==================== block 1
Figure 1. M3 wires (block 1).
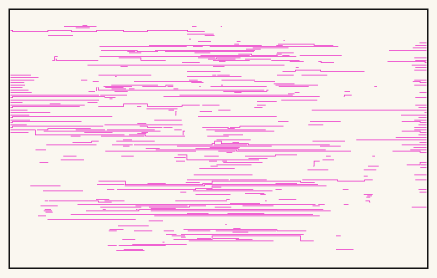

===== src/rtl/mult_div_unit_pkg.sv =====
// Shared types for the multiply/divide unit: operation codes, FSM states, op decode helpers.
package mult_div_unit_pkg;

    typedef enum logic [1:0] {
        OpMult  = 2'b00,
        OpMultu = 2'b01,
        OpDiv   = 2'b10,
        OpDivu  = 2'b11
    } mdu_op_e;

    typedef enum logic [1:0] {
        StIdle,
        StCalc,
        StFix,
        StZdiv
    } mdu_state_e;

    function automatic logic op_is_div(input mdu_op_e op);
        return op inside {OpDiv, OpDivu};
    endfunction

    function automatic logic op_is_signed(input mdu_op_e op);
        return op inside {OpMult, OpDiv};
    endfunction

endpackage


===== src/rtl/mult_div_unit_sign_fix.sv =====
// Conditional negation of a {hi,lo} result pair: either as one 2*WIDTH value (products)
// or as two independent halves (remainder / quotient).
module mult_div_unit_sign_fix #(
    parameter int unsigned WIDTH = 32
) (
    input  logic [WIDTH-1:0] hi_i,
    input  logic [WIDTH-1:0] lo_i,
    input  logic             pair_i,
    input  logic             neg_hi_i,
    input  logic             neg_lo_i,
    output logic [WIDTH-1:0] hi_o,
    output logic [WIDTH-1:0] lo_o
);

    logic [2*WIDTH-1:0] pair_neg;

    // Select negated or pass-through halves according to the sign flags.
    always_comb begin
        pair_neg = -{hi_i, lo_i};
        hi_o     = hi_i;
        lo_o     = lo_i;
        if (pair_i) begin
            // neg_lo_i carries the product sign when the pair is treated as one value
            if (neg_lo_i) begin
                {hi_o, lo_o} = pair_neg;
            end
        end else begin
            if (neg_hi_i) begin
                hi_o = -hi_i;
            end
            if (neg_lo_i) begin
                lo_o = -lo_i;
            end
        end
    end

endmodule


===== src/rtl/mult_div_unit.sv =====
// Multicycle integer multiply/divide unit owning the HI/LO pair. One result bit per cycle
// on operand magnitudes; signs are re-applied in a final FIX cycle.
module mult_div_unit
    import mult_div_unit_pkg::*;
#(
    parameter int unsigned WIDTH = 32,
    parameter int unsigned CNT_W = $clog2(WIDTH) + 1
) (
    input  logic             clk_i,
    input  logic             reset_i,
    input  logic             start_i,
    input  logic [1:0]       op_i,
    input  logic [WIDTH-1:0] src_a_i,
    input  logic [WIDTH-1:0] src_b_i,
    output logic             busy_o,
    output logic             done_o,
    output logic             div_zero_o,
    output logic [WIDTH-1:0] hi_o,
    output logic [WIDTH-1:0] lo_o
);

    mdu_state_e         state_q, state_d;
    mdu_op_e            op_q, op_d, op_in;
    logic [WIDTH-1:0]   b_q, b_d;
    logic [2*WIDTH-1:0] acc_q, acc_d;
    logic [CNT_W-1:0]   cnt_q, cnt_d;
    logic               neg_res_q, neg_res_d;
    logic               neg_a_q, neg_a_d;
    logic               busy_q, busy_d;
    logic               done_q, done_d;
    logic               div_zero_q, div_zero_d;
    logic [WIDTH-1:0]   hi_q, hi_d, lo_q, lo_d;

    logic [WIDTH-1:0]   abs_a, abs_b;
    logic               sgn_in;
    logic [WIDTH:0]     mul_sum;
    logic [2*WIDTH-1:0] mul_next, div_next;
    logic [WIDTH:0]     rem_sh;
    logic [WIDTH-1:0]   div_diff;
    logic               div_ge;
    logic [WIDTH-1:0]   fix_hi, fix_lo;

    // Operand magnitudes and one shift-add / restoring shift-subtract step.
    always_comb begin
        op_in  = mdu_op_e'(op_i);
        sgn_in = op_is_signed(op_in);
        abs_a  = (sgn_in && src_a_i[WIDTH-1]) ? -src_a_i : src_a_i;
        abs_b  = (sgn_in && src_b_i[WIDTH-1]) ? -src_b_i : src_b_i;

        // Multiplier sits in acc[W-1:0] and is consumed LSB first as the product shifts in.
        mul_sum  = {1'b0, acc_q[2*WIDTH-1:WIDTH]} + {1'b0, (acc_q[0] ? b_q : '0)};
        mul_next = {mul_sum, acc_q[WIDTH-1:1]};

        // Remainder in acc[2W-1:W], dividend shifts out of the top of acc[W-1:0] as quotient
        // bits shift in at the bottom.
        rem_sh   = {acc_q[2*WIDTH-1:WIDTH], acc_q[WIDTH-1]};
        div_ge   = rem_sh >= {1'b0, b_q};
        div_diff = rem_sh[WIDTH-1:0] - b_q;
        div_next = {(div_ge ? div_diff : rem_sh[WIDTH-1:0]), acc_q[WIDTH-2:0], div_ge};
    end

    mult_div_unit_sign_fix #(
        .WIDTH (WIDTH)
    ) u_sign_fix (
        .hi_i     (acc_q[2*WIDTH-1:WIDTH]),
        .lo_i     (acc_q[WIDTH-1:0]),
        .pair_i   (!op_is_div(op_q)),
        .neg_hi_i (op_is_div(op_q) ? neg_a_q : neg_res_q),
        .neg_lo_i (neg_res_q),
        .hi_o     (fix_hi),
        .lo_o     (fix_lo)
    );

    // FSM next-state, counter and accumulator update.
    always_comb begin
        state_d    = state_q;
        op_d       = op_q;
        b_d        = b_q;
        acc_d      = acc_q;
        cnt_d      = cnt_q;
        neg_res_d  = neg_res_q;
        neg_a_d    = neg_a_q;
        busy_d     = busy_q;
        done_d     = 1'b0;
        div_zero_d = div_zero_q;
        hi_d       = hi_q;
        lo_d       = lo_q;
        case (state_q)
            StIdle: begin
                if (start_i) begin
                    op_d       = op_in;
                    cnt_d      = '0;
                    div_zero_d = 1'b0;
                    busy_d     = 1'b1;
                    neg_res_d  = sgn_in && (src_a_i[WIDTH-1] ^ src_b_i[WIDTH-1]);
                    neg_a_d    = sgn_in && src_a_i[WIDTH-1];
                    if (op_is_div(op_in)) begin
                        b_d     = abs_b;
                        acc_d   = {{WIDTH{1'b0}}, abs_a};
                        state_d = (src_b_i == '0) ? StZdiv : StCalc;
                    end else begin
                        b_d     = abs_a;
                        acc_d   = {{WIDTH{1'b0}}, abs_b};
                        state_d = StCalc;
                    end
                end
            end
            StCalc: begin
                acc_d = op_is_div(op_q) ? div_next : mul_next;
                cnt_d = cnt_q + CNT_W'(1);
                if (cnt_q == CNT_W'(WIDTH - 1)) begin
                    state_d = StFix;
                end
            end
            StFix: begin
                hi_d    = fix_hi;
                lo_d    = fix_lo;
                done_d  = 1'b1;
                busy_d  = 1'b0;
                state_d = StIdle;
            end
            StZdiv: begin
                // hi/lo keep the previous result
                div_zero_d = 1'b1;
                done_d     = 1'b1;
                busy_d     = 1'b0;
                state_d    = StIdle;
            end
            default: state_d = StIdle;
        endcase
    end

    // State registers with synchronous reset; reset aborts any operation in flight.
    always_ff @(posedge clk_i) begin
        if (reset_i) begin
            state_q    <= StIdle;
            op_q       <= OpMult;
            b_q        <= '0;
            acc_q      <= '0;
            cnt_q      <= '0;
            neg_res_q  <= 1'b0;
            neg_a_q    <= 1'b0;
            busy_q     <= 1'b0;
            done_q     <= 1'b0;
            div_zero_q <= 1'b0;
            hi_q       <= '0;
            lo_q       <= '0;
        end else begin
            state_q    <= state_d;
            op_q       <= op_d;
            b_q        <= b_d;
            acc_q      <= acc_d;
            cnt_q      <= cnt_d;
            neg_res_q  <= neg_res_d;
            neg_a_q    <= neg_a_d;
            busy_q     <= busy_d;
            done_q     <= done_d;
            div_zero_q <= div_zero_d;
            hi_q       <= hi_d;
            lo_q       <= lo_d;
        end
    end

    assign busy_o     = busy_q;
    assign done_o     = done_q;
    assign div_zero_o = div_zero_q;
    assign hi_o       = hi_q;
    assign lo_o       = lo_q;

endmodule


===== config.mk =====
export PLATFORM = sky130hd
export DESIGN_NAME = mult_div_unit
export DESIGN_NICKNAME = d
export VERILOG_FILES = /design/src/rtl/mult_div_unit_pkg.sv /design/src/rtl/mult_div_unit_sign_fix.sv /design/src/rtl/mult_div_unit.sv
export SDC_FILE = /design/constraint.sdc
export NUM_CORES = 1
export LEC_CHECK = 0
export CAP_MARGIN = 20
export CORE_ASPECT_RATIO = 0.6
export CORE_MARGIN = 5
export CORE_UTILIZATION = 50
export CTS_BUF_LIST = sky130_fd_sc_hd__clkbuf_16
export DETAILED_ROUTE_END_ITERATION = 12
export DONT_BUFFER_PORTS = 1
export PLACE_DENSITY_LB_ADDON = 0.2
export SYNTH_ARGS = -nofsm -noshare
export SYNTH_HDL_FRONTEND = slang
export SYNTH_HIERARCHICAL = 1
export SYNTH_SLANG_ARGS = --single-unit

===== constraint.sdc =====
create_clock -name clk_i -period 3.82 [get_ports clk_i]
set_input_delay 0.573 -clock clk_i [delete_from_list [all_inputs] [get_ports clk_i]]
set_output_delay 0.573 -clock clk_i [all_outputs]
set_load 0.01 [all_outputs]

==================== block 2
### src/rtl/alu_pkg.sv
// Shared encodings for the pipelined ALU: op select, status flag bit positions, FSM states.
package alu_pkg;

    localparam logic [2:0] OP_ADD  = 3'b000;
    localparam logic [2:0] OP_SUB  = 3'b001;
    localparam logic [2:0] OP_AND  = 3'b010;
    localparam logic [2:0] OP_NOTB = 3'b011;
    localparam logic [2:0] OP_OR   = 3'b100;
    localparam logic [2:0] OP_XOR  = 3'b101;
    localparam logic [2:0] OP_SHL  = 3'b110;
    localparam logic [2:0] OP_SHR  = 3'b111;

    localparam int FLG_Z = 0;
    localparam int FLG_N = 1;
    localparam int FLG_V = 2;

    localparam logic [0:0] ST_IDLE  = 1'b0;
    localparam logic [0:0] ST_SHIFT = 1'b1;

endpackage

### src/rtl/alu_shift_seq.sv
// Iterative one-bit-per-cycle shifter: loads A and amount on start, shifts while run.
// Latency: sh+1 cycles from start to done; done is held off while stall is high.
// Backpressure: stall freezes completion with the final value parked in the working register.
module alu_shift_seq
    import alu_pkg::*;
#(
    parameter int WIDTH = 16,
    parameter int SHW   = $clog2(WIDTH)
) (
    input  logic             clk,
    input  logic             reset_n,
    input  logic             start,
    input  logic             dir_right,
    input  logic [WIDTH-1:0] a,
    input  logic [SHW-1:0]   sh,
    input  logic             run,
    input  logic             stall,
    output logic             done,
    output logic [WIDTH-1:0] res
);

    logic [WIDTH-1:0] work;
    logic [SHW-1:0]   cnt;
    logic             right_q;

    always_ff @(posedge clk or negedge reset_n) begin
        if (!reset_n) begin
            work    <= '0;
            cnt     <= '0;
            right_q <= 1'b0;
        end else if (start) begin
            work    <= a;
            cnt     <= sh;
            right_q <= dir_right;
        end else if (run && (cnt != '0)) begin
            work <= right_q ? (work >> 1) : (work << 1);
            cnt  <= cnt - 1'b1;
        end
    end

    assign done = run && (cnt == '0) && !stall;
    assign res  = work;

endmodule

### src/rtl/alu_pipe.sv
// Registered 8-op ALU with valid/ready handshakes and Z/N/V status; ALU_BARREL_SHIFT_EN selects a one-cycle shifter.
// Latency: 1 cycle for all ops, except sh+1 cycles for SHL/SHR in the default iterative build.
// Backpressure: result and status hold while out_valid && !out_ready; in_ready is low then and during a shift.
module alu_pipe
    import alu_pkg::*;
#(
    parameter int WIDTH = 16,
    parameter int SHW   = $clog2(WIDTH)
) (
    input  logic             clk,
    input  logic             reset_n,
    input  logic             in_valid,
    output logic             in_ready,
    input  logic [WIDTH-1:0] Ain,
    input  logic [WIDTH-1:0] Bin,
    input  logic [2:0]       ALUop,
    output logic             out_valid,
    input  logic             out_ready,
    output logic [WIDTH-1:0] out,
    output logic [2:0]       status
);

    logic [WIDTH-1:0] alu_res;
    logic             alu_v;
    logic             accept;
    logic             out_free;

    assign out_free = !out_valid || out_ready;
    assign accept   = in_valid && in_ready;

    always_comb begin
        alu_res = '0;
        alu_v   = 1'b0;
        case (ALUop)
            OP_ADD: begin
                alu_res = Ain + Bin;
                alu_v   = (Ain[WIDTH-1] == Bin[WIDTH-1]) && (alu_res[WIDTH-1] != Ain[WIDTH-1]);
            end
            OP_SUB: begin
                alu_res = Ain - Bin;
                alu_v   = (Ain[WIDTH-1] != Bin[WIDTH-1]) && (alu_res[WIDTH-1] != Ain[WIDTH-1]);
            end
            OP_AND:  alu_res = Ain & Bin;
            OP_NOTB: alu_res = ~Bin;
            OP_OR:   alu_res = Ain | Bin;
            OP_XOR:  alu_res = Ain ^ Bin;
`ifdef ALU_BARREL_SHIFT_EN
            OP_SHL:  alu_res = Ain << Bin[SHW-1:0];
            OP_SHR:  alu_res = Ain >> Bin[SHW-1:0];
`endif
            default: alu_res = '0;
        endcase
    end

    function automatic logic [2:0] mk_status(input logic [WIDTH-1:0] r, input logic v);
        logic [2:0] s;
        s        = '0;
        s[FLG_Z] = (r == '0);
        s[FLG_N] = r[WIDTH-1];
        s[FLG_V] = v;
        return s;
    endfunction

`ifdef ALU_BARREL_SHIFT_EN

    assign in_ready = out_free;

    always_ff @(posedge clk or negedge reset_n) begin
        if (!reset_n) begin
            out       <= '0;
            status    <= '0;
            out_valid <= 1'b0;
        end else if (accept) begin
            out       <= alu_res;
            status    <= mk_status(alu_res, alu_v);
            out_valid <= 1'b1;
        end else if (out_ready) begin
            out_valid <= 1'b0;
        end
    end

`else

    logic [0:0]       state;
    logic             is_shift;
    logic             shift_done;
    logic [WIDTH-1:0] shift_res;

    assign is_shift = (ALUop == OP_SHL) || (ALUop == OP_SHR);
    assign in_ready = (state == ST_IDLE) && out_free;

    alu_shift_seq #(.WIDTH(WIDTH), .SHW(SHW)) u_shift (
        .clk       (clk),
        .reset_n   (reset_n),
        .start     (accept && is_shift),
        .dir_right (ALUop == OP_SHR),
        .a         (Ain),
        .sh        (Bin[SHW-1:0]),
        .run       (state == ST_SHIFT),
        .stall     (!out_free),
        .done      (shift_done),
        .res       (shift_res)
    );

    // Accept already implies the output slot is free, so out_valid may drop on a shift start.
    always_ff @(posedge clk or negedge reset_n) begin
        if (!reset_n) begin
            state     <= ST_IDLE;
            out       <= '0;
            status    <= '0;
            out_valid <= 1'b0;
        end else if (accept) begin
            if (is_shift) begin
                state     <= ST_SHIFT;
                out_valid <= 1'b0;
            end else begin
                out       <= alu_res;
                status    <= mk_status(alu_res, alu_v);
                out_valid <= 1'b1;
            end
        end else if (shift_done) begin
            state     <= ST_IDLE;
            out       <= shift_res;
            status    <= mk_status(shift_res, 1'b0);
            out_valid <= 1'b1;
        end else if (out_ready) begin
            out_valid <= 1'b0;
        end
    end

`endif

endmodule

### config.mk
export PLATFORM = sky130hd
export DESIGN_NAME = alu_pipe
export DESIGN_NICKNAME = d
export VERILOG_FILES = /design/src/rtl/alu_pkg.sv /design/src/rtl/alu_shift_seq.sv /design/src/rtl/alu_pipe.sv
export SDC_FILE = /design/constraint.sdc
export NUM_CORES = 1
export LEC_CHECK = 0
export ABC_AREA = 1
export CORE_ASPECT_RATIO = 0.7
export CORE_UTILIZATION = 62
export CTS_BUF_LIST = sky130_fd_sc_hd__clkbuf_4 sky130_fd_sc_hd__clkbuf_8 sky130_fd_sc_hd__clkbuf_16
export DETAILED_ROUTE_END_ITERATION = 12
export DONT_BUFFER_PORTS = 1
export GPL_TIMING_DRIVEN = 0
export PLACE_DENSITY_LB_ADDON = 0.15
export SLEW_MARGIN = 20
export SYNTH_ARGS = -nofsm -noshare
export SYNTH_HDL_FRONTEND = slang
export SYNTH_SLANG_ARGS = --single-unit
### constraint.sdc
create_clock -name clk -period 3.2 [get_ports clk]
set_input_delay 0.8 -clock clk [delete_from_list [all_inputs] [get_ports clk]]
set_output_delay 0.8 -clock clk [all_outputs]
set_load 0.01 [all_outputs]
==================== block 3
===== src/rtl/regfile_sb.sv =====
// Register file with per-register busy scoreboard for the 16-bit CPU decode/writeback stages.
// Two combinational read ports, optional write-to-read bypass and optional hardwired-zero r0.
module regfile_sb #(
  parameter int DATA_W  = 16,
  parameter int ADDR_W  = 3,
  parameter bit ZERO_R0 = 1'b1,
  parameter bit BYPASS  = 1'b1
) (
  input  logic              clk,
  input  logic              rst,
  input  logic [ADDR_W-1:0] rega,
  input  logic [ADDR_W-1:0] regb,
  output logic [DATA_W-1:0] read1,
  output logic [DATA_W-1:0] read2,
  output logic              busy1,
  output logic              busy2,
  input  logic              write_en,
  input  logic [ADDR_W-1:0] wreg,
  input  logic [DATA_W-1:0] writedata,
  input  logic              rsv_en,
  input  logic [ADDR_W-1:0] rsv_reg,
  output logic              rsv_conflict,
  output logic [ADDR_W:0]   busy_cnt
);

  localparam int DEPTH = 1 << ADDR_W;

  logic [DATA_W-1:0] mem [DEPTH];
  logic [DEPTH-1:0]  busy;
  logic [DEPTH-1:0]  busy_next;
  logic              conflict_next;
  logic [ADDR_W:0]   cnt_next;
  logic              wr_ok;
  logic              rsv_ok;
  logic              zero1, zero2;
  logic              hit1, hit2;

  // Requests aimed at a hardwired r0 are dropped before they touch any state.
  assign wr_ok  = write_en && !(ZERO_R0 && (wreg == '0));
  assign rsv_ok = rsv_en && !(ZERO_R0 && (rsv_reg == '0));

  // NOTE: every variable assigned here gets a default first, so no path leaves it unassigned and no latch is inferred.
  always_comb begin
    busy_next = busy;
    if (wr_ok)  busy_next[wreg]    = 1'b0;
    if (rsv_ok) busy_next[rsv_reg] = 1'b1;   // reservation wins over a same-cycle clear
    conflict_next = rsv_ok && busy[rsv_reg];
    cnt_next = '0;
    for (int i = 0; i < DEPTH; i++) begin
      cnt_next = cnt_next + (ADDR_W+1)'(busy_next[i]);
    end
  end

  // NOTE: the data array is reset explicitly because a cleared register file is architecturally visible; this keeps it in flops rather than a RAM macro.
  always_ff @(posedge clk) begin
    if (rst) begin
      for (int i = 0; i < DEPTH; i++) begin
        mem[i] <= '0;
      end
      busy         <= '0;
      rsv_conflict <= 1'b0;
      busy_cnt     <= '0;
    end else begin
      if (wr_ok) mem[wreg] <= writedata;
      busy         <= busy_next;
      rsv_conflict <= conflict_next;
      busy_cnt     <= cnt_next;
    end
  end

  assign zero1 = ZERO_R0 && (rega == '0);
  assign zero2 = ZERO_R0 && (regb == '0);
  assign hit1  = BYPASS && write_en && (wreg == rega);
  assign hit2  = BYPASS && write_en && (wreg == regb);

  // Bypass forwards the writeback data and its busy-clear; a same-cycle reservation is never forwarded.
  assign read1 = zero1 ? '0 : (hit1 ? writedata : mem[rega]);
  assign read2 = zero2 ? '0 : (hit2 ? writedata : mem[regb]);
  assign busy1 = !zero1 && !hit1 && busy[rega];
  assign busy2 = !zero2 && !hit2 && busy[regb];

endmodule


===== config.mk =====
export PLATFORM = sky130hd
export DESIGN_NAME = regfile_sb
export DESIGN_NICKNAME = d
export VERILOG_FILES = /design/src/rtl/regfile_sb.sv
export SDC_FILE = /design/constraint.sdc
export NUM_CORES = 1
export LEC_CHECK = 0
export CORE_MARGIN = 4
export CORE_UTILIZATION = 35
export CTS_CLUSTER_SIZE = 24
export DETAILED_ROUTE_END_ITERATION = 7
export PLACE_DENSITY = 0.61
export SYNTH_ARGS = -nofsm -noshare
export SYNTH_HDL_FRONTEND = slang
export SYNTH_SLANG_ARGS = --single-unit

===== constraint.sdc =====
create_clock -name clk -period 8.5 [get_ports clk]
set_input_delay 0.85 -clock clk [delete_from_list [all_inputs] [get_ports clk]]
set_output_delay 0.85 -clock clk [all_outputs]
set_load 0.05 [all_outputs]

Figure 2. M3 wires (block 3).
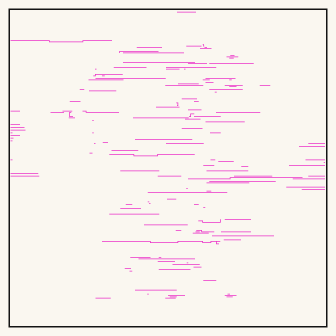
main direction: horizontal
nets with wire on the layer: 78
longest straight run: 39.6 um

==> run summary, block 3 <==
Hold buffer count at CTS -> 0
IO Pins -> 71
Syn avg cell area -> 12.8 um^2
Die height -> 158 um
Top cells by count -> 128 x edfxtp_1, 112 x and2_1, 65 x mux2i_1
Status -> finished, final reports clean
Design Power -> 1.95 mW
Ys flops -> 141
Critical Path Max Stage Delay -> 1.01 ns
Largest cell class -> flip-flops and latches
Via count -> 5522
DRC Markers -> 0
Worst-path maximum fanout -> 17
Max_cap viols -> 0
Max-area cell share -> 0.485
GRT overflow -> 0
Final nets -> 728
Reg-to-Reg Start -> busy[1]
Most common reg cell -> edfxtp_1
Crit path DAT -> 4.41 ns
Top sig layer -> met4
Slew of the pin with the lowest slew margin -> 1.16 ns
Crit. End Element -> primary output
Pwr Density -> 206 mW/mm^2
Largest area contributor in the netlist -> edfxtp_1
Largest Register -> mem
Syn Std Cell Area -> 0.00793 mm^2
Final setup TNS -> 0 ns
Met2 Track Usage GR -> 0.307
Final hold slack -> 0.552 ns
First-pass GRT wire length -> 34600 um
Synthesis Warnings -> 0
[block 3: logic make-up after synthesis]
| group | Yosys count | share of synthesized area |
|---|---|---|
| and+or+nand+nor | 222 | 0.161 |
| DFF | 141 | 0.518 |
| muxes | 104 | 0.193 |
| AOI/OAI and AO/OA | 83 | 0.0707 |
| buffers and inverters | 55 | 0.0346 |
| adders and majority gates | 7 | 0.0148 |
| xor gates and xnor gates | 7 | 0.00773 |
| other | 1 | 0.000473 |
[block 3: critical path, delay by kind of cell]
family        cells  cell delay (ns)
buf+inv           4             2.50
simple gates      3             1.02
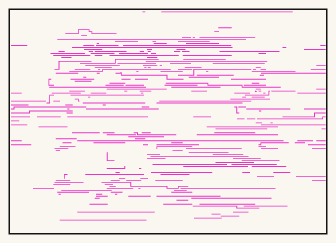
Figure 3: block 2, M3 wires.
nets with wire on the layer: 184
wire length on this layer: 2450 um
longest straight run: 70.4 um
share of all routed wire: 15%

==> run summary, block 2 <==
Critical Path Max Stage Delay -> 0.25 ns
Yosys xor share -> 0.00714
Fin crit share -> 0.876
Root Buffer -> clkbuf_16
WL met1 -> 7060 um
Hpwl dp -> 13300 um
Top Usage Layer GRT -> met1
Reg power frac -> 0.323
Most common logic cells in the final layout -> 228 x nand2_1, 134 x inv_1, 95 x nor2_1
Met2 Track Usage GR -> 0.597
RSZ-0062 raised after global routing -> no
Hold buffer count at CTS -> 0
N_diodes -> 0
RR Endpoint -> u_shift.res[11]
FF-to-FF setup slack -> 0.63 ns
Fin area -> 0.00521 mm^2
Largest area contributor in the netlist -> dfrtp_1
Latency at later pin -> 0.30 ns
Worst-case clock buffer depth -> 2
Asr flop ratio synth -> 1.00
Largest net degree at the start of global routing -> 42
Reg-to-Reg Start -> out_valid
Worst-path maximum fanout -> 8
Combinational gates -> 601
Pwr Density -> 623 mW/mm^2
Maximum vdd drop -> 0.000587 V
Distinct cells, synth -> 39
Die area -> 0.00828 mm^2
Slowest stage cell, crit path -> ha_1
Status -> finished, final reports clean
Num CTS Buffers -> 5
Largest cell class -> logic gates
Crit start category -> input port
Dominant combinational family -> simple AND/OR/NAND/NOR gates
Crit-path most repeated cell -> nand3_1
GRT overflow -> 0
Seq/total area -> 0.197
Metal2 WL -> 6880 um
Count leader, synth -> nand2_1
Clock network share of area -> 0.0339
Yosys simple share -> 0.352
Initial DRC Count -> 783
Syn Std Cell Area -> 0.00491 mm^2
Most common reg cell -> dfrtp_1
Die width -> 108 um
block 2: worst max-delay path by stage:
stage,slack [ns],cells past startpoint,start,end
finish,0.40,16,Ain[5],status[0]
global route,0.26,16,Ain[5],status[0]
CTS,0.53,16,Ain[5],status[0]
detailed placement,0.24,16,Ain[5],status[0]
global placement,0.28,16,Ain[5],status[0]
floorplan,0.76,15,Ain[0],status[0]
block 2: critical path: cells and delay by family:
kind	cells	cell delay, ns
compound gates	1	0.14
fa+ha+maj	1	0.25
buf+inv	4	0.51
simple gates	10	1.30
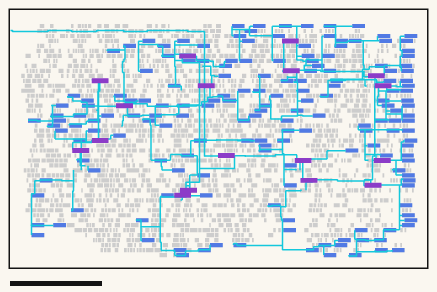
Figure 4: block 1, clock network drawn from the DEF.
Bar = 50 um.
[clock wires] cyan | length: 2570 um
[flip-flops] blue | count: 174
[clock-net drivers] purple | count: 17
routed clock nets: 18
flops lie: widely spread

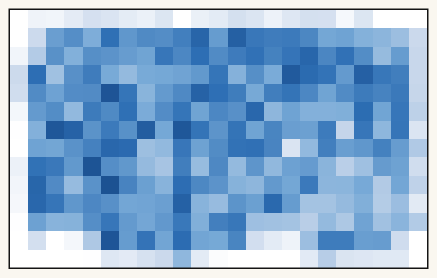
Figure 5: block 1, cell density map.
23 x 14 tiles, from white (low) to dark blue (high), 0 to 100% covered.
fullest tile: 87%
mean over tiles: 47%
tiles over 75% full: 8.1%
nearly empty tiles: 7.1%

Notes on Figure 1 above:
longest straight run: 132 um
nets with wire on the layer: 252
share of all routed wire: 13%
wire length on this layer: 6380 um
main direction: horizontal

==> run summary, block 1 <==
Worst EP required -> 4.13 ns
Most common logic cells in the final layout -> 298 x nand2_1, 210 x a21oi_1, 173 x dfxtp_1
Buf/Inv on CP -> 3
Via count -> 14.5k
LEAKAGE -> 6.09 nW
Die height -> 141 um
Critical path depth -> 16
Final WL -> 50200 um
P_sw -> 1.84 mW
Placed cell area -> 0.0150 mm^2
Drt pass-1 iters -> 5
Yosys adder share -> 0.0635
CTS tree -> yes
Maximum vdd drop -> 0.000266 V
Top delay family on crit path -> AND-OR/OR-AND gates
FP Util -> 0.512
IO Pins -> 136
Status -> finished, final reports clean
Slowest stage cell, crit path -> a221o_1
Hold path cells -> 1
RD Place Congestion -> 0.959
Comb power -> 1.39 mW
Crit Path Class -> register to register
FF/Latch Area -> 0.00348 mm^2
Gate Area -> 0.0100 mm^2
Die width -> 228 um
Ys flops -> 174
[block 1: per-layer routing]
metal  wire length (um)  vias up
li1                   -     6979
met1              24200     6867
met2              19100      641
met3               6380       40
met4                518        2
met5                  7        -
[block 1: sequential cells by signal (all words and copies together), names as in the netlist]
register,cells
acc_q,64
b_q,32
lo_o,32
hi_o,32
div_zero_o,1
cnt_q,6
state_q,2
neg_res_q,1
neg_a_q,1
op_q,1
done_o,1
busy_o,1

==> layout pictures side by side <==
Cell outlines without signal wires.
panel A
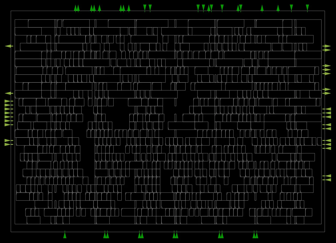
panel B
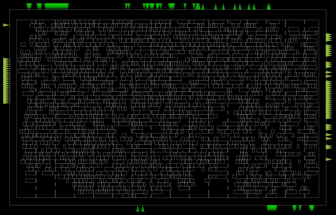
panel C
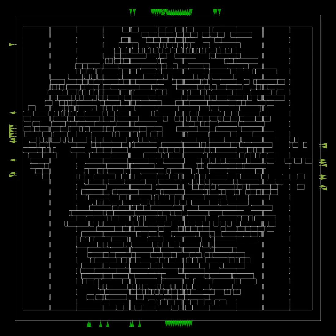
Block 3 is panel C.
Block 1 is panel B.
Block 2 is panel A.
- most cells: panel B


==================== block 4
Figure 6. I/O pins on the die edge (block 4).
Pins as bars across the die edge, other pins in grey.
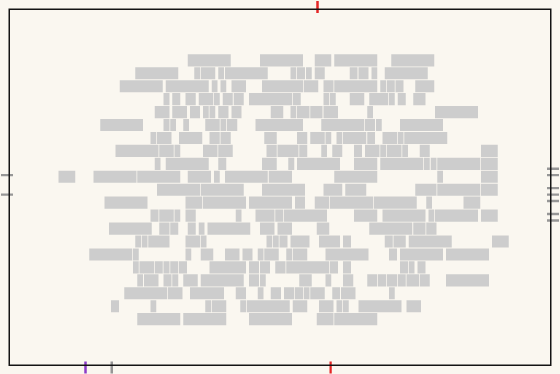

==> src/rtl/gates_pkg.sv <==
// Shared constants and helpers for the debounced switch-gates block.
// Configuration macro used by the top: GATES_INVERT_EN.
package gates_pkg;

  // 10 ms at 100 MHz
  localparam int DEBOUNCE_DEFAULT = 1000000;
  // Synchroniser depth for raw board switches
  localparam int SYNC_STAGES = 2;

  // Width of a counter that only ever holds 0 .. n-1 (never less than 1 bit)
  function automatic int cnt_width(input int n);
    int w;
    w = $clog2(n);
    return (w < 1) ? 1 : w;
  endfunction

endpackage

==> src/rtl/sw_debounce.sv <==
// One switch bit: 2-FF synchroniser, stability counter and accepted (clean) state.
// The clean bit only moves after the synchronised input has disagreed with it for
// DEBOUNCE_CYCLES consecutive cycles; any agreement restarts the count from zero.
module sw_debounce
  import gates_pkg::*;
#(
  parameter int DEBOUNCE_CYCLES = DEBOUNCE_DEFAULT,
  parameter int CNT_W           = cnt_width(DEBOUNCE_CYCLES)
) (
  input  logic clk,
  input  logic rst_n,
  input  logic sw,
  output logic clean
);

  localparam logic [CNT_W-1:0] CNT_LAST = CNT_W'(DEBOUNCE_CYCLES - 1);

  logic [SYNC_STAGES-1:0] sync_q;
  logic [CNT_W-1:0]       cnt_q;
  logic                   s;

  assign s = sync_q[SYNC_STAGES-1];

  // Bring the asynchronous switch into the clk domain
  always_ff @(posedge clk or negedge rst_n) begin
    if (!rst_n) begin
      sync_q <= '0;
    end else begin
      sync_q <= {sync_q[SYNC_STAGES-2:0], sw};
    end
  end

  // Count consecutive disagreeing cycles; accept the new level on the last one
  always_ff @(posedge clk or negedge rst_n) begin
    if (!rst_n) begin
      cnt_q <= '0;
      clean <= 1'b0;
    end else if (s == clean) begin
      cnt_q <= '0;
    end else if (cnt_q == CNT_LAST) begin
      cnt_q <= '0;
      clean <= s;
    end else begin
      cnt_q <= cnt_q + 1'b1;
    end
  end

endmodule

==> src/rtl/sw_gates_debounced.sv <==
// Debounced N-switch gates block: per-bit synchronise + debounce, then registered
// AND/OR/XOR reductions of the clean vector and one-cycle rise/fall pulses.
// Optional macro GATES_INVERT_EN adds registered y_nand / y_nor / y_xnor outputs.
module sw_gates_debounced
  import gates_pkg::*;
#(
  parameter int N_SW            = 2,
  parameter int DEBOUNCE_CYCLES = DEBOUNCE_DEFAULT
) (
  input  logic            clk,
  input  logic            rst_n,
  input  logic [N_SW-1:0] SW,
  output logic [N_SW-1:0] sw_clean,
  output logic [N_SW-1:0] sw_rise,
  output logic [N_SW-1:0] sw_fall,
  output logic            y_and,
  output logic            y_or,
  output logic            y_xor
`ifdef GATES_INVERT_EN
  ,
  output logic            y_nand,
  output logic            y_nor,
  output logic            y_xnor
`endif
);

  localparam int CNT_W = cnt_width(DEBOUNCE_CYCLES);

  logic [N_SW-1:0] clean_d1;

  for (genvar i = 0; i < N_SW; i++) begin : g_bit
    sw_debounce #(
      .DEBOUNCE_CYCLES (DEBOUNCE_CYCLES),
      .CNT_W           (CNT_W)
    ) u_debounce (
      .clk   (clk),
      .rst_n (rst_n),
      .sw    (SW[i]),
      .clean (sw_clean[i])
    );
  end

  // Edge pulses compare the clean vector against its one-cycle-old copy
  always_ff @(posedge clk or negedge rst_n) begin
    if (!rst_n) begin
      clean_d1 <= '0;
      sw_rise  <= '0;
      sw_fall  <= '0;
    end else begin
      clean_d1 <= sw_clean;
      sw_rise  <= sw_clean & ~clean_d1;
      sw_fall  <= ~sw_clean & clean_d1;
    end
  end

  // Reductions are taken from the whole clean vector at once, so simultaneous
  // acceptances on several bits never expose an intermediate value
  always_ff @(posedge clk or negedge rst_n) begin
    if (!rst_n) begin
      y_and <= 1'b0;
      y_or  <= 1'b0;
      y_xor <= 1'b0;
    end else begin
      y_and <= &sw_clean;
      y_or  <= |sw_clean;
      y_xor <= ^sw_clean;
    end
  end

`ifdef GATES_INVERT_EN
  // Inverted reductions, registered alongside y_*; reset to the inverse of their reset
  always_ff @(posedge clk or negedge rst_n) begin
    if (!rst_n) begin
      y_nand <= 1'b1;
      y_nor  <= 1'b1;
      y_xnor <= 1'b1;
    end else begin
      y_nand <= ~(&sw_clean);
      y_nor  <= ~(|sw_clean);
      y_xnor <= ~(^sw_clean);
    end
  end
`endif

endmodule

==> config.mk <==
export PLATFORM = sky130hd
export DESIGN_NAME = sw_gates_debounced
export DESIGN_NICKNAME = d
export VERILOG_FILES = /design/src/rtl/gates_pkg.sv /design/src/rtl/sw_debounce.sv /design/src/rtl/sw_gates_debounced.sv
export SDC_FILE = /design/constraint.sdc
export NUM_CORES = 1
export LEC_CHECK = 0
export CAP_MARGIN = 20
export CORE_ASPECT_RATIO = 0.6
export CORE_MARGIN = 8
export CORE_UTILIZATION = 45
export CTS_CLUSTER_SIZE = 28
export DETAILED_ROUTE_END_ITERATION = 16
export GPL_TIMING_DRIVEN = 0
export HOLD_SLACK_MARGIN = 0.02
export PLACE_DENSITY = 0.7
export SYNTH_ARGS = -nofsm -noshare
export SYNTH_HDL_FRONTEND = slang
export SYNTH_SLANG_ARGS = --single-unit
export TNS_END_PERCENT = 1
==> constraint.sdc <==
create_clock -name clk -period 4.4 [get_ports clk]
set_clock_uncertainty 0.05 [all_clocks]
set_input_delay 1.1 -clock clk [delete_from_list [all_inputs] [get_ports clk]]
set_output_delay 1.1 -clock clk [all_outputs]
set_load 0.02 [all_outputs]
==================== block 5
===== config.mk =====
export PLATFORM = sky130hd
export DESIGN_NAME = shift_add_mul
export DESIGN_NICKNAME = d
export VERILOG_FILES = /design/src/rtl/shift_add_mul.sv
export SDC_FILE = /design/constraint.sdc
export NUM_CORES = 1
export LEC_CHECK = 0
export CORE_ASPECT_RATIO = 0.6
export CORE_UTILIZATION = 50
export DETAILED_ROUTE_END_ITERATION = 6
export DONT_BUFFER_PORTS = 1
export PLACE_DENSITY = 0.76
export SLEW_MARGIN = 25
export SYNTH_ARGS = -nofsm -noshare
export SYNTH_HDL_FRONTEND = slang
export SYNTH_SLANG_ARGS = --single-unit
export TNS_END_PERCENT = 50

===== constraint.sdc =====
create_clock -name clk -period 2.4 [get_ports clk]
set_input_delay 0.48 -clock clk [delete_from_list [all_inputs] [get_ports clk]]
set_output_delay 0.48 -clock clk [all_outputs]
set_load 0.01 [all_outputs]

===== src/rtl/shift_add_mul.sv =====
// Unsigned 32x32 -> 64 sequential shift-add multiplier (one result bit per RUN cycle),
// plus the 32-bit add block it is built around.

module add (
    input  logic [31:0] a,
    input  logic [31:0] b,
    output logic [31:0] sum,
    output logic        carry
);
    assign {carry, sum} = {1'b0, a} + {1'b0, b};
endmodule

module shift_add_mul (
    input  logic        clk,
    input  logic        rst_n,
    input  logic        in_valid,
    output logic        in_ready,
    input  logic [31:0] a,
    input  logic [31:0] b,
    output logic        out_valid,
    input  logic        out_ready,
    output logic [63:0] product,
    output logic        busy
);
    // Handshakes: a transfer happens on a rising edge where valid and ready are both 1.
    // in_ready is high only in IDLE and out_valid only in DONE, so an operand pair can
    // never be accepted on the same edge that a product is consumed.
    typedef enum logic [1:0] {
        IDLE = 2'd0,
        RUN  = 2'd1,
        DONE = 2'd2
    } state_t;

    state_t      state;
    logic [63:0] acc;
    logic [31:0] mcand;
    logic [4:0]  cnt;
    logic [31:0] add_sum;
    logic        add_carry;

    // The upper half of acc is the running partial product; the lower half still holds
    // the unused multiplier bits, so acc[0] is always the current multiplier bit.
    add u_add (
        .a     (acc[63:32]),
        .b     (mcand),
        .sum   (add_sum),
        .carry (add_carry)
    );

    assign product = acc;
    assign busy    = ~in_ready;

    always_ff @(posedge clk or negedge rst_n) begin
        if (!rst_n) begin
            state     <= IDLE;
            acc       <= 64'h0;
            mcand     <= 32'h0;
            cnt       <= 5'd0;
            in_ready  <= 1'b1;
            out_valid <= 1'b0;
        end else begin
            case (state)
                IDLE: begin
                    if (in_valid) begin
                        mcand    <= a;
                        acc      <= {32'h0, b};
                        cnt      <= 5'd0;
                        state    <= RUN;
                        in_ready <= 1'b0;
                    end
                end
                RUN: begin
                    if (acc[0]) begin
                        acc <= {add_carry, add_sum, acc[31:1]};
                    end else begin
                        acc <= {1'b0, acc[63:1]};
                    end
                    cnt <= cnt + 5'd1;
                    if (cnt == 5'd31) begin
                        state     <= DONE;
                        out_valid <= 1'b1;
                    end
                end
                DONE: begin
                    if (out_ready) begin
                        state     <= IDLE;
                        out_valid <= 1'b0;
                        in_ready  <= 1'b1;
                    end
                end
                default: begin
                    state     <= IDLE;
                    in_ready  <= 1'b1;
                    out_valid <= 1'b0;
                end
            endcase
        end
    end
endmodule


==================== block 6
**src/rtl/sys_bus_pkg.sv**
```systemverilog
// Shared types and constants for the I-cache/D-cache system bus arbiter.
package sys_bus_pkg;

  localparam int unsigned ADDR_W_DEF = 32;
  localparam int unsigned DATA_W_DEF = 32;
  localparam int unsigned STRB_W     = 4;

  localparam logic M_ICACHE = 1'b0;
  localparam logic M_DCACHE = 1'b1;

  typedef enum logic [2:0] {
    S_IDLE  = 3'd0,
    S_RADDR = 3'd1,
    S_RDATA = 3'd2,
    S_WADDR = 3'd3,
    S_WRESP = 3'd4
  } state_e;

endpackage

```
**src/rtl/sys_arb_pick.sv**
```systemverilog
// Combinational winner select between the two masters.
// SYS_ARB_RR_EN selects round-robin on ties; otherwise D-cache has fixed priority.
module sys_arb_pick
  import sys_bus_pkg::*;
(
  input  logic [1:0] i_req,
`ifdef SYS_ARB_RR_EN
  input  logic       i_last,
`endif
  output logic [1:0] o_grant_c
);

  always_comb begin
    o_grant_c = 2'b00;
`ifdef SYS_ARB_RR_EN
    // A tie goes to whichever master was not granted last.
    if (&i_req) o_grant_c = (i_last == M_DCACHE) ? 2'b01 : 2'b10;
    else        o_grant_c = i_req;
`else
    if (i_req[M_DCACHE])      o_grant_c = 2'b10;
    else if (i_req[M_ICACHE]) o_grant_c = 2'b01;
`endif
  end

endmodule

```
**src/rtl/sys_bus_arbiter.sv**
```systemverilog
// Two-master (I-cache, D-cache) to one-slave bus arbiter, one transaction in flight.
// Define SYS_ARB_RR_EN for round-robin arbitration; default is fixed D-cache priority.
module sys_bus_arbiter
  import sys_bus_pkg::*;
#(
  parameter int unsigned ADDR_W = ADDR_W_DEF,
  parameter int unsigned DATA_W = DATA_W_DEF
) (
  input  logic              clk,
  input  logic              rst,
  // master 0: I-cache
  input  logic              m0_readAddr_valid,
  input  logic [ADDR_W-1:0] m0_readAddr_addr,
  input  logic              m0_readData_ready,
  input  logic              m0_writeAddr_valid,
  input  logic [ADDR_W-1:0] m0_writeAddr_addr,
  input  logic              m0_writeData_valid,
  input  logic [DATA_W-1:0] m0_writeData_data,
  input  logic [STRB_W-1:0] m0_writeData_strb,
  input  logic              m0_writeResp_ready,
  output logic              m0_readAddr_ready,
  output logic              m0_readData_valid,
  output logic [DATA_W-1:0] m0_readData_data,
  output logic              m0_writeAddr_ready,
  output logic              m0_writeData_ready,
  output logic              m0_writeResp_valid,
  output logic [DATA_W-1:0] m0_writeResp_msg,
  // master 1: D-cache
  input  logic              m1_readAddr_valid,
  input  logic [ADDR_W-1:0] m1_readAddr_addr,
  input  logic              m1_readData_ready,
  input  logic              m1_writeAddr_valid,
  input  logic [ADDR_W-1:0] m1_writeAddr_addr,
  input  logic              m1_writeData_valid,
  input  logic [DATA_W-1:0] m1_writeData_data,
  input  logic [STRB_W-1:0] m1_writeData_strb,
  input  logic              m1_writeResp_ready,
  output logic              m1_readAddr_ready,
  output logic              m1_readData_valid,
  output logic [DATA_W-1:0] m1_readData_data,
  output logic              m1_writeAddr_ready,
  output logic              m1_writeData_ready,
  output logic              m1_writeResp_valid,
  output logic [DATA_W-1:0] m1_writeResp_msg,
  // slave
  output logic              s_readAddr_valid,
  output logic [ADDR_W-1:0] s_readAddr_addr,
  output logic              s_readData_ready,
  output logic              s_writeAddr_valid,
  output logic [ADDR_W-1:0] s_writeAddr_addr,
  output logic              s_writeData_valid,
  output logic [DATA_W-1:0] s_writeData_data,
  output logic [STRB_W-1:0] s_writeData_strb,
  output logic              s_writeResp_ready,
  input  logic              s_readAddr_ready,
  input  logic              s_readData_valid,
  input  logic [DATA_W-1:0] s_readData_data,
  input  logic              s_writeAddr_ready,
  input  logic              s_writeData_ready,
  input  logic              s_writeResp_valid,
  input  logic [DATA_W-1:0] s_writeResp_msg,
  // status
  output logic [1:0]        grant,
  output logic              busy
);

  state_e            r_state;
  state_e            w_state_nx;
  logic [1:0]        r_grant;
  logic [1:0]        w_grant_nx;
  logic              r_busy;
  logic [1:0]        w_pick;
  logic              w_own;

  logic [1:0]        w_ra_valid, w_rd_ready, w_wa_valid, w_wd_valid, w_resp_ready;
  logic [1:0]        w_wreq, w_req;
  logic [ADDR_W-1:0] w_ra_addr [2];
  logic [ADDR_W-1:0] w_wa_addr [2];
  logic [DATA_W-1:0] w_wd_data [2];
  logic [STRB_W-1:0] w_wd_strb [2];

  logic              w_ra_ready, w_rd_valid, w_wr_ready, w_resp_valid;
  logic [DATA_W-1:0] w_rd_data, w_resp_msg;

  assign w_ra_valid   = {m1_readAddr_valid,  m0_readAddr_valid};
  assign w_rd_ready   = {m1_readData_ready,  m0_readData_ready};
  assign w_wa_valid   = {m1_writeAddr_valid, m0_writeAddr_valid};
  assign w_wd_valid   = {m1_writeData_valid, m0_writeData_valid};
  assign w_resp_ready = {m1_writeResp_ready, m0_writeResp_ready};
  assign w_ra_addr[0] = m0_readAddr_addr;
  assign w_ra_addr[1] = m1_readAddr_addr;
  assign w_wa_addr[0] = m0_writeAddr_addr;
  assign w_wa_addr[1] = m1_writeAddr_addr;
  assign w_wd_data[0] = m0_writeData_data;
  assign w_wd_data[1] = m1_writeData_data;
  assign w_wd_strb[0] = m0_writeData_strb;
  assign w_wd_strb[1] = m1_writeData_strb;

  // A write needs both address and data valid; it outranks a read from the same master.
  assign w_wreq = w_wa_valid & w_wd_valid;
  assign w_req  = w_ra_valid | w_wreq;
  assign w_own  = r_grant[M_DCACHE];

`ifdef SYS_ARB_RR_EN
  logic r_last;

  always_ff @(posedge clk) begin
    if (rst)                            r_last <= M_DCACHE;
    else if (r_state == S_IDLE && |w_pick) r_last <= w_pick[M_DCACHE];
  end

  sys_arb_pick u_pick (.i_req(w_req), .i_last(r_last), .o_grant_c(w_pick));
`else
  sys_arb_pick u_pick (.i_req(w_req), .o_grant_c(w_pick));
`endif

  always_ff @(posedge clk) begin
    if (rst) begin
      r_state <= S_IDLE;
      r_grant <= 2'b00;
      r_busy  <= 1'b0;
    end else begin
      r_state <= w_state_nx;
      r_grant <= w_grant_nx;
      r_busy  <= (w_state_nx != S_IDLE);
    end
  end

  // Next state plus owner<->slave routing for the current phase.
  always_comb begin
    w_state_nx        = r_state;
    w_grant_nx        = r_grant;
    w_ra_ready        = 1'b0;
    w_rd_valid        = 1'b0;
    w_rd_data         = '0;
    w_wr_ready        = 1'b0;
    w_resp_valid      = 1'b0;
    w_resp_msg        = '0;
    s_readAddr_valid  = 1'b0;
    s_readAddr_addr   = '0;
    s_readData_ready  = 1'b0;
    s_writeAddr_valid = 1'b0;
    s_writeAddr_addr  = '0;
    s_writeData_valid = 1'b0;
    s_writeData_data  = '0;
    s_writeData_strb  = '0;
    s_writeResp_ready = 1'b0;
    unique case (r_state)
      S_IDLE: begin
        if (|w_pick) begin
          w_grant_nx = w_pick;
          w_state_nx = w_wreq[w_pick[M_DCACHE]] ? S_WADDR : S_RADDR;
        end
      end
      S_RADDR: begin
        s_readAddr_valid = w_ra_valid[w_own];
        s_readAddr_addr  = w_ra_addr[w_own];
        w_ra_ready       = s_readAddr_ready;
        if (w_ra_valid[w_own] && s_readAddr_ready) w_state_nx = S_RDATA;
      end
      S_RDATA: begin
        w_rd_valid       = s_readData_valid;
        w_rd_data        = s_readData_data;
        s_readData_ready = w_rd_ready[w_own];
        if (s_readData_valid && w_rd_ready[w_own]) begin
          w_state_nx = S_IDLE;
          w_grant_nx = 2'b00;
        end
      end
      S_WADDR: begin
        s_writeAddr_valid = w_wa_valid[w_own];
        s_writeAddr_addr  = w_wa_addr[w_own];
        s_writeData_valid = w_wd_valid[w_own];
        s_writeData_data  = w_wd_data[w_own];
        s_writeData_strb  = w_wd_strb[w_own];
        w_wr_ready        = s_writeAddr_ready & s_writeData_ready;
        if (w_wreq[w_own] && w_wr_ready) w_state_nx = S_WRESP;
      end
      S_WRESP: begin
        w_resp_valid      = s_writeResp_valid;
        w_resp_msg        = s_writeResp_msg;
        s_writeResp_ready = w_resp_ready[w_own];
        if (s_writeResp_valid && w_resp_ready[w_own]) begin
          w_state_nx = S_IDLE;
          w_grant_nx = 2'b00;
        end
      end
      default: begin
        w_state_nx = S_IDLE;
        w_grant_nx = 2'b00;
      end
    endcase
  end

  // Only the owner sees slave responses; everyone else reads zeros.
  assign m0_readAddr_ready  = r_grant[M_ICACHE] & w_ra_ready;
  assign m0_readData_valid  = r_grant[M_ICACHE] & w_rd_valid;
  assign m0_readData_data   = r_grant[M_ICACHE] ? w_rd_data : '0;
  assign m0_writeAddr_ready = r_grant[M_ICACHE] & w_wr_ready;
  assign m0_writeData_ready = r_grant[M_ICACHE] & w_wr_ready;
  assign m0_writeResp_valid = r_grant[M_ICACHE] & w_resp_valid;
  assign m0_writeResp_msg   = r_grant[M_ICACHE] ? w_resp_msg : '0;

  assign m1_readAddr_ready  = r_grant[M_DCACHE] & w_ra_ready;
  assign m1_readData_valid  = r_grant[M_DCACHE] & w_rd_valid;
  assign m1_readData_data   = r_grant[M_DCACHE] ? w_rd_data : '0;
  assign m1_writeAddr_ready = r_grant[M_DCACHE] & w_wr_ready;
  assign m1_writeData_ready = r_grant[M_DCACHE] & w_wr_ready;
  assign m1_writeResp_valid = r_grant[M_DCACHE] & w_resp_valid;
  assign m1_writeResp_msg   = r_grant[M_DCACHE] ? w_resp_msg : '0;

  assign grant = r_grant;
  assign busy  = r_busy;

endmodule
```
**config.mk**
```make
export PLATFORM = sky130hd
export DESIGN_NAME = sys_bus_arbiter
export DESIGN_NICKNAME = d
export VERILOG_FILES = /design/src/rtl/sys_bus_pkg.sv /design/src/rtl/sys_arb_pick.sv /design/src/rtl/sys_bus_arbiter.sv
export SDC_FILE = /design/constraint.sdc
export NUM_CORES = 1
export LEC_CHECK = 0
export ABC_AREA = 1
export CAP_MARGIN = 20
export CORE_AREA = 5 5 204 206
export CTS_CLUSTER_SIZE = 24
export DETAILED_ROUTE_END_ITERATION = 16
export DIE_AREA = 0 0 209 211
export SLEW_MARGIN = 30
export SYNTH_ARGS = -nofsm -noshare
export SYNTH_HDL_FRONTEND = slang
export SYNTH_SLANG_ARGS = --single-unit
export TNS_END_PERCENT = 5
```
**constraint.sdc**
```tcl
create_clock -name clk -period 3.7 [get_ports clk]
set_input_delay 0.555 -clock clk [delete_from_list [all_inputs] [get_ports clk]]
set_output_delay 0.555 -clock clk [all_outputs]
set_load 0.05 [all_outputs]
```
==================== block 7
==> src/rtl/metaframe_pkg.sv <==
// rtl/metaframe_pkg.sv - shared encodings and default words for the metaframe TX controller
package metaframe_pkg;

  typedef enum logic [2:0] {
    ST_OFF,
    ST_SYNC,
    ST_SCRAM,
    ST_SKIP,
    ST_PAYLOAD,
    ST_DIAG
  } mf_state_e;

  localparam logic [5:0]  SCRAM_PREFIX = 6'b001010;
  localparam logic [5:0]  DIAG_PREFIX  = 6'b011001;
  localparam logic [1:0]  HDR_DATA     = 2'b01;
  localparam logic [1:0]  HDR_CTRL     = 2'b10;

  localparam logic [63:0] DEFAULT_SYNC_WORD = 64'h78f678f678f678f6;
  localparam logic [63:0] DEFAULT_SKIP_WORD = 64'h1e1e1e1e1e1e1e1e;
  localparam logic [63:0] DEFAULT_IDLE_WORD = 64'h0300000000000000;

endpackage

==> src/rtl/metaframe_tx_ctrl.sv <==
// rtl/metaframe_tx_ctrl.sv - metaframe builder feeding the 64b/67b scrambler
module metaframe_tx_ctrl
  import metaframe_pkg::*;
#(
  parameter int          TX_DATA_WIDTH = 64,
  parameter int          METAFRAME_LEN = 2048,
  parameter logic [63:0] SYNC_WORD     = DEFAULT_SYNC_WORD,
  parameter logic [63:0] SKIP_WORD     = DEFAULT_SKIP_WORD,
  parameter logic [63:0] IDLE_WORD     = DEFAULT_IDLE_WORD
) (
  input  logic                     USER_CLK,
  input  logic                     SYSTEM_RESET,
  input  logic                     ENABLE,
  input  logic [TX_DATA_WIDTH-1:0] DATA_IN,
  input  logic [1:0]               HEADER_IN,
  input  logic                     DATA_VALID_IN,
  output logic                     DATA_READY_OUT,
  input  logic [1:0]               DIAG_STATUS_IN,
  input  logic [31:0]              DIAG_CRC_IN,
  output logic [TX_DATA_WIDTH-1:0] TX_DATA_OUT,
  output logic [1:0]               TX_HEADER_OUT,
  output logic                     PASSTHROUGH_OUT,
  output logic                     FRAME_START_OUT,
  output logic                     PROTO_ERR_OUT,
  output logic [15:0]              MF_COUNT_OUT
);

  // Slot counter is loaded with (payload slots - 1) and the last slot is at zero.
  localparam logic [15:0] SLOT_INIT = 16'(METAFRAME_LEN - 5);

  mf_state_e                state_q, state_d;
  logic [15:0]              slot_q, slot_d;
  logic [TX_DATA_WIDTH-1:0] data_q, data_d;
  logic [1:0]               hdr_q, hdr_d;
  logic                     pass_q, pass_d;
  logic                     fs_q, fs_d;
  logic                     perr_q, perr_d;
  logic [15:0]              cnt_q, cnt_d;

  logic xfer;
  logic forbidden;

  assign DATA_READY_OUT = (state_q == ST_PAYLOAD) && !SYSTEM_RESET;
  assign xfer           = DATA_VALID_IN && DATA_READY_OUT;
  // A raw sync word in the payload would make the scrambler re-lock mid-frame.
  assign forbidden      = (DATA_IN == SYNC_WORD) && (HEADER_IN == HDR_CTRL);

  always_comb begin
    state_d = state_q;
    slot_d  = slot_q;
    data_d  = data_q;
    hdr_d   = HDR_CTRL;
    pass_d  = 1'b0;
    fs_d    = 1'b0;
    perr_d  = 1'b0;
    cnt_d   = cnt_q;
    case (state_q)
      ST_OFF: begin
        data_d = IDLE_WORD;
        pass_d = 1'b1;
        if (ENABLE) begin
          data_d  = SYNC_WORD;
          pass_d  = 1'b0;
          fs_d    = 1'b1;
          state_d = ST_SCRAM;
        end
      end
      ST_SYNC: begin
        data_d  = SYNC_WORD;
        fs_d    = 1'b1;
        state_d = ST_SCRAM;
      end
      ST_SCRAM: begin
        data_d  = {SCRAM_PREFIX, 58'h0};
        state_d = ST_SKIP;
      end
      ST_SKIP: begin
        data_d  = SKIP_WORD;
        slot_d  = SLOT_INIT;
        state_d = ST_PAYLOAD;
      end
      ST_PAYLOAD: begin
        if (xfer && !forbidden) begin
          data_d = DATA_IN;
          hdr_d  = HEADER_IN;
        end else begin
          data_d = IDLE_WORD;
        end
        perr_d = xfer && forbidden;
        if (slot_q == 16'd0) begin
          state_d = ST_DIAG;
        end else begin
          slot_d = slot_q - 16'd1;
        end
      end
      ST_DIAG: begin
        data_d  = {DIAG_PREFIX, 24'h0, DIAG_STATUS_IN, DIAG_CRC_IN};
        cnt_d   = cnt_q + 16'd1;
        state_d = ENABLE ? ST_SYNC : ST_OFF;
      end
      default: begin
        data_d  = IDLE_WORD;
        pass_d  = 1'b1;
        state_d = ST_OFF;
      end
    endcase
  end

  always_ff @(posedge USER_CLK) begin
    if (SYSTEM_RESET) begin
      state_q <= ST_OFF;
      slot_q  <= 16'd0;
      data_q  <= '0;
      hdr_q   <= HDR_DATA;
      pass_q  <= 1'b1;
      fs_q    <= 1'b0;
      perr_q  <= 1'b0;
      cnt_q   <= 16'd0;
    end else begin
      state_q <= state_d;
      slot_q  <= slot_d;
      data_q  <= data_d;
      hdr_q   <= hdr_d;
      pass_q  <= pass_d;
      fs_q    <= fs_d;
      perr_q  <= perr_d;
      cnt_q   <= cnt_d;
    end
  end

  assign TX_DATA_OUT     = data_q;
  assign TX_HEADER_OUT   = hdr_q;
  assign PASSTHROUGH_OUT = pass_q;
  assign FRAME_START_OUT = fs_q;
  assign PROTO_ERR_OUT   = perr_q;
  assign MF_COUNT_OUT    = cnt_q;

endmodule

==> config.mk <==
export PLATFORM = sky130hd
export DESIGN_NAME = metaframe_tx_ctrl
export DESIGN_NICKNAME = d
export VERILOG_FILES = /design/src/rtl/metaframe_pkg.sv /design/src/rtl/metaframe_tx_ctrl.sv
export SDC_FILE = /design/constraint.sdc
export NUM_CORES = 1
export LEC_CHECK = 0
export CAP_MARGIN = 10
export CORE_MARGIN = 2
export CORE_UTILIZATION = 39
export CTS_BUF_LIST = sky130_fd_sc_hd__clkbuf_4 sky130_fd_sc_hd__clkbuf_8
export CTS_CLUSTER_DIAMETER = 80
export DETAILED_ROUTE_END_ITERATION = 10
export GPL_ROUTABILITY_DRIVEN = 0
export HOLD_SLACK_MARGIN = 0.05
export MAX_ROUTING_LAYER = met4
export PLACE_DENSITY = 0.78
export SYNTH_ARGS = -nofsm -noshare
export SYNTH_HDL_FRONTEND = slang
export SYNTH_SLANG_ARGS = --single-unit
==> constraint.sdc <==
create_clock -name USER_CLK -period 2.1 [get_ports USER_CLK]
set_clock_uncertainty 0.15 [all_clocks]
set_input_delay 0.21 -clock USER_CLK [delete_from_list [all_inputs] [get_ports USER_CLK]]
set_output_delay 0.21 -clock USER_CLK [all_outputs]
set_load 0.1 [all_outputs]
==================== block 8
==> src/rtl/bit_serial_adder.sv <==
// Bit-serial adder: one full-adder cell and a registered carry, LSB first,
// with a start/done handshake and registered sum, carry-out and overflow.
module bit_serial_adder #(
  parameter int unsigned WIDTH = 8
) (
  input  logic             clk,
  input  logic             rst,
  input  logic             start,
  input  logic [WIDTH-1:0] in1,
  input  logic [WIDTH-1:0] in2,
  input  logic             c_in,
  output logic             busy,
  output logic             done,
  output logic [WIDTH-1:0] sum,
  output logic             c_out,
  output logic             ovf
);

  localparam int unsigned CW = (WIDTH > 1) ? $clog2(WIDTH) : 1;

  typedef enum logic [1:0] {IDLE, ADD, DONE} state_t;

  state_t           state, state_nxt;
  logic [WIDTH-1:0] a, b, r, r_nxt;
  logic             carry;
  logic [CW-1:0]    cnt;
  logic             s, co, last;

  // Full-adder cell built from two half adders plus an OR.
  always_comb begin
    s     = a[0] ^ b[0] ^ carry;
    co    = (a[0] & b[0]) | (carry & (a[0] ^ b[0]));
    r_nxt = r >> 1;
    r_nxt[WIDTH-1] = s;
    last  = (cnt == CW'(WIDTH - 1));
  end

  always_ff @(posedge clk) begin
    if (rst) state <= IDLE;
    else     state <= state_nxt;
  end

  always_comb begin
    state_nxt = state;
    case (state)
      IDLE:    if (start) state_nxt = ADD;
      ADD:     if (last)  state_nxt = DONE;
      DONE:    state_nxt = IDLE;
      default: state_nxt = IDLE;
    endcase
  end

  assign busy = (state == ADD);
  assign done = (state == DONE);

  always_ff @(posedge clk) begin
    if (rst) begin
      a     <= '0;
      b     <= '0;
      r     <= '0;
      carry <= 1'b0;
      cnt   <= '0;
      sum   <= '0;
      c_out <= 1'b0;
      ovf   <= 1'b0;
    end else begin
      case (state)
        IDLE: if (start) begin
          a     <= in1;
          b     <= in2;
          carry <= c_in;
          cnt   <= '0;
        end
        ADD: begin
          a     <= a >> 1;
          b     <= b >> 1;
          r     <= r_nxt;
          carry <= co;
          cnt   <= cnt + CW'(1);
          // Result registers update only on the MSB edge; carry here is the carry into the MSB.
          if (last) begin
            sum   <= r_nxt;
            c_out <= co;
            ovf   <= carry ^ co;
          end
        end
        default: ;
      endcase
    end
  end

endmodule
==> config.mk <==
export PLATFORM = sky130hd
export DESIGN_NAME = bit_serial_adder
export DESIGN_NICKNAME = d
export VERILOG_FILES = /design/src/rtl/bit_serial_adder.sv
export SDC_FILE = /design/constraint.sdc
export NUM_CORES = 1
export LEC_CHECK = 0
export CAP_MARGIN = 20
export CORE_AREA = 2 2 65 67
export CTS_CLUSTER_DIAMETER = 40
export DETAILED_ROUTE_END_ITERATION = 6
export DIE_AREA = 0 0 67 69
export PLACE_DENSITY = 0.76
export SLEW_MARGIN = 15
export SYNTH_ARGS = -nofsm -noshare
export SYNTH_HDL_FRONTEND = slang
export SYNTH_SLANG_ARGS = --single-unit
==> constraint.sdc <==
create_clock -name clk -period 1.3 [get_ports clk]
set_clock_uncertainty 0.05 [all_clocks]
set_input_delay 0.26 -clock clk [delete_from_list [all_inputs] [get_ports clk]]
set_output_delay 0.26 -clock clk [all_outputs]
set_load 0.01 [all_outputs]

==> screenshots <==
M3 wires.
shot_01.png
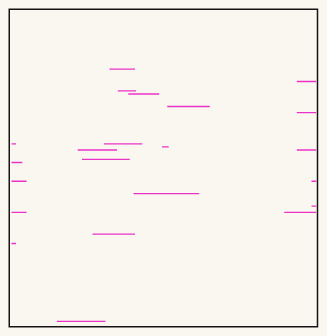
shot_02.png
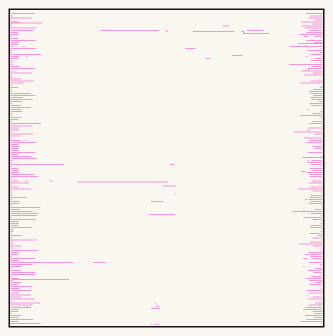
shot_03.png
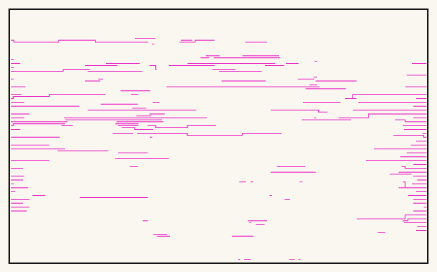
shot_04.png
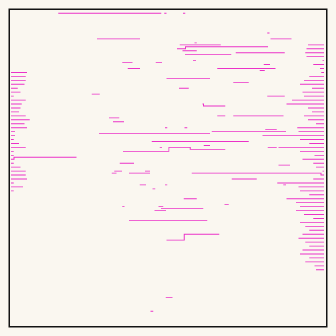
shot_05.png
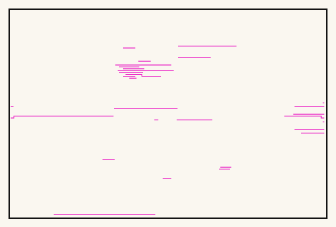
For block 4, see shot_05.png.
For block 6, see shot_02.png.
For block 7, see shot_04.png.
For block 8, see shot_01.png.
For block 5, see shot_03.png.

Figure 7. Clock network drawn from the DEF (block 5).
Bar = 50 um.
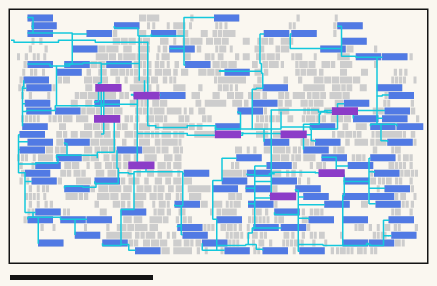
[clock-net drivers] purple | count: 9
[clock wires] cyan | length: 1420 um
[flip-flops] blue | count: 105
routed clock nets: 10

==> run summary, block 5 <==
Status -> finished with violations
Failing checks -> negative hold slack, negative setup slack
Die width -> 146 um
Final hold vios -> 104
Final WS setup -> -0.0450 ns
Final ANT Viol Nets -> 0
Gate Area -> 0.00361 mm^2
Non-clk buf share -> 0.0643
Placed cell area -> 0.00676 mm^2
Initial DRC Count -> 445
Clk pin slew, worst setup/hold paths -> 0.08 ns
Endpoints failing setup -> 3
Max-slew violation count -> 0
Max_cap viols -> 0
Most common reg cell -> dfrtp_1
Final hold slack -> -0.188 ns
Via count -> 5627
block 5: metal layers:
| metal | GRT usage | routed length [um] | vias up |
|---|---|---|---|
| li1 | - | - | 2645 |
| met1 | 0.402 | 8370 | 2739 |
| met2 | 0.417 | 7540 | 215 |
| met3 | 0.0773 | 1470 | 28 |
| met4 | 0.0758 | 246 | 0 |
| met5 | 0 | 0 | - |
block 5: repair_timing:
| item | in CTS | in global routing |
|---|---|---|
| endpoints found under the setup margin | 11 | 20 |
| pin swaps | 7 | 9 |
| hold endpoints to repair | 105 | 105 |
| buffers inserted | 1 | 3 |
| gates resized | 9 | 23 |
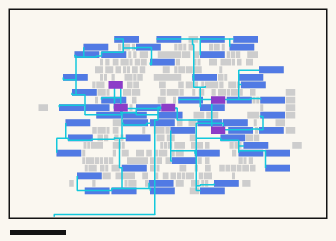
Figure 8: block 4, clock network drawn from the DEF.
Bar = 20 um.
[flip-flops] blue | count: 55
[clock wires] cyan | length: 631 um
[clock-net drivers] purple | count: 5
routed clock nets: 6

## Picture notes: Figure 6
[sw_clean] red | pins: 2 | direction: output | edge: 1 south, 1 north
[clk] purple | pins: 1 | direction: input | edge: south

==> run summary, block 4 <==
Final nets -> 271
YS chip area -> 0.00257 mm^2
Non-clk buf share -> 0.0611
Final setup TNS -> 0 ns
Min cycle time layout -> 2.71 ns
Seq/total area -> 0.476
First-pass GRT wire length -> 8630 um
Drt pass-1 iters -> 6
Flop count -> 55
Count of plain and timing-repair buffers -> 20
Synthesis Warnings -> 0
CP endpoint -> sw_clean[1]
Vias in the first global route -> 1746
Buf/Inv on CP -> 2
Reg power frac -> 0.628
CTS tree -> yes
Mux share -> 0.00878
Final WL -> 4850 um
CP startpoint -> g_bit[1].u_debounce.clean
Largest area contributor in the netlist -> dfrtp_1
Status -> finished, final reports clean
Crit path DAT -> 1.56 ns
Fin area -> 0.00289 mm^2
Post-CTS Repair Setup Buffers -> 0
Ys flops -> 55
Distinct cells, synth -> 35
Top power group -> registers
Sequential power -> 0.516 mW
Tool Warnings -> 27
Top cells by count -> 55 x dfrtp_1, 38 x nor2_1, 25 x xnor2_1
Clock net sink count -> 55
Top cells by area -> dfrtp_1 54%, xnor2_1 8.5%, nor2_1 5.6%
Final ANT Viol Nets -> 0
Most common reg cell -> dfrtp_1
Worst-path maximum fanout -> 7
LEAKAGE -> 1.22 nW
Comb power frac -> 0.037
Crit. End Element -> primary output
FP Util -> 0.463
Fill count -> 500
Final hold vios -> 0
Max-area cell share -> 0.536
Num CTS Buffers -> 5
## block 4: stage by stage
step	worst slack, ns	std cells	hold WS, ns	power, mW	utilization
2_1_floorplan	2.56	243	0.281	0.539	-
3_3_place_gp	0.507	335	0.285	0.556	0.503
3_5_place_dp	2.02	336	0.285	0.558	0.505
4_1_cts	1.68	343	0.307	0.834	0.521
5_1_grt	1.63	343	0.327	0.859	0.521
6_report	1.69	343	0.306	0.823	0.521
## block 4: routing by layer
layer  track usage  wire (um)
met5             0          0
met2         0.182       1990
met4        0.0352         34
met3        0.0316        301
met1         0.184       2520
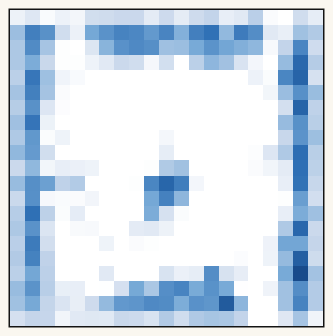
Figure 9: block 6, cell density map.
21 x 21 tiles, from white (low) to dark blue (high), 0 to 100% covered.
emptiest ninth of the die: centre
fullest tile: 89%
mean over tiles: 20%

==> run summary, block 6 <==
Num CTS Buffers -> 3
CP Cell Sequence -> inv_2 > nand2_1 > nor2_1 > inv_2 > nor3_1 > clkdlybuf4s50_1
Hpwl dp -> 22400 um
Min cycle time layout -> 3.20 ns
Final core occ -> 0.244
Gate Area -> 0.00277 mm^2
FF-to-FF setup slack -> 1.88 ns
Slowest stage cell, crit path -> clkdlybuf4s50_1
Most common reg cell -> dfxtp_1
Maximum vdd drop -> 0.000197 V
Worst Reg-to-Reg Cells -> 8
Slew of the pin with the lowest slew margin -> 0.805 ns
Root Buffer -> clkbuf_16
Total track usage -> 0.107
Seq/total area -> 0.0129
Sw Share -> 0.593
Latency at later pin -> 0.23 ns
Max-slew violation count -> 0
Synthesis Warnings -> 0
DRC Markers -> 0
Largest net degree at the start of global routing -> 110
Final hold vios -> 0
Area grow syn2layout -> 149%
Status -> finished, final reports clean
Comb power frac -> 0.880
Initial DRC Count -> 302
Drt pass-1 iters -> 6
Buf/Inv on CP -> 3
Crit start category -> register
Syn Std Cell Area -> 0.00387 mm^2
CTS tree -> yes
Via count -> 6573
Fmax -> 313 MHz
Worst EP required -> 3.14 ns
Top cells by count -> 373 x nand2_1, 152 x inv_1, 71 x nor3_2
P_sw -> 1.36 mW
Fill count -> 4453
# rows -> 73
Yosys simple share -> 0.665
Die height -> 211 um
Crit-path most repeated cell -> inv_2
Clk network pwr share -> 0.079
GRT overflow -> 0
YS chip area -> 0.00387 mm^2
==> block 6: routing by layer <==
layer | vias up | part of all wire | global-route usage
met3 | 29 | 0.095 | 0.0307
met2 | 365 | 0.49 | 0.195
met4 | 2 | 0.027 | 0.0311
met5 | - | 0.00050 | 0
li1 | 3350 | - | -
met1 | 2827 | 0.38 | 0.121
==> block 6: worst min-delay path, cell delays in order (launching register included) <==
cell	delay, ns
dfxtp_1	0.32
nor2_1	0.10
nor2_1	0.05
==> block 6: flip-flops by register name (all words and copies together), names as in the netlist <==
name and cells:
r_state 3, busy 1, grant 2
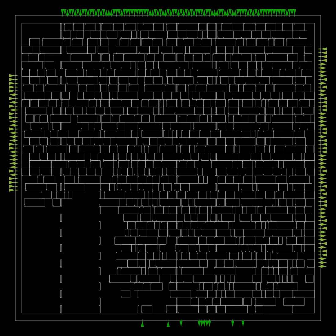
Figure 10: block 7, cell outlines without signal wires.
Seq/total area: 0.301
final core occ: 0.644
fill count: 884

==> run summary, block 7 <==
Distinct cells, synth -> 51
Ys flops -> 104
Worst-path maximum fanout -> 4
Fmax -> 454 MHz
Failing checks -> negative setup slack
CTS resizes -> 4
CP Cell Sequence -> or4_4 > nand4bb_1 > a311o_1 > or4_1 > nand2_1
Vias in the first global route -> 4501
Synthesis Warnings -> 0
Mux share -> 0.00700
Latency at later pin -> 0.38 ns
Root Buffer -> clkbuf_8
Status -> finished with violations
Clk pin slew, worst setup/hold paths -> 0.12 ns
Slew of the pin with the lowest slew margin -> 0.952 ns
Crit Path Class -> register to register
Yosys simple share -> 0.245
Crit. End Element -> register
Asr flop ratio synth -> 0
Top cells by count -> 104 x dfxtp_1, 44 x nor2_1, 34 x a21oi_1
Endpoints failing setup -> 3
Largest area contributor in the netlist -> dfxtp_1
Pwr Density -> 718 mW/mm^2
Syn avg cell area -> 9.62 um^2
CTS H-Tree Depth -> 3
Slew HR -> 0.366
Final ANT Viol Nets -> 0
Hold buffer count at CTS -> 0
Top Usage Layer GRT -> met2
Count leader, synth -> dfxtp_1
IO Port Bufs -> 189
Initial DRC Count -> 342
Max_cap viols -> 0
Worst-case clock buffer depth -> 2
Final WS setup -> -0.103 ns
## block 7: report_power, final
| part | leakage, nW | internal (mW) | switching (mW) |
|---|---|---|---|
| sequential | 0.854 | 2.08 | 0.0518 |
| clock | 0.0952 | 0.482 | 0.755 |
| combinational | 2.03 | 0.548 | 1.07 |
## block 7: area by class of cell
class | count | area (um^2)
fill | 884 | 3840
clock inverter | 6 | 50.0
tap | 140 | 175
multi-input combinational | 311 | 2200
clock buffer | 10 | 138
inverter | 6 | 22.5
timing repair buffer | 264 | 2270
antenna | 1 | 2.50
sequential | 104 | 2090
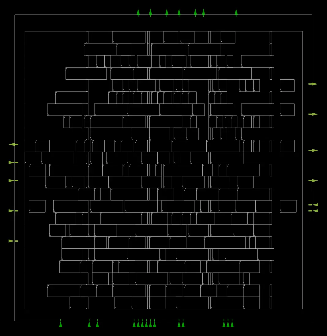
Figure 11: block 8, cell outlines without signal wires.
flop count: 39
# rows: 23
fin cells: 270
TAP cells: 50
fill count: 337

==> run summary, block 8 <==
Endpoints failing setup -> 9
CP Cell Sequence -> ha_4 > ha_4 > and3b_2 > buf_6 > nand2_1 > a21oi_2
Top Usage Layer GRT -> met2
Asr flop ratio synth -> 0
CTS tree -> yes
Crit-path most repeated cell -> ha_4
Failing checks -> negative setup slack
Latency at later pin -> 0.29 ns
Worst Reg-to-Reg Cells -> 6
Critical path depth -> 6
Initial DRC Count -> 49
Die area -> 0.00462 mm^2
Sequential power -> 1.29 mW
Hold Crit Class -> register to register
DRC Markers -> 0
Num CTS Buffers -> 5
Layout cell share with drive strength beyond 1 -> 0.282
Final nets -> 242
FF/Latch Area -> 791 um^2
Final WS setup -> -0.0255 ns
Final WL -> 3410 um
Top power group -> registers
Status -> finished with violations
## block 8: through the flow
stage / setup TNS, ns / util / cells / area (um^2)
3_3_place_gp: -3.10 / 0.547 / 260 / 2140
4_1_cts: -0.109 / 0.581 / 268 / 2270
5_1_grt: -0.619 / 0.606 / 270 / 2370
2_1_floorplan: 0 / - / 177 / 1730
6_report: -0.102 / 0.606 / 270 / 2370
3_5_place_dp: -3.50 / 0.547 / 260 / 2140
## block 8: what timing repair did
action / 4_1_cts / 5_1_grt
pin swaps: 0 / 12
resized: 28 / 15
cloned: 0 / 2
endpoints found under the setup margin: 36 / 28

==================== block 9
Figure 12. M3 wires (block 9).
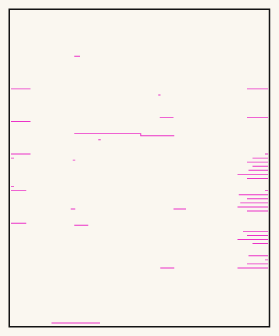

<file path="src/rtl/alu_cmd_sequencer_pkg.sv">
// Shared definitions for the ALU command sequencer slice.
//   - ALU field widths and the 16-bit command packing {opcode, operad, rd_reg1, rd_reg2}
//   - opcode constants
//   - FSM state encoding
package alu_cmd_sequencer_pkg;

    localparam int OPC_W = 3;
    localparam int OPD_W = 5;
    localparam int REG_W = 4;
    localparam int RES_W = 4;
    localparam int CMD_W = OPC_W + OPD_W + 2 * REG_W;

    localparam logic [OPC_W-1:0] OP_ADD = 3'd0;

    // Field order here is the packing order; the first member is the MSB field.
    typedef struct packed {
        logic [OPC_W-1:0] opcode;
        logic [OPD_W-1:0] operad;
        logic [REG_W-1:0] rd_reg1;
        logic [REG_W-1:0] rd_reg2;
    } alu_cmd_t;

    typedef enum logic [1:0] {
        S_IDLE = 2'd0,
        S_WAIT = 2'd1,
        S_HOLD = 2'd2
    } seq_state_e;

endpackage

</file>
<file path="src/rtl/alu_cmd_sequencer_if.sv">
// Signal bundle around the sequencer: host command channel, registered ALU
// drive plus the ALU result, and the valid/ready result channel.
//   slave  : the sequencer's view (accepts commands, drives the ALU, offers results)
//   master : the environment's view (host, ALU instance and result consumer)
interface alu_cmd_sequencer_if;
    import alu_cmd_sequencer_pkg::*;

    logic             cmd_valid;
    logic             cmd_ready;
    logic [OPC_W-1:0] cmd_opcode;
    logic [OPD_W-1:0] cmd_operad;
    logic [REG_W-1:0] cmd_rd_reg1;
    logic [REG_W-1:0] cmd_rd_reg2;

    logic [OPC_W-1:0] alu_opcode;
    logic [OPD_W-1:0] alu_operad;
    logic [REG_W-1:0] alu_rd_reg1;
    logic [REG_W-1:0] alu_rd_reg2;
    logic [RES_W-1:0] alu_result;

    logic             res_valid;
    logic             res_ready;
    logic [RES_W-1:0] res_data;

    modport slave (
        input  cmd_valid, cmd_opcode, cmd_operad, cmd_rd_reg1, cmd_rd_reg2,
        output cmd_ready,
        output alu_opcode, alu_operad, alu_rd_reg1, alu_rd_reg2,
        input  alu_result,
        output res_valid, res_data,
        input  res_ready
    );

    modport master (
        output cmd_valid, cmd_opcode, cmd_operad, cmd_rd_reg1, cmd_rd_reg2,
        input  cmd_ready,
        input  alu_opcode, alu_operad, alu_rd_reg1, alu_rd_reg2,
        output alu_result,
        input  res_valid, res_data,
        output res_ready
    );

endinterface

</file>
<file path="src/rtl/alu_cmd_fifo.sv">
// Synchronous command FIFO, DEPTH x alu_cmd_t, show-ahead read (rd_data is the head).
//   clk, rst      : clock, asynchronous active-low reset (empties the FIFO)
//   push, wr_data : write request / data; ignored when full
//   pop, rd_data  : read request / head entry; pop ignored when empty
//   full, empty   : status from (log2(DEPTH)+1)-bit pointers
module alu_cmd_fifo
    import alu_cmd_sequencer_pkg::*;
#(
    parameter int DEPTH = 4
) (
    input  logic     clk,
    input  logic     rst,
    input  logic     push,
    input  alu_cmd_t wr_data,
    input  logic     pop,
    output alu_cmd_t rd_data,
    output logic     full,
    output logic     empty
);

    localparam int AW = $clog2(DEPTH);

    logic [AW:0] wr_ptr;
    logic [AW:0] rd_ptr;
    alu_cmd_t    mem [DEPTH];

    // Pointers carry one extra wrap bit: equal pointers mean empty, pointers
    // differing only in the wrap bit mean full.
    assign empty = (wr_ptr == rd_ptr);
    assign full  = (wr_ptr[AW] != rd_ptr[AW]) && (wr_ptr[AW-1:0] == rd_ptr[AW-1:0]);

    always_ff @(posedge clk or negedge rst) begin
        // NOTE: sequential state uses non-blocking assignments so every register
        // samples pre-edge values, independent of process ordering.
        if (!rst) begin
            wr_ptr <= '0;
            rd_ptr <= '0;
        end else begin
            if (push && !full)  wr_ptr <= wr_ptr + 1'b1;
            if (pop  && !empty) rd_ptr <= rd_ptr + 1'b1;
        end
    end

    // NOTE: storage is deliberately not reset; only the pointers define validity,
    // and a reset on the array would turn it into flops with a reset tree.
    always_ff @(posedge clk) begin
        if (push && !full) mem[wr_ptr[AW-1:0]] <= wr_data;
    end

    assign rd_data = mem[rd_ptr[AW-1:0]];

endmodule

</file>
<file path="src/rtl/alu_cmd_sequencer.sv">
// Initiator side of the ALU command interface. Queues host commands, issues
// them to the ALU one at a time, waits ALU_LAT edges, captures the result and
// holds it on a valid/ready port until consumed.
//   clk, rst    : clock, asynchronous active-low reset
//   bus         : alu_cmd_sequencer_if.slave (command, ALU drive, result channels)
//   busy        : FSM not idle or commands still queued
//   issued_cnt  : commands issued to the ALU since reset, wraps silently
module alu_cmd_sequencer
    import alu_cmd_sequencer_pkg::*;
#(
    parameter int DEPTH   = 4,
    parameter int ALU_LAT = 1,
    parameter int CNTW    = 8
) (
    input  logic                clk,
    input  logic                rst,
    alu_cmd_sequencer_if.slave  bus,
    output logic                busy,
    output logic [CNTW-1:0]     issued_cnt
);

    localparam int CW = $clog2(ALU_LAT + 1);

    seq_state_e       state_q, state_d;
    logic             pop;
    logic             capture;
    logic             fifo_full, fifo_empty;
    alu_cmd_t         cmd_in, fifo_head, alu_q;
    logic [CW-1:0]    cnt_q;
    logic [RES_W-1:0] res_q;
    logic [CNTW-1:0]  issued_q;

    assign cmd_in = '{opcode:  bus.cmd_opcode,  operad:  bus.cmd_operad,
                      rd_reg1: bus.cmd_rd_reg1, rd_reg2: bus.cmd_rd_reg2};

    alu_cmd_fifo #(.DEPTH(DEPTH)) u_fifo (
        .clk     (clk),
        .rst     (rst),
        .push    (bus.cmd_valid),
        .wr_data (cmd_in),
        .pop     (pop),
        .rd_data (fifo_head),
        .full    (fifo_full),
        .empty   (fifo_empty)
    );

    // Readiness depends on fullness only, so a full FIFO refuses even in a pop cycle.
    assign bus.cmd_ready = !fifo_full;

    always_ff @(posedge clk or negedge rst) begin
        if (!rst) state_q <= S_IDLE;
        else      state_q <= state_d;
    end

    always_comb begin
        // NOTE: every signal written here gets a default first, so no path can
        // leave one unassigned and infer a latch.
        state_d = state_q;
        pop     = 1'b0;
        capture = 1'b0;
        case (state_q)
            S_IDLE: begin
                if (!fifo_empty) begin
                    pop     = 1'b1;
                    state_d = S_WAIT;
                end
            end
            S_WAIT: begin
                if (cnt_q == CW'(1)) begin
                    capture = 1'b1;
                    state_d = S_HOLD;
                end
            end
            S_HOLD: begin
                // Consuming the result and issuing the next command share an edge.
                if (bus.res_ready) begin
                    if (!fifo_empty) begin
                        pop     = 1'b1;
                        state_d = S_WAIT;
                    end else begin
                        state_d = S_IDLE;
                    end
                end
            end
            default: state_d = S_IDLE;
        endcase
    end

    // ALU drive registers keep the last issued command until the next pop.
    always_ff @(posedge clk or negedge rst) begin
        if (!rst) begin
            alu_q    <= '0;
            cnt_q    <= '0;
            res_q    <= '0;
            issued_q <= '0;
        end else begin
            if (pop) begin
                alu_q    <= fifo_head;
                cnt_q    <= CW'(ALU_LAT);
                issued_q <= issued_q + 1'b1;
            end else if (state_q == S_WAIT) begin
                cnt_q    <= cnt_q - 1'b1;
            end
            if (capture) res_q <= bus.alu_result;
        end
    end

    assign bus.alu_opcode  = alu_q.opcode;
    assign bus.alu_operad  = alu_q.operad;
    assign bus.alu_rd_reg1 = alu_q.rd_reg1;
    assign bus.alu_rd_reg2 = alu_q.rd_reg2;

    // A result is held exactly while in HOLD.
    assign bus.res_valid = (state_q == S_HOLD);
    assign bus.res_data  = res_q;

    assign busy       = (state_q != S_IDLE) || !fifo_empty;
    assign issued_cnt = issued_q;

endmodule
</file>
<file path="src/flat_wrapper.sv">
// flat-port wrapper written by rule: the top's interface ports become plain ports
module alu_cmd_sequencer_flat import alu_cmd_sequencer_pkg::*;
#(
    parameter int DEPTH   = 4,
    parameter int ALU_LAT = 1,
    parameter int CNTW    = 8
)
  (clk, rst, busy, issued_cnt, bus_cmd_valid, bus_cmd_opcode, bus_cmd_operad, bus_cmd_rd_reg1, bus_cmd_rd_reg2, bus_cmd_ready, bus_alu_opcode, bus_alu_operad, bus_alu_rd_reg1, bus_alu_rd_reg2, bus_alu_result, bus_res_valid, bus_res_data, bus_res_ready);
  alu_cmd_sequencer_if bus_i ();
  input  logic clk;
  input  logic rst;
  output logic busy;
  output logic [CNTW-1:0] issued_cnt;
  input wire logic [$bits(bus_i.cmd_valid)-1:0] bus_cmd_valid;
  input wire logic [$bits(bus_i.cmd_opcode)-1:0] bus_cmd_opcode;
  input wire logic [$bits(bus_i.cmd_operad)-1:0] bus_cmd_operad;
  input wire logic [$bits(bus_i.cmd_rd_reg1)-1:0] bus_cmd_rd_reg1;
  input wire logic [$bits(bus_i.cmd_rd_reg2)-1:0] bus_cmd_rd_reg2;
  output wire logic [$bits(bus_i.cmd_ready)-1:0] bus_cmd_ready;
  output wire logic [$bits(bus_i.alu_opcode)-1:0] bus_alu_opcode;
  output wire logic [$bits(bus_i.alu_operad)-1:0] bus_alu_operad;
  output wire logic [$bits(bus_i.alu_rd_reg1)-1:0] bus_alu_rd_reg1;
  output wire logic [$bits(bus_i.alu_rd_reg2)-1:0] bus_alu_rd_reg2;
  input wire logic [$bits(bus_i.alu_result)-1:0] bus_alu_result;
  output wire logic [$bits(bus_i.res_valid)-1:0] bus_res_valid;
  output wire logic [$bits(bus_i.res_data)-1:0] bus_res_data;
  input wire logic [$bits(bus_i.res_ready)-1:0] bus_res_ready;
  assign bus_i.cmd_valid = bus_cmd_valid;
  assign bus_i.cmd_opcode = bus_cmd_opcode;
  assign bus_i.cmd_operad = bus_cmd_operad;
  assign bus_i.cmd_rd_reg1 = bus_cmd_rd_reg1;
  assign bus_i.cmd_rd_reg2 = bus_cmd_rd_reg2;
  assign bus_cmd_ready = bus_i.cmd_ready;
  assign bus_alu_opcode = bus_i.alu_opcode;
  assign bus_alu_operad = bus_i.alu_operad;
  assign bus_alu_rd_reg1 = bus_i.alu_rd_reg1;
  assign bus_alu_rd_reg2 = bus_i.alu_rd_reg2;
  assign bus_i.alu_result = bus_alu_result;
  assign bus_res_valid = bus_i.res_valid;
  assign bus_res_data = bus_i.res_data;
  assign bus_i.res_ready = bus_res_ready;
  alu_cmd_sequencer #(.DEPTH(DEPTH), .ALU_LAT(ALU_LAT), .CNTW(CNTW)) u_core (.clk(clk), .rst(rst), .bus(bus_i), .busy(busy), .issued_cnt(issued_cnt));
endmodule
</file>
<file path="config.mk">
export PLATFORM = sky130hd
export DESIGN_NAME = alu_cmd_sequencer_flat
export DESIGN_NICKNAME = d
export VERILOG_FILES = /design/src/rtl/alu_cmd_sequencer_pkg.sv /design/src/rtl/alu_cmd_sequencer_if.sv /design/src/rtl/alu_cmd_fifo.sv /design/src/rtl/alu_cmd_sequencer.sv /design/src/flat_wrapper.sv
export SDC_FILE = /design/constraint.sdc
export NUM_CORES = 1
export LEC_CHECK = 0
export CORE_ASPECT_RATIO = 1.25
export CORE_MARGIN = 5
export CORE_UTILIZATION = 54
export CTS_CLUSTER_DIAMETER = 150
export DETAILED_ROUTE_END_ITERATION = 12
export PLACE_DENSITY = 0.8
export SYNTH_ARGS = -nofsm -noshare
export SYNTH_HDL_FRONTEND = slang
export SYNTH_SLANG_ARGS = --single-unit
export TNS_END_PERCENT = 10
</file>
<file path="constraint.sdc">
create_clock -name clk -period 2.2 [get_ports clk]
set_input_delay 0.44 -clock clk [delete_from_list [all_inputs] [get_ports clk]]
set_output_delay 0.44 -clock clk [all_outputs]
set_load 0.02 [all_outputs]
</file>
==================== block 10
==> config.mk <==
export PLATFORM = sky130hd
export DESIGN_NAME = mem_wb_stage
export DESIGN_NICKNAME = d
export VERILOG_FILES = /design/src/rtl/mem_wb_stage.sv
export SDC_FILE = /design/constraint.sdc
export NUM_CORES = 1
export LEC_CHECK = 0
export CAP_MARGIN = 20
export CELL_PAD_IN_SITES_DETAIL_PLACEMENT = 1
export CELL_PAD_IN_SITES_GLOBAL_PLACEMENT = 1
export CORE_MARGIN = 4
export CORE_UTILIZATION = 34
export CTS_CLUSTER_SIZE = 12
export DETAILED_ROUTE_END_ITERATION = 10
export GPL_ROUTABILITY_DRIVEN = 1
export GPL_TIMING_DRIVEN = 0
export PLACE_DENSITY = 0.79
export SLEW_MARGIN = 40
export SYNTH_ARGS = -nofsm -noshare
export SYNTH_HDL_FRONTEND = slang
export SYNTH_SLANG_ARGS = --single-unit
==> constraint.sdc <==
create_clock -name clock -period 2.91 [get_ports clock]
set_clock_uncertainty 0.15 [all_clocks]
set_input_delay 0.582 -clock clock [delete_from_list [all_inputs] [get_ports clock]]
set_output_delay 0.582 -clock clock [all_outputs]
set_load 0.05 [all_outputs]
==> src/rtl/mem_wb_stage.sv <==
// MEM/WB pipeline latch and write-back select for the DLX core: registers MEM results,
// aligns big-endian sub-word loads from raw RAM data and keeps load data stable across stalls.
module mem_wb_stage #(
  parameter int DATA_W     = 32,
  parameter int REG_ADDR_W = 5
) (
  input  logic                  clock,
  input  logic                  reset,
  input  logic                  stall,
  input  logic                  flush,
  input  logic                  valid_in,
  input  logic [1:0]            WB_control,
  input  logic [2:0]            load_type,
  input  logic [DATA_W-1:0]     data_from_ALU,
  input  logic [REG_ADDR_W-1:0] reg_write_in,
  input  logic [DATA_W-1:0]     data_from_mem,
  output logic                  wb_valid,
  output logic                  wb_reg_write,
  output logic [REG_ADDR_W-1:0] wb_reg_addr,
  output logic [DATA_W-1:0]     wb_data,
  output logic                  load_misaligned
);

  localparam logic [2:0] LT_LH  = 3'b001;
  localparam logic [2:0] LT_LHU = 3'b010;
  localparam logic [2:0] LT_LB  = 3'b011;
  localparam logic [2:0] LT_LBU = 3'b100;

  logic                  valid_r;
  logic [1:0]            wbc_r;
  logic [2:0]            ltype_r;
  logic [DATA_W-1:0]     alu_r;
  logic [REG_ADDR_W-1:0] rd_r;
  logic [DATA_W-1:0]     hold_data;
  logic                  hold_valid;

  logic [DATA_W-1:0]     mem_word;
  logic [DATA_W-1:0]     load_word;
  logic                  mis;

  function automatic logic [DATA_W-1:0] extract_load(
    input logic [DATA_W-1:0] word,
    input logic [1:0]        off,
    input logic [2:0]        lt
  );
    logic signed [7:0]  byte_s;
    logic signed [15:0] half_s;
    logic [DATA_W-1:0]  res;
    case (off)
      2'd0:    byte_s = word[31:24];
      2'd1:    byte_s = word[23:16];
      2'd2:    byte_s = word[15:8];
      default: byte_s = word[7:0];
    endcase
    half_s = off[1] ? word[15:0] : word[31:16];
    case (lt)
      LT_LB:   res = {{(DATA_W-8){byte_s[7]}}, byte_s};
      LT_LBU:  res = {{(DATA_W-8){1'b0}}, byte_s};
      LT_LH:   res = {{(DATA_W-16){half_s[15]}}, half_s};
      LT_LHU:  res = {{(DATA_W-16){1'b0}}, half_s};
      default: res = word;
    endcase
    return res;
  endfunction

  function automatic logic is_misaligned(input logic [1:0] off, input logic [2:0] lt);
    logic m;
    case (lt)
      LT_LB, LT_LBU: m = 1'b0;
      LT_LH, LT_LHU: m = off[0];
      default:       m = (off != 2'd0);
    endcase
    return m;
  endfunction

  // ---- MEM -> WB register stage ----
  always_ff @(posedge clock) begin
    if (reset) begin
      valid_r    <= 1'b0;
      wbc_r      <= 2'b00;
      ltype_r    <= 3'b000;
      alu_r      <= '0;
      rd_r       <= '0;
      hold_data  <= '0;
      hold_valid <= 1'b0;
    end else if (flush) begin
      valid_r    <= 1'b0;
      wbc_r      <= 2'b00;
      hold_valid <= 1'b0;
    end else if (stall) begin
      // Capture RAM data only on the first stalled edge; it is what WB already saw.
      if (!hold_valid) begin
        hold_data  <= data_from_mem;
        hold_valid <= 1'b1;
      end
    end else begin
      valid_r    <= valid_in;
      wbc_r      <= WB_control;
      ltype_r    <= load_type;
      alu_r      <= data_from_ALU;
      rd_r       <= reg_write_in;
      hold_valid <= 1'b0;
    end
  end

  // ---- WB combinational select ----
  assign mem_word  = hold_valid ? hold_data : data_from_mem;
  assign load_word = extract_load(mem_word, alu_r[1:0], ltype_r);
  assign mis       = is_misaligned(alu_r[1:0], ltype_r);

  assign load_misaligned = valid_r & wbc_r[1] & mis;
  assign wb_data         = wbc_r[1] ? load_word : alu_r;
  assign wb_reg_write    = valid_r & wbc_r[0] & ~stall & (rd_r != '0) & ~load_misaligned;
  assign wb_reg_addr     = rd_r;
  assign wb_valid        = valid_r;

endmodule

==================== block 11
<file path="src/rtl/clk_div_pkg.sv">
// Shared definitions for the clk_div_bank clock-enable generator.
//   MIN_DIV        : smallest divisor a channel may run with.
//   ch_idx_w()     : width of a channel index (at least one bit).
//   default_div_ok(): legality check for the reset divisor.
package clk_div_pkg;

    localparam int MIN_DIV = 2;

    function automatic int ch_idx_w(input int num_ch);
        return (num_ch > 1) ? $clog2(num_ch) : 1;
    endfunction

    // The reset divisor must be at least MIN_DIV and representable in cnt_w bits.
    function automatic bit default_div_ok(input int div, input int cnt_w);
        return (div >= MIN_DIV) && ((cnt_w >= 31) || (div < (1 << cnt_w)));
    endfunction

endpackage

</file>
<file path="src/rtl/clk_div_bank_if.sv">
// Configuration port of clk_div_bank.
//   cfg_valid/cfg_ready : write handshake.
//   cfg_ch              : target channel of the write.
//   cfg_div             : new divisor.
//   cfg_err             : one-cycle pulse, the write was rejected.
// Handshake: a write transfers on every clock edge where cfg_valid and
// cfg_ready are both high. cfg_ready is combinational in cfg_ch and never
// depends on cfg_valid. The master holds cfg_ch/cfg_div stable while
// cfg_valid is high and not yet accepted.
interface clk_div_bank_if #(
    parameter int NUM_CH = 2,
    parameter int CNT_W  = 16
);
    localparam int CH_W = clk_div_pkg::ch_idx_w(NUM_CH);

    logic             cfg_valid;
    logic             cfg_ready;
    logic [CH_W-1:0]  cfg_ch;
    logic [CNT_W-1:0] cfg_div;
    logic             cfg_err;

    modport master (
        output cfg_valid, cfg_ch, cfg_div,
        input  cfg_ready, cfg_err
    );

    modport slave (
        input  cfg_valid, cfg_ch, cfg_div,
        output cfg_ready, cfg_err
    );
endinterface

</file>
<file path="src/rtl/clk_div_chan.sv">
// One divider channel: counter, active/pending divisor and output decode.
//   clk, reset  : clock, asynchronous active-high reset.
//   en_i        : run enable; when low the counter is held at zero.
//   restart_i   : realign pulse, restarts the period at cnt=0.
//   wr_i        : store wr_div_i as pending divisor (only asserted when
//                 pending_o is low).
//   pending_o   : a pending divisor is waiting for a period boundary.
//   div_out_o   : registered near-50% divided output.
//   tick_o      : registered one-cycle strobe at the end of each period.
module clk_div_chan #(
    parameter int CNT_W       = 16,
    parameter int DEFAULT_DIV = 2
) (
    input  logic             clk,
    input  logic             reset,
    input  logic             en_i,
    input  logic             restart_i,
    input  logic             wr_i,
    input  logic [CNT_W-1:0] wr_div_i,
    output logic             pending_o,
    output logic             div_out_o,
    output logic             tick_o
);
    logic [CNT_W-1:0] cnt_q, cnt_d;
    logic [CNT_W-1:0] div_q, div_d;
    logic [CNT_W-1:0] pdiv_q, pdiv_d;
    logic             pend_q, pend_d;
    logic             dout_q, dout_d;
    logic             tick_q, tick_d;
    logic             wrap;
    logic             realign;
    logic [CNT_W-1:0] half;

    // div_q >= 2 always, so div_q-1 never underflows.
    assign wrap    = en_i && (cnt_q == div_q - CNT_W'(1));
    // Every point where the period may (re)start at zero is also a safe
    // point to switch divisors without a glitch.
    assign realign = !en_i || restart_i || wrap;
    // ceil(D/2) without needing an extra bit: fits even for D = 2^CNT_W-1.
    assign half    = (div_q >> 1) + CNT_W'(div_q[0]);

    always_comb begin
        cnt_d  = realign ? '0 : cnt_q + CNT_W'(1);
        div_d  = div_q;
        pdiv_d = pdiv_q;
        pend_d = pend_q;
        if (pend_q && realign) begin
            div_d  = pdiv_q;
            pend_d = 1'b0;
        end
        // A write arriving on a wrap cycle lands after the apply check
        // above, so it waits for the following wrap.
        if (wr_i) begin
            pdiv_d = wr_div_i;
            pend_d = 1'b1;
        end
        // The period cut short by a restart does not get a tick.
        tick_d = wrap && !restart_i;
        dout_d = en_i && (cnt_q < half);
    end

    always_ff @(posedge clk or posedge reset) begin
        if (reset) begin
            cnt_q  <= '0;
            div_q  <= CNT_W'(DEFAULT_DIV);
            pdiv_q <= CNT_W'(DEFAULT_DIV);
            pend_q <= 1'b0;
            dout_q <= 1'b0;
            tick_q <= 1'b0;
        end else begin
            cnt_q  <= cnt_d;
            div_q  <= div_d;
            pdiv_q <= pdiv_d;
            pend_q <= pend_d;
            dout_q <= dout_d;
            tick_q <= tick_d;
        end
    end

    assign pending_o = pend_q;
    assign div_out_o = dout_q;
    assign tick_o    = tick_q;
endmodule

</file>
<file path="src/rtl/clk_div_bank.sv">
// Multi-channel runtime-programmable clock-enable generator.
//   clk, reset   : clock, asynchronous active-high reset.
//   ch_en        : per-channel run enable.
//   sync_restart : one-cycle pulse realigning all enabled channels.
//   cfg          : configuration write port (clk_div_bank_if.slave).
//   div_out      : divided square wave per channel.
//   tick         : one-cycle strobe per channel, once per period.
module clk_div_bank
    import clk_div_pkg::*;
#(
    parameter int NUM_CH      = 2,
    parameter int CNT_W       = 16,
    parameter int DEFAULT_DIV = 2
) (
    input  logic              clk,
    input  logic              reset,
    input  logic [NUM_CH-1:0] ch_en,
    input  logic              sync_restart,
    clk_div_bank_if.slave     cfg,
    output logic [NUM_CH-1:0] div_out,
    output logic [NUM_CH-1:0] tick
);
    localparam int CH_W = ch_idx_w(NUM_CH);

    if (!default_div_ok(DEFAULT_DIV, CNT_W)) begin : g_bad_default
        $error("clk_div_bank: DEFAULT_DIV must be >= MIN_DIV and fit in CNT_W bits");
    end
    if (NUM_CH < 1 || NUM_CH > 8) begin : g_bad_num_ch
        $error("clk_div_bank: NUM_CH must be in 1..8");
    end

    logic [NUM_CH-1:0] pend;
    logic [NUM_CH-1:0] wr;
    logic              cfg_ready_c;
    logic              div_ok;
    logic              err_q, err_d;

    assign div_ok = cfg.cfg_div >= CNT_W'(MIN_DIV);

    // Ready/demux on the addressed channel. An index beyond NUM_CH is
    // accepted and dropped so it can never stall the port.
    always_comb begin
        cfg_ready_c = 1'b1;
        wr          = '0;
        for (int i = 0; i < NUM_CH; i++) begin
            if (cfg.cfg_ch == CH_W'(i)) begin
                cfg_ready_c = ~pend[i];
                wr[i]       = cfg.cfg_valid & ~pend[i] & div_ok;
            end
        end
    end

    // Illegal divisors are consumed (no stall) and flagged one cycle later.
    assign err_d = cfg.cfg_valid & cfg_ready_c & ~div_ok;

    always_ff @(posedge clk or posedge reset) begin
        if (reset) begin
            err_q <= 1'b0;
        end else begin
            err_q <= err_d;
        end
    end

    assign cfg.cfg_ready = cfg_ready_c;
    assign cfg.cfg_err   = err_q;

    for (genvar g = 0; g < NUM_CH; g++) begin : g_ch
        clk_div_chan #(
            .CNT_W       (CNT_W),
            .DEFAULT_DIV (DEFAULT_DIV)
        ) u_chan (
            .clk       (clk),
            .reset     (reset),
            .en_i      (ch_en[g]),
            .restart_i (sync_restart),
            .wr_i      (wr[g]),
            .wr_div_i  (cfg.cfg_div),
            .pending_o (pend[g]),
            .div_out_o (div_out[g]),
            .tick_o    (tick[g])
        );
    end
endmodule

</file>
<file path="src/flat_wrapper.sv">
// flat-port wrapper written by rule: the top's interface ports become plain ports
module clk_div_bank_flat import clk_div_pkg::*;
#(
    parameter int NUM_CH      = 2,
    parameter int CNT_W       = 16,
    parameter int DEFAULT_DIV = 2
)
  (clk, reset, ch_en, sync_restart, div_out, tick, cfg_cfg_valid, cfg_cfg_ch, cfg_cfg_div, cfg_cfg_ready, cfg_cfg_err);
  clk_div_bank_if #(.NUM_CH(NUM_CH), .CNT_W(CNT_W)) cfg_i ();
  input  logic clk;
  input  logic reset;
  input  logic [NUM_CH-1:0] ch_en;
  input  logic sync_restart;
  output logic [NUM_CH-1:0] div_out;
  output logic [NUM_CH-1:0] tick;
  input wire logic [$bits(cfg_i.cfg_valid)-1:0] cfg_cfg_valid;
  input wire logic [$bits(cfg_i.cfg_ch)-1:0] cfg_cfg_ch;
  input wire logic [$bits(cfg_i.cfg_div)-1:0] cfg_cfg_div;
  output wire logic [$bits(cfg_i.cfg_ready)-1:0] cfg_cfg_ready;
  output wire logic [$bits(cfg_i.cfg_err)-1:0] cfg_cfg_err;
  assign cfg_i.cfg_valid = cfg_cfg_valid;
  assign cfg_i.cfg_ch = cfg_cfg_ch;
  assign cfg_i.cfg_div = cfg_cfg_div;
  assign cfg_cfg_ready = cfg_i.cfg_ready;
  assign cfg_cfg_err = cfg_i.cfg_err;
  clk_div_bank #(.NUM_CH(NUM_CH), .CNT_W(CNT_W), .DEFAULT_DIV(DEFAULT_DIV)) u_core (.clk(clk), .reset(reset), .ch_en(ch_en), .sync_restart(sync_restart), .cfg(cfg_i), .div_out(div_out), .tick(tick));
endmodule
</file>
<file path="config.mk">
export PLATFORM = sky130hd
export DESIGN_NAME = clk_div_bank_flat
export DESIGN_NICKNAME = d
export VERILOG_FILES = /design/src/rtl/clk_div_pkg.sv /design/src/rtl/clk_div_bank_if.sv /design/src/rtl/clk_div_chan.sv /design/src/rtl/clk_div_bank.sv /design/src/flat_wrapper.sv
export SDC_FILE = /design/constraint.sdc
export NUM_CORES = 1
export LEC_CHECK = 0
export CAP_MARGIN = 5
export CORE_UTILIZATION = 44
export CTS_CLUSTER_SIZE = 14
export DETAILED_ROUTE_END_ITERATION = 7
export PLACE_DENSITY_LB_ADDON = 0.15
export RECOVER_POWER = 50
export SKIP_CTS_REPAIR_TIMING = 1
export SLEW_MARGIN = 0
export SYNTH_ARGS = -nofsm -noshare
export SYNTH_HDL_FRONTEND = slang
export SYNTH_SLANG_ARGS = --single-unit
export TNS_END_PERCENT = 30
</file>
<file path="constraint.sdc">
create_clock -name clk -period 5.59 [get_ports clk]
set_input_delay 1.677 -clock clk [delete_from_list [all_inputs] [get_ports clk]]
set_output_delay 1.677 -clock clk [all_outputs]
set_load 0.01 [all_outputs]
</file>
==================== block 12
$ cat config.mk
export PLATFORM = sky130hd
export DESIGN_NAME = uart_rx_digit_flat
export DESIGN_NICKNAME = d
export VERILOG_FILES = /design/src/rtl/uart_rx_digit_pkg.sv /design/src/rtl/uart_rx_digit_if.sv /design/src/rtl/uart_rx_digit_sync.sv /design/src/rtl/uart_rx_digit.sv /design/src/flat_wrapper.sv
export SDC_FILE = /design/constraint.sdc
export NUM_CORES = 1
export LEC_CHECK = 0
export ABC_AREA = 0
export CAP_MARGIN = 10
export CORE_MARGIN = 5
export CORE_UTILIZATION = 25
export DETAILED_ROUTE_END_ITERATION = 10
export PLACE_DENSITY = 0.48
export SYNTH_ARGS = -nofsm -noshare
export SYNTH_HDL_FRONTEND = slang
export SYNTH_HIERARCHICAL = 1
export SYNTH_SLANG_ARGS = --single-unit
$ cat constraint.sdc
create_clock -name clk -period 1.6 [get_ports clk]
set_input_delay 0.24 -clock clk [delete_from_list [all_inputs] [get_ports clk]]
set_output_delay 0.24 -clock clk [all_outputs]
set_load 0.1 [all_outputs]
$ cat src/rtl/uart_rx_digit_pkg.sv
// Shared definitions for the UART digit receiver: ASCII bounds, FSM state codes
// and the decoded-digit record.
package uart_rx_digit_pkg;

  localparam logic [7:0] ASCII_0  = 8'h30;
  localparam logic [7:0] ASCII_9  = 8'h39;
  localparam logic [7:0] ASCII_UA = 8'h41;
  localparam logic [7:0] ASCII_LA = 8'h61;

  localparam logic [2:0] RX_IDLE  = 3'd0;
  localparam logic [2:0] RX_START = 3'd1;
  localparam logic [2:0] RX_DATA  = 3'd2;
  localparam logic [2:0] RX_STOP  = 3'd3;
  localparam logic [2:0] RX_BREAK = 3'd4;

  typedef struct packed {
    logic       hit;
    logic [3:0] value;
  } digit_t;

  // 'A'..'F' or 'a'..'f'
  function automatic logic is_hex_letter(input logic [7:0] b);
    return ((b >= ASCII_UA) && (b <= ASCII_UA + 8'd5)) ||
           ((b >= ASCII_LA) && (b <= ASCII_LA + 8'd5));
  endfunction

endpackage

$ cat src/rtl/uart_rx_digit_if.sv
// Result bundle of the UART digit receiver: accepted digit with toggle strobe,
// raw received byte and per-frame status pulses.
interface uart_rx_digit_if;
  import uart_rx_digit_pkg::*;

  logic [3:0] digit_data;
  logic       digit_strobe;
  logic [7:0] rx_byte;
  logic       byte_valid;
  logic       frame_err;

  modport master (output digit_data, output digit_strobe, output rx_byte,
                  output byte_valid, output frame_err);
  modport slave  (input digit_data, input digit_strobe, input rx_byte,
                  input byte_valid, input frame_err);
endinterface

$ cat src/rtl/uart_rx_digit_sync.sv
// Multi-flop synchroniser for the asynchronous rx line; resets to the idle level (1).
module uart_rx_digit_sync #(
  parameter int SYNC_STAGES = 2
) (
  input  logic clk,
  input  logic rst,
  input  logic din,
  output logic dout
);

  logic [SYNC_STAGES-1:0] sync_q;

  always_ff @(posedge clk) begin
    if (rst) sync_q <= '1;
    else     sync_q <= {sync_q[SYNC_STAGES-2:0], din};
  end

  assign dout = sync_q[SYNC_STAGES-1];

endmodule

$ cat src/rtl/uart_rx_digit.sv
// 8N1 UART receiver that forwards ASCII decimal digits as value + toggle strobe.
// Define HEX_DIGIT_EN to also accept 'A'-'F' / 'a'-'f' as digits 10..15.
module uart_rx_digit
  import uart_rx_digit_pkg::*;
#(
  parameter int CLKS_PER_BIT = 104,
  parameter int SYNC_STAGES  = 2
) (
  input  logic           clk,
  input  logic           rst,
  input  logic           uart_rx_in,
  uart_rx_digit_if.master dig
);

  localparam int CNT_W = $clog2(CLKS_PER_BIT);
  localparam logic [CNT_W-1:0] HALF_M1 = CNT_W'(CLKS_PER_BIT / 2 - 1);
  localparam logic [CNT_W-1:0] FULL_M1 = CNT_W'(CLKS_PER_BIT - 1);

  logic             rx_s;
  logic [2:0]       state;
  logic [CNT_W-1:0] cnt;
  logic [2:0]       bit_idx;
  logic [7:0]       shift;
  logic [3:0]       digit_data;
  logic             digit_strobe;
  logic [7:0]       rx_byte;
  logic             byte_valid;
  logic             frame_err;
  digit_t           dec;

  function automatic digit_t decode_digit(input logic [7:0] b);
    digit_t d;
    d.hit   = 1'b0;
    d.value = 4'd0;
    if ((b >= ASCII_0) && (b <= ASCII_9)) begin
      d.hit   = 1'b1;
      d.value = b[3:0];
    end
`ifdef HEX_DIGIT_EN
    else if (is_hex_letter(b)) begin
      // low nibble of 'A'/'a' is 1, so +9 maps the letters onto 10..15
      d.hit   = 1'b1;
      d.value = b[3:0] + 4'd9;
    end
`endif
    return d;
  endfunction

  uart_rx_digit_sync #(.SYNC_STAGES(SYNC_STAGES)) u_sync (
    .clk  (clk),
    .rst  (rst),
    .din  (uart_rx_in),
    .dout (rx_s)
  );

  assign dec = decode_digit(shift);

  always_ff @(posedge clk) begin
    if (rst) begin
      state        <= RX_IDLE;
      cnt          <= '0;
      bit_idx      <= '0;
      shift        <= '0;
      digit_data   <= '0;
      digit_strobe <= 1'b0;
      rx_byte      <= '0;
      byte_valid   <= 1'b0;
      frame_err    <= 1'b0;
    end else begin
      byte_valid <= 1'b0;
      frame_err  <= 1'b0;
      case (state)
        RX_IDLE: begin
          cnt     <= '0;
          bit_idx <= '0;
          if (!rx_s) state <= RX_START;
        end
        RX_START: begin
          // mid-start-bit check rejects short low glitches
          if (cnt == HALF_M1) begin
            cnt   <= '0;
            state <= rx_s ? RX_IDLE : RX_DATA;
          end else begin
            cnt <= cnt + 1'b1;
          end
        end
        RX_DATA: begin
          if (cnt == FULL_M1) begin
            cnt   <= '0;
            shift <= {rx_s, shift[7:1]};
            if (bit_idx == 3'd7) state <= RX_STOP;
            else                 bit_idx <= bit_idx + 3'd1;
          end else begin
            cnt <= cnt + 1'b1;
          end
        end
        RX_STOP: begin
          if (cnt == FULL_M1) begin
            cnt <= '0;
            if (rx_s) begin
              rx_byte    <= shift;
              byte_valid <= 1'b1;
              if (dec.hit) begin
                digit_data   <= dec.value;
                digit_strobe <= ~digit_strobe;
              end
              state <= RX_IDLE;
            end else begin
              frame_err <= 1'b1;
              state     <= RX_BREAK;
            end
          end else begin
            cnt <= cnt + 1'b1;
          end
        end
        RX_BREAK: begin
          if (rx_s) state <= RX_IDLE;
        end
        default: state <= RX_IDLE;
      endcase
    end
  end

  assign dig.digit_data   = digit_data;
  assign dig.digit_strobe = digit_strobe;
  assign dig.rx_byte      = rx_byte;
  assign dig.byte_valid   = byte_valid;
  assign dig.frame_err    = frame_err;

endmodule

$ cat src/flat_wrapper.sv
// flat-port wrapper written by rule: the top's interface ports become plain ports
module uart_rx_digit_flat import uart_rx_digit_pkg::*;
#(
  parameter int CLKS_PER_BIT = 104,
  parameter int SYNC_STAGES  = 2
)
  (clk, rst, uart_rx_in, dig_digit_data, dig_digit_strobe, dig_rx_byte, dig_byte_valid, dig_frame_err);
  uart_rx_digit_if dig_i ();
  input  logic clk;
  input  logic rst;
  input  logic uart_rx_in;
  output wire logic [$bits(dig_i.digit_data)-1:0] dig_digit_data;
  output wire logic [$bits(dig_i.digit_strobe)-1:0] dig_digit_strobe;
  output wire logic [$bits(dig_i.rx_byte)-1:0] dig_rx_byte;
  output wire logic [$bits(dig_i.byte_valid)-1:0] dig_byte_valid;
  output wire logic [$bits(dig_i.frame_err)-1:0] dig_frame_err;
  assign dig_digit_data = dig_i.digit_data;
  assign dig_digit_strobe = dig_i.digit_strobe;
  assign dig_rx_byte = dig_i.rx_byte;
  assign dig_byte_valid = dig_i.byte_valid;
  assign dig_frame_err = dig_i.frame_err;
  uart_rx_digit #(.CLKS_PER_BIT(CLKS_PER_BIT), .SYNC_STAGES(SYNC_STAGES)) u_core (.clk(clk), .rst(rst), .uart_rx_in(uart_rx_in), .dig(dig_i));
endmodule
Figure 13. Clock network drawn from the DEF (block 9).
Bar = 20 um.
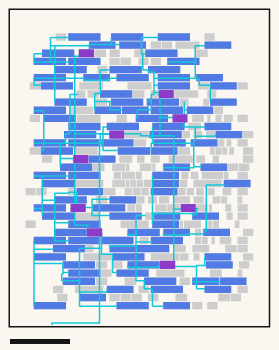
[clock wires] cyan | length: 1070 um
[clock-net drivers] purple | count: 9
[flip-flops] blue | count: 101
flops lie: widely spread

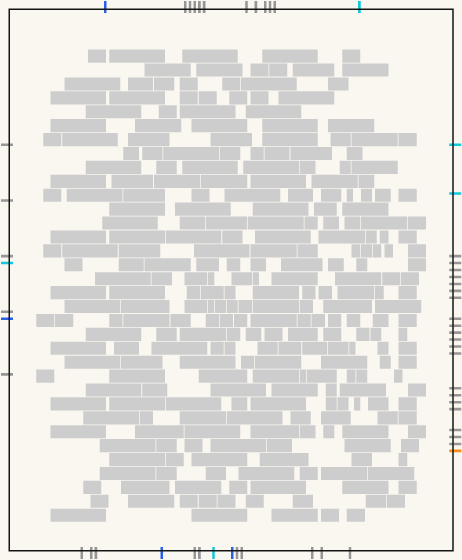
Figure 14: block 9, I/O pins on the die edge.
Pins as bars across the die edge, other pins in grey.
[bus_alu_operad] cyan | pins: 5 | direction: output | edge: 2 east, 1 west, 1 north, 1 south
[bus_cmd_rd_reg1] blue | pins: 4 | direction: input | edge: 2 south, 1 west, 1 north
[rst] orange | pins: 1 | direction: input | edge: east

About Figure 12:
nets with wire on the layer: 32
main direction: horizontal
longest straight run: 22.1 um
share of all routed wire: 3.7%

==> run summary, block 9 <==
Tool Warnings -> 31
Syn_nets -> 229
Met1 Use GR -> 0.198
Inverters excl. clock -> 3
Area grow syn2layout -> 23.6%
Maximum vdd drop -> 0.000941 V
Fill count -> 494
Endpoints failing setup -> 0
Comb/total area -> 0.217
Sw Share -> 0.337
Gate Area -> 0.00106 mm^2
Yosys adder share -> 0.0190
Initial antenna violation count -> 0
Crit start category -> register
Critical Path Max Stage Delay -> 0.43 ns
Slew HR -> 0.431
GRT overflow -> 0
First-pass GRT wire length -> 11100 um
Top sig layer -> met4
Seq/total area -> 0.584
Layout clock buffer count -> 9
YS chip area -> 0.00395 mm^2
Fmax -> 474 MHz
Status -> finished, final reports clean
[block 9: sequential cells by signal, summed over array words and instances, names as in the netlist]
| register | flops |
|---|---|
| u_core.bus.alu_rd_reg2 | 4 |
| u_core.bus.alu_rd_reg1 | 4 |
| u_core.cnt_q | 1 |
| u_core.bus.alu_opcode | 3 |
| u_core.issued_cnt | 8 |
| u_core.bus.alu_operad | 5 |
| u_core.u_fifo.mem | 64 |
| u_core.bus.res_data | 4 |
| u_core.u_fifo.rd_ptr | 3 |
| u_core.u_fifo.wr_ptr | 3 |
| u_core.state_q | 2 |
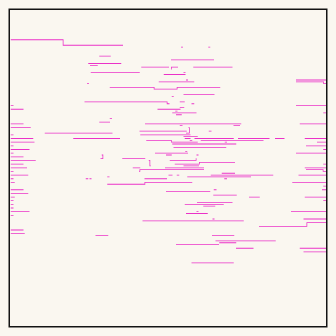
Figure 15: block 10, M3 wires.
share of all routed wire: 6.6%
main direction: horizontal
longest straight run: 37.3 um

==> run summary, block 10 <==
Status -> finished with violations
Failing checks -> negative setup slack
Clk pin slew, worst setup/hold paths -> 0.06 ns
Hold buffer count at CTS -> 0
Slew of the pin with the lowest slew margin -> 0.687 ns
Flop count -> 76
Hold wc startpoint -> alu_r[30]
First-pass GRT wire length -> 26300 um
Initial antenna violation count -> 0
Layout clock buffer count -> 13
Final WS setup -> -0.358 ns
CTS H-Tree Depth -> 3
Die area -> 0.0138 mm^2
Mux share -> 0.133
Final WL -> 17900 um
Vias in the first global route -> 4911
FP Util -> 0.352
Final nets -> 761
Endpoints failing setup -> 31
Synthesis Warnings -> 0
==> block 10: registers in the layout, summed over array words and instances, names as in the netlist <==
name / flops
hold_data: 32
hold_valid: 1
alu_r: 32
ltype_r: 3
wbc_r: 2
wb_valid: 1
wb_reg_addr: 5
==> block 10: power groups by stage <==
| stage | sequential, mW | combinational [mW] | clock, mW |
|---|---|---|---|
| floorplan | 1.15 | 0.405 | 0 |
| global placement | 1.14 | 0.685 | 0 |
| detailed placement | 1.15 | 0.699 | 0 |
| CTS | 1.13 | 0.798 | 1.21 |
| global route | 1.14 | 0.907 | 1.26 |
| finish | 1.14 | 0.864 | 1.20 |
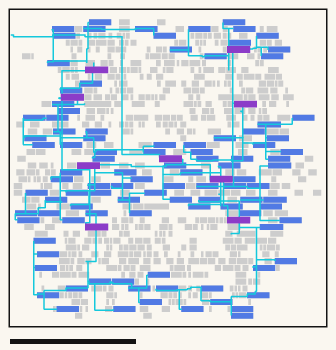
Figure 16: block 11, clock network drawn from the DEF.
Bar = 50 um.
[clock wires] cyan | length: 1370 um
[flip-flops] blue | count: 103
[clock-net drivers] purple | count: 9
flops lie: widely spread

==> run summary, block 11 <==
Status -> finished with violations
Failing checks -> max-capacitance violations, max-slew violations
Hold Path End -> u_core.g_ch[0].u_chan.div_q[5]
Metal2 WL -> 6080 um
Fin cells -> 849
Fin crit share -> 0.847
Top cells by count -> 99 x dfrtp_1, 47 x xnor2_1, 47 x xor2_1
Vias per cell -> 5.69
Tool Warnings -> 28
Max-slew violation count -> 78
Layout cell share with drive strength beyond 1 -> 0.149
RR Endpoint -> u_core.g_ch[1].u_chan.div_q[14]
Drt pass-1 iters -> 5
# rows -> 44
Final core occ -> 0.500
Asr flop ratio synth -> 1.00
Final setup TNS -> 0 ns
Clk pin slew, worst setup/hold paths -> 0.07 ns
Final ANT Viol Nets -> 0
Crit. End Element -> primary output
Worst-case clock buffer depth -> 2
Most frequent logic cell in the layout -> dfrtp_1
WL/cell -> 17.1 um
Hold path cells -> 1
Endpoints failing setup -> 0
Syn avg cell area -> 10.3 um^2
Synthesis Warnings -> 0
First-pass GRT wire length -> 25000 um
CTS tree -> yes
IO Port Bufs -> 28
Ys flops -> 103
Syn Std Cell Area -> 0.00675 mm^2
Vias in the first global route -> 4785
Clock net sink count -> 103
Num CTS Buffers -> 9
Dominant combinational family -> simple AND/OR/NAND/NOR gates
IO Pins -> 29
Max_cap viols -> 1
Distinct cells, synth -> 64
Fmax -> 211 MHz
Post-Syn Instances -> 658
Hold wc startpoint -> u_core.g_ch[0].u_chan.pdiv_q[5]
FF/Latch Area -> 0.00258 mm^2
FP Util -> 0.458
Buf/Inv on CP -> 2
[block 11: area by class of cell]
| class | instances | area share |
|---|---|---|
| Sequential cell | 103 | 0.350 |
| Timing Repair Buffer | 30 | 0.0400 |
| Tap cell | 184 | 0.0312 |
| Clock inverter | 6 | 0.0105 |
| Inverter | 24 | 0.0122 |
| Multi-Input combinational cell | 492 | 0.524 |
| Clock buffer | 10 | 0.0324 |
[block 11: power by group]
group | total, mW | internal, mW | switching [mW]
clock | 0.670 | 0.368 | 0.302
combinational | 0.831 | 0.433 | 0.398
sequential | 1.14 | 0.885 | 0.258
total | 2.64 | 1.69 | 0.958
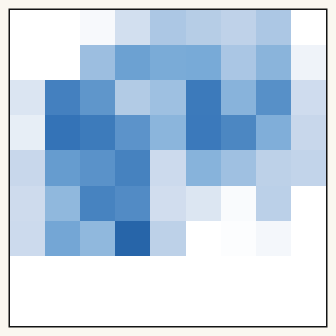
Figure 17: block 12, cell density map.
9 x 9 tiles, from white (low) to dark blue (high), 0 to 100% covered.
emptiest ninth of the die: south-east
nearly empty tiles: 33%
fullest tile: 79%
tiles over 75% full: 1.2%
mean over tiles: 27%

==> run summary, block 12 <==
Dominant combinational family -> simple AND/OR/NAND/NOR gates
Gate Area -> 911 um^2
Fin crit share -> 0.950
Top delay family on crit path -> adder cells
Core Area -> 0.00672 mm^2
First-pass GRT wire length -> 6730 um
Tool Warnings -> 26
Num CTS Buffers -> 5
Reg-to-Reg Start -> u_core/bit_idx[0]
Final hold slack -> 0.411 ns
GRT overflow -> 0
Die width -> 92.5 um
Most frequent logic cell in the layout -> dfxtp_1
Placed insts -> 299
Clock net sink count -> 38
Final setup TNS -> 0 ns
Max-area cell share -> 0.447
Final WL -> 3890 um
Sequential power -> 0.951 mW
Worst Reg-to-Reg Cells -> 5
CP Cell Sequence -> ha_1 > ha_1 > o31ai_1 > a21oi_1 > mux2_2
Comb power -> 0.0581 mW
Synthesis Warnings -> 6
Yosys adder share -> 0.0221
Critical Path Max Stage Delay -> 0.32 ns
Flop count -> 38
Status -> finished, final reports clean
Met1 Use GR -> 0.122
==> block 12: repair_timing <==
action                     CTS  global route
hold buffers                 0             0
gates resized                2             7
gates cloned                 0             0
setup endpoints to repair    3            22
pin swaps                    0             1
==> block 12: sequential cells by signal, indices dropped and copies added, names as in the netlist <==
register                 cells
u_core/shift                 8
u_core/dig.digit_strobe      1
u_core/cnt                   7
u_core/bit_idx               3
u_core/dig.byte_valid        1
u_core/dig.frame_err         1
u_core/dig.rx_byte           8
u_core/u_sync/sync_q         2
u_core/dig.digit_data        4
u_core/state                 3

==> screenshots <==
Cell outlines without signal wires.
(a)
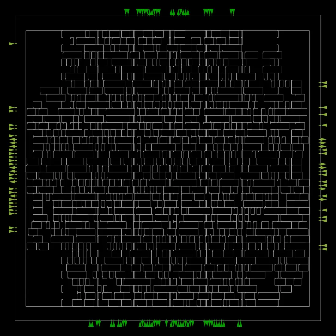
(b)
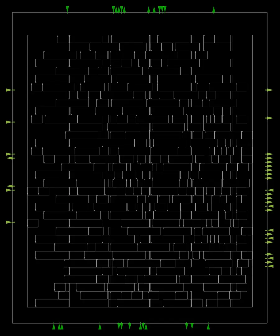
(c)
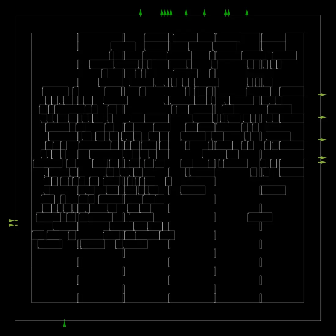
(d)
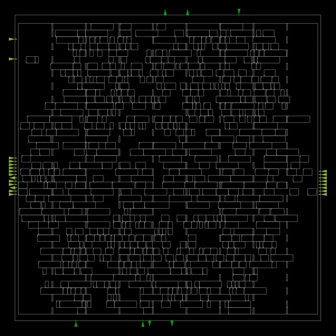
- (d) = block 11
- (a) = block 10
- (c) = block 12
- (b) = block 9



==> gallery <==
Cell density map.
image #1
13 x 13 tiles, from white (low) to dark blue (high), 0 to 100% covered.
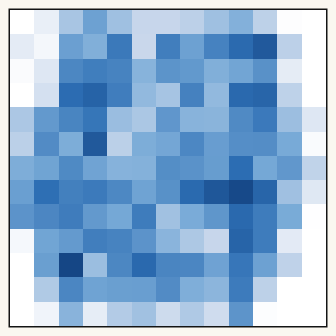
image #2
11 x 7 tiles, from white (low) to dark blue (high), 0 to 100% covered.
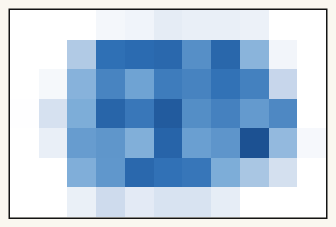
image #3
15 x 9 tiles, from white (low) to dark blue (high), 0 to 100% covered.
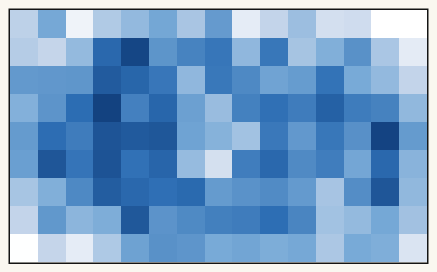
image #4
9 x 11 tiles, from white (low) to dark blue (high), 0 to 100% covered.
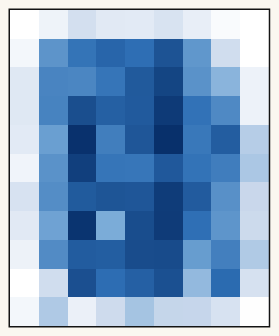
image #5
7 x 7 tiles, from white (low) to dark blue (high), 0 to 100% covered.
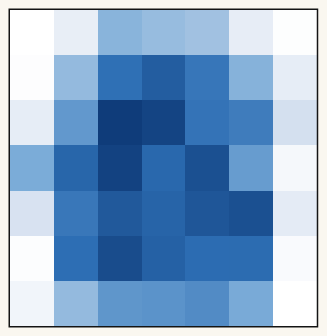
image #6
11 x 8 tiles, from white (low) to dark blue (high), 0 to 100% covered.
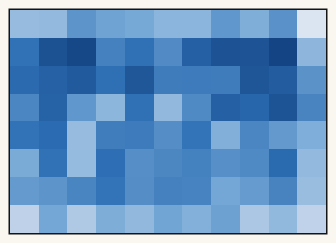
| picture | from |
|---|---|
| image #3 | block 5 |
| image #5 | block 8 |
| image #6 | block 2 |
| image #4 | block 9 |
| image #1 | block 11 |
| image #2 | block 4 |


## Gallery

Clock network drawn from the DEF.
picture 1
Bar = 20 um.
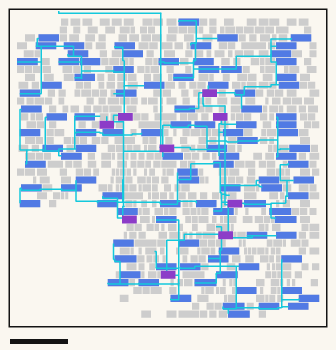
picture 2
Bar = 20 um.
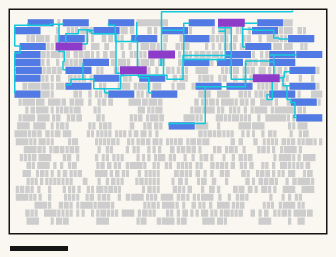
picture 3
Bar = 50 um.
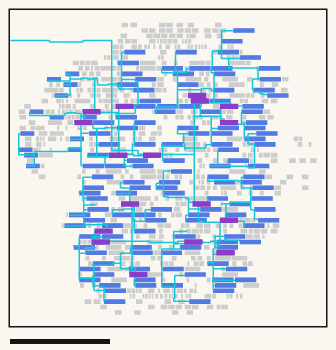
picture 4
Bar = 50 um.
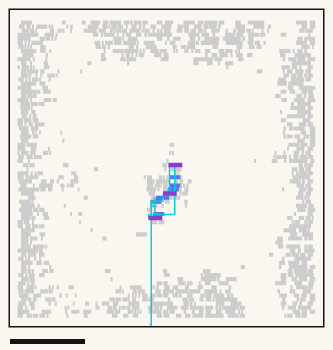
picture 5
Bar = 20 um.
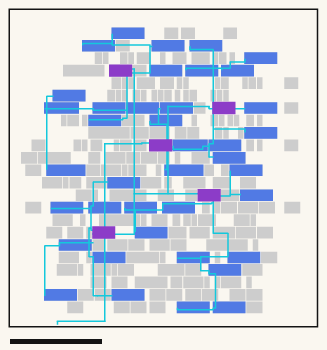
picture 6
Bar = 20 um.
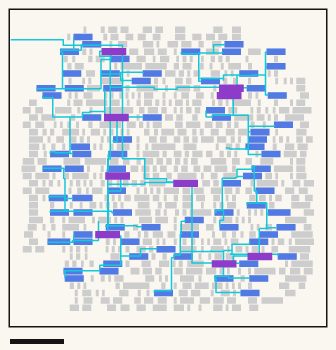
block 3: picture 3
block 8: picture 5
block 10: picture 6
block 6: picture 4
block 7: picture 1
block 2: picture 2
The one with the most sequential cells is picture 3.

Key to picture 1:
[flip-flops] blue | count: 104
[clock-net drivers] purple | count: 9
[clock wires] cyan | length: 1240 um
flops lie: widely spread

Power is estimated from default activity; no workload was simulated.
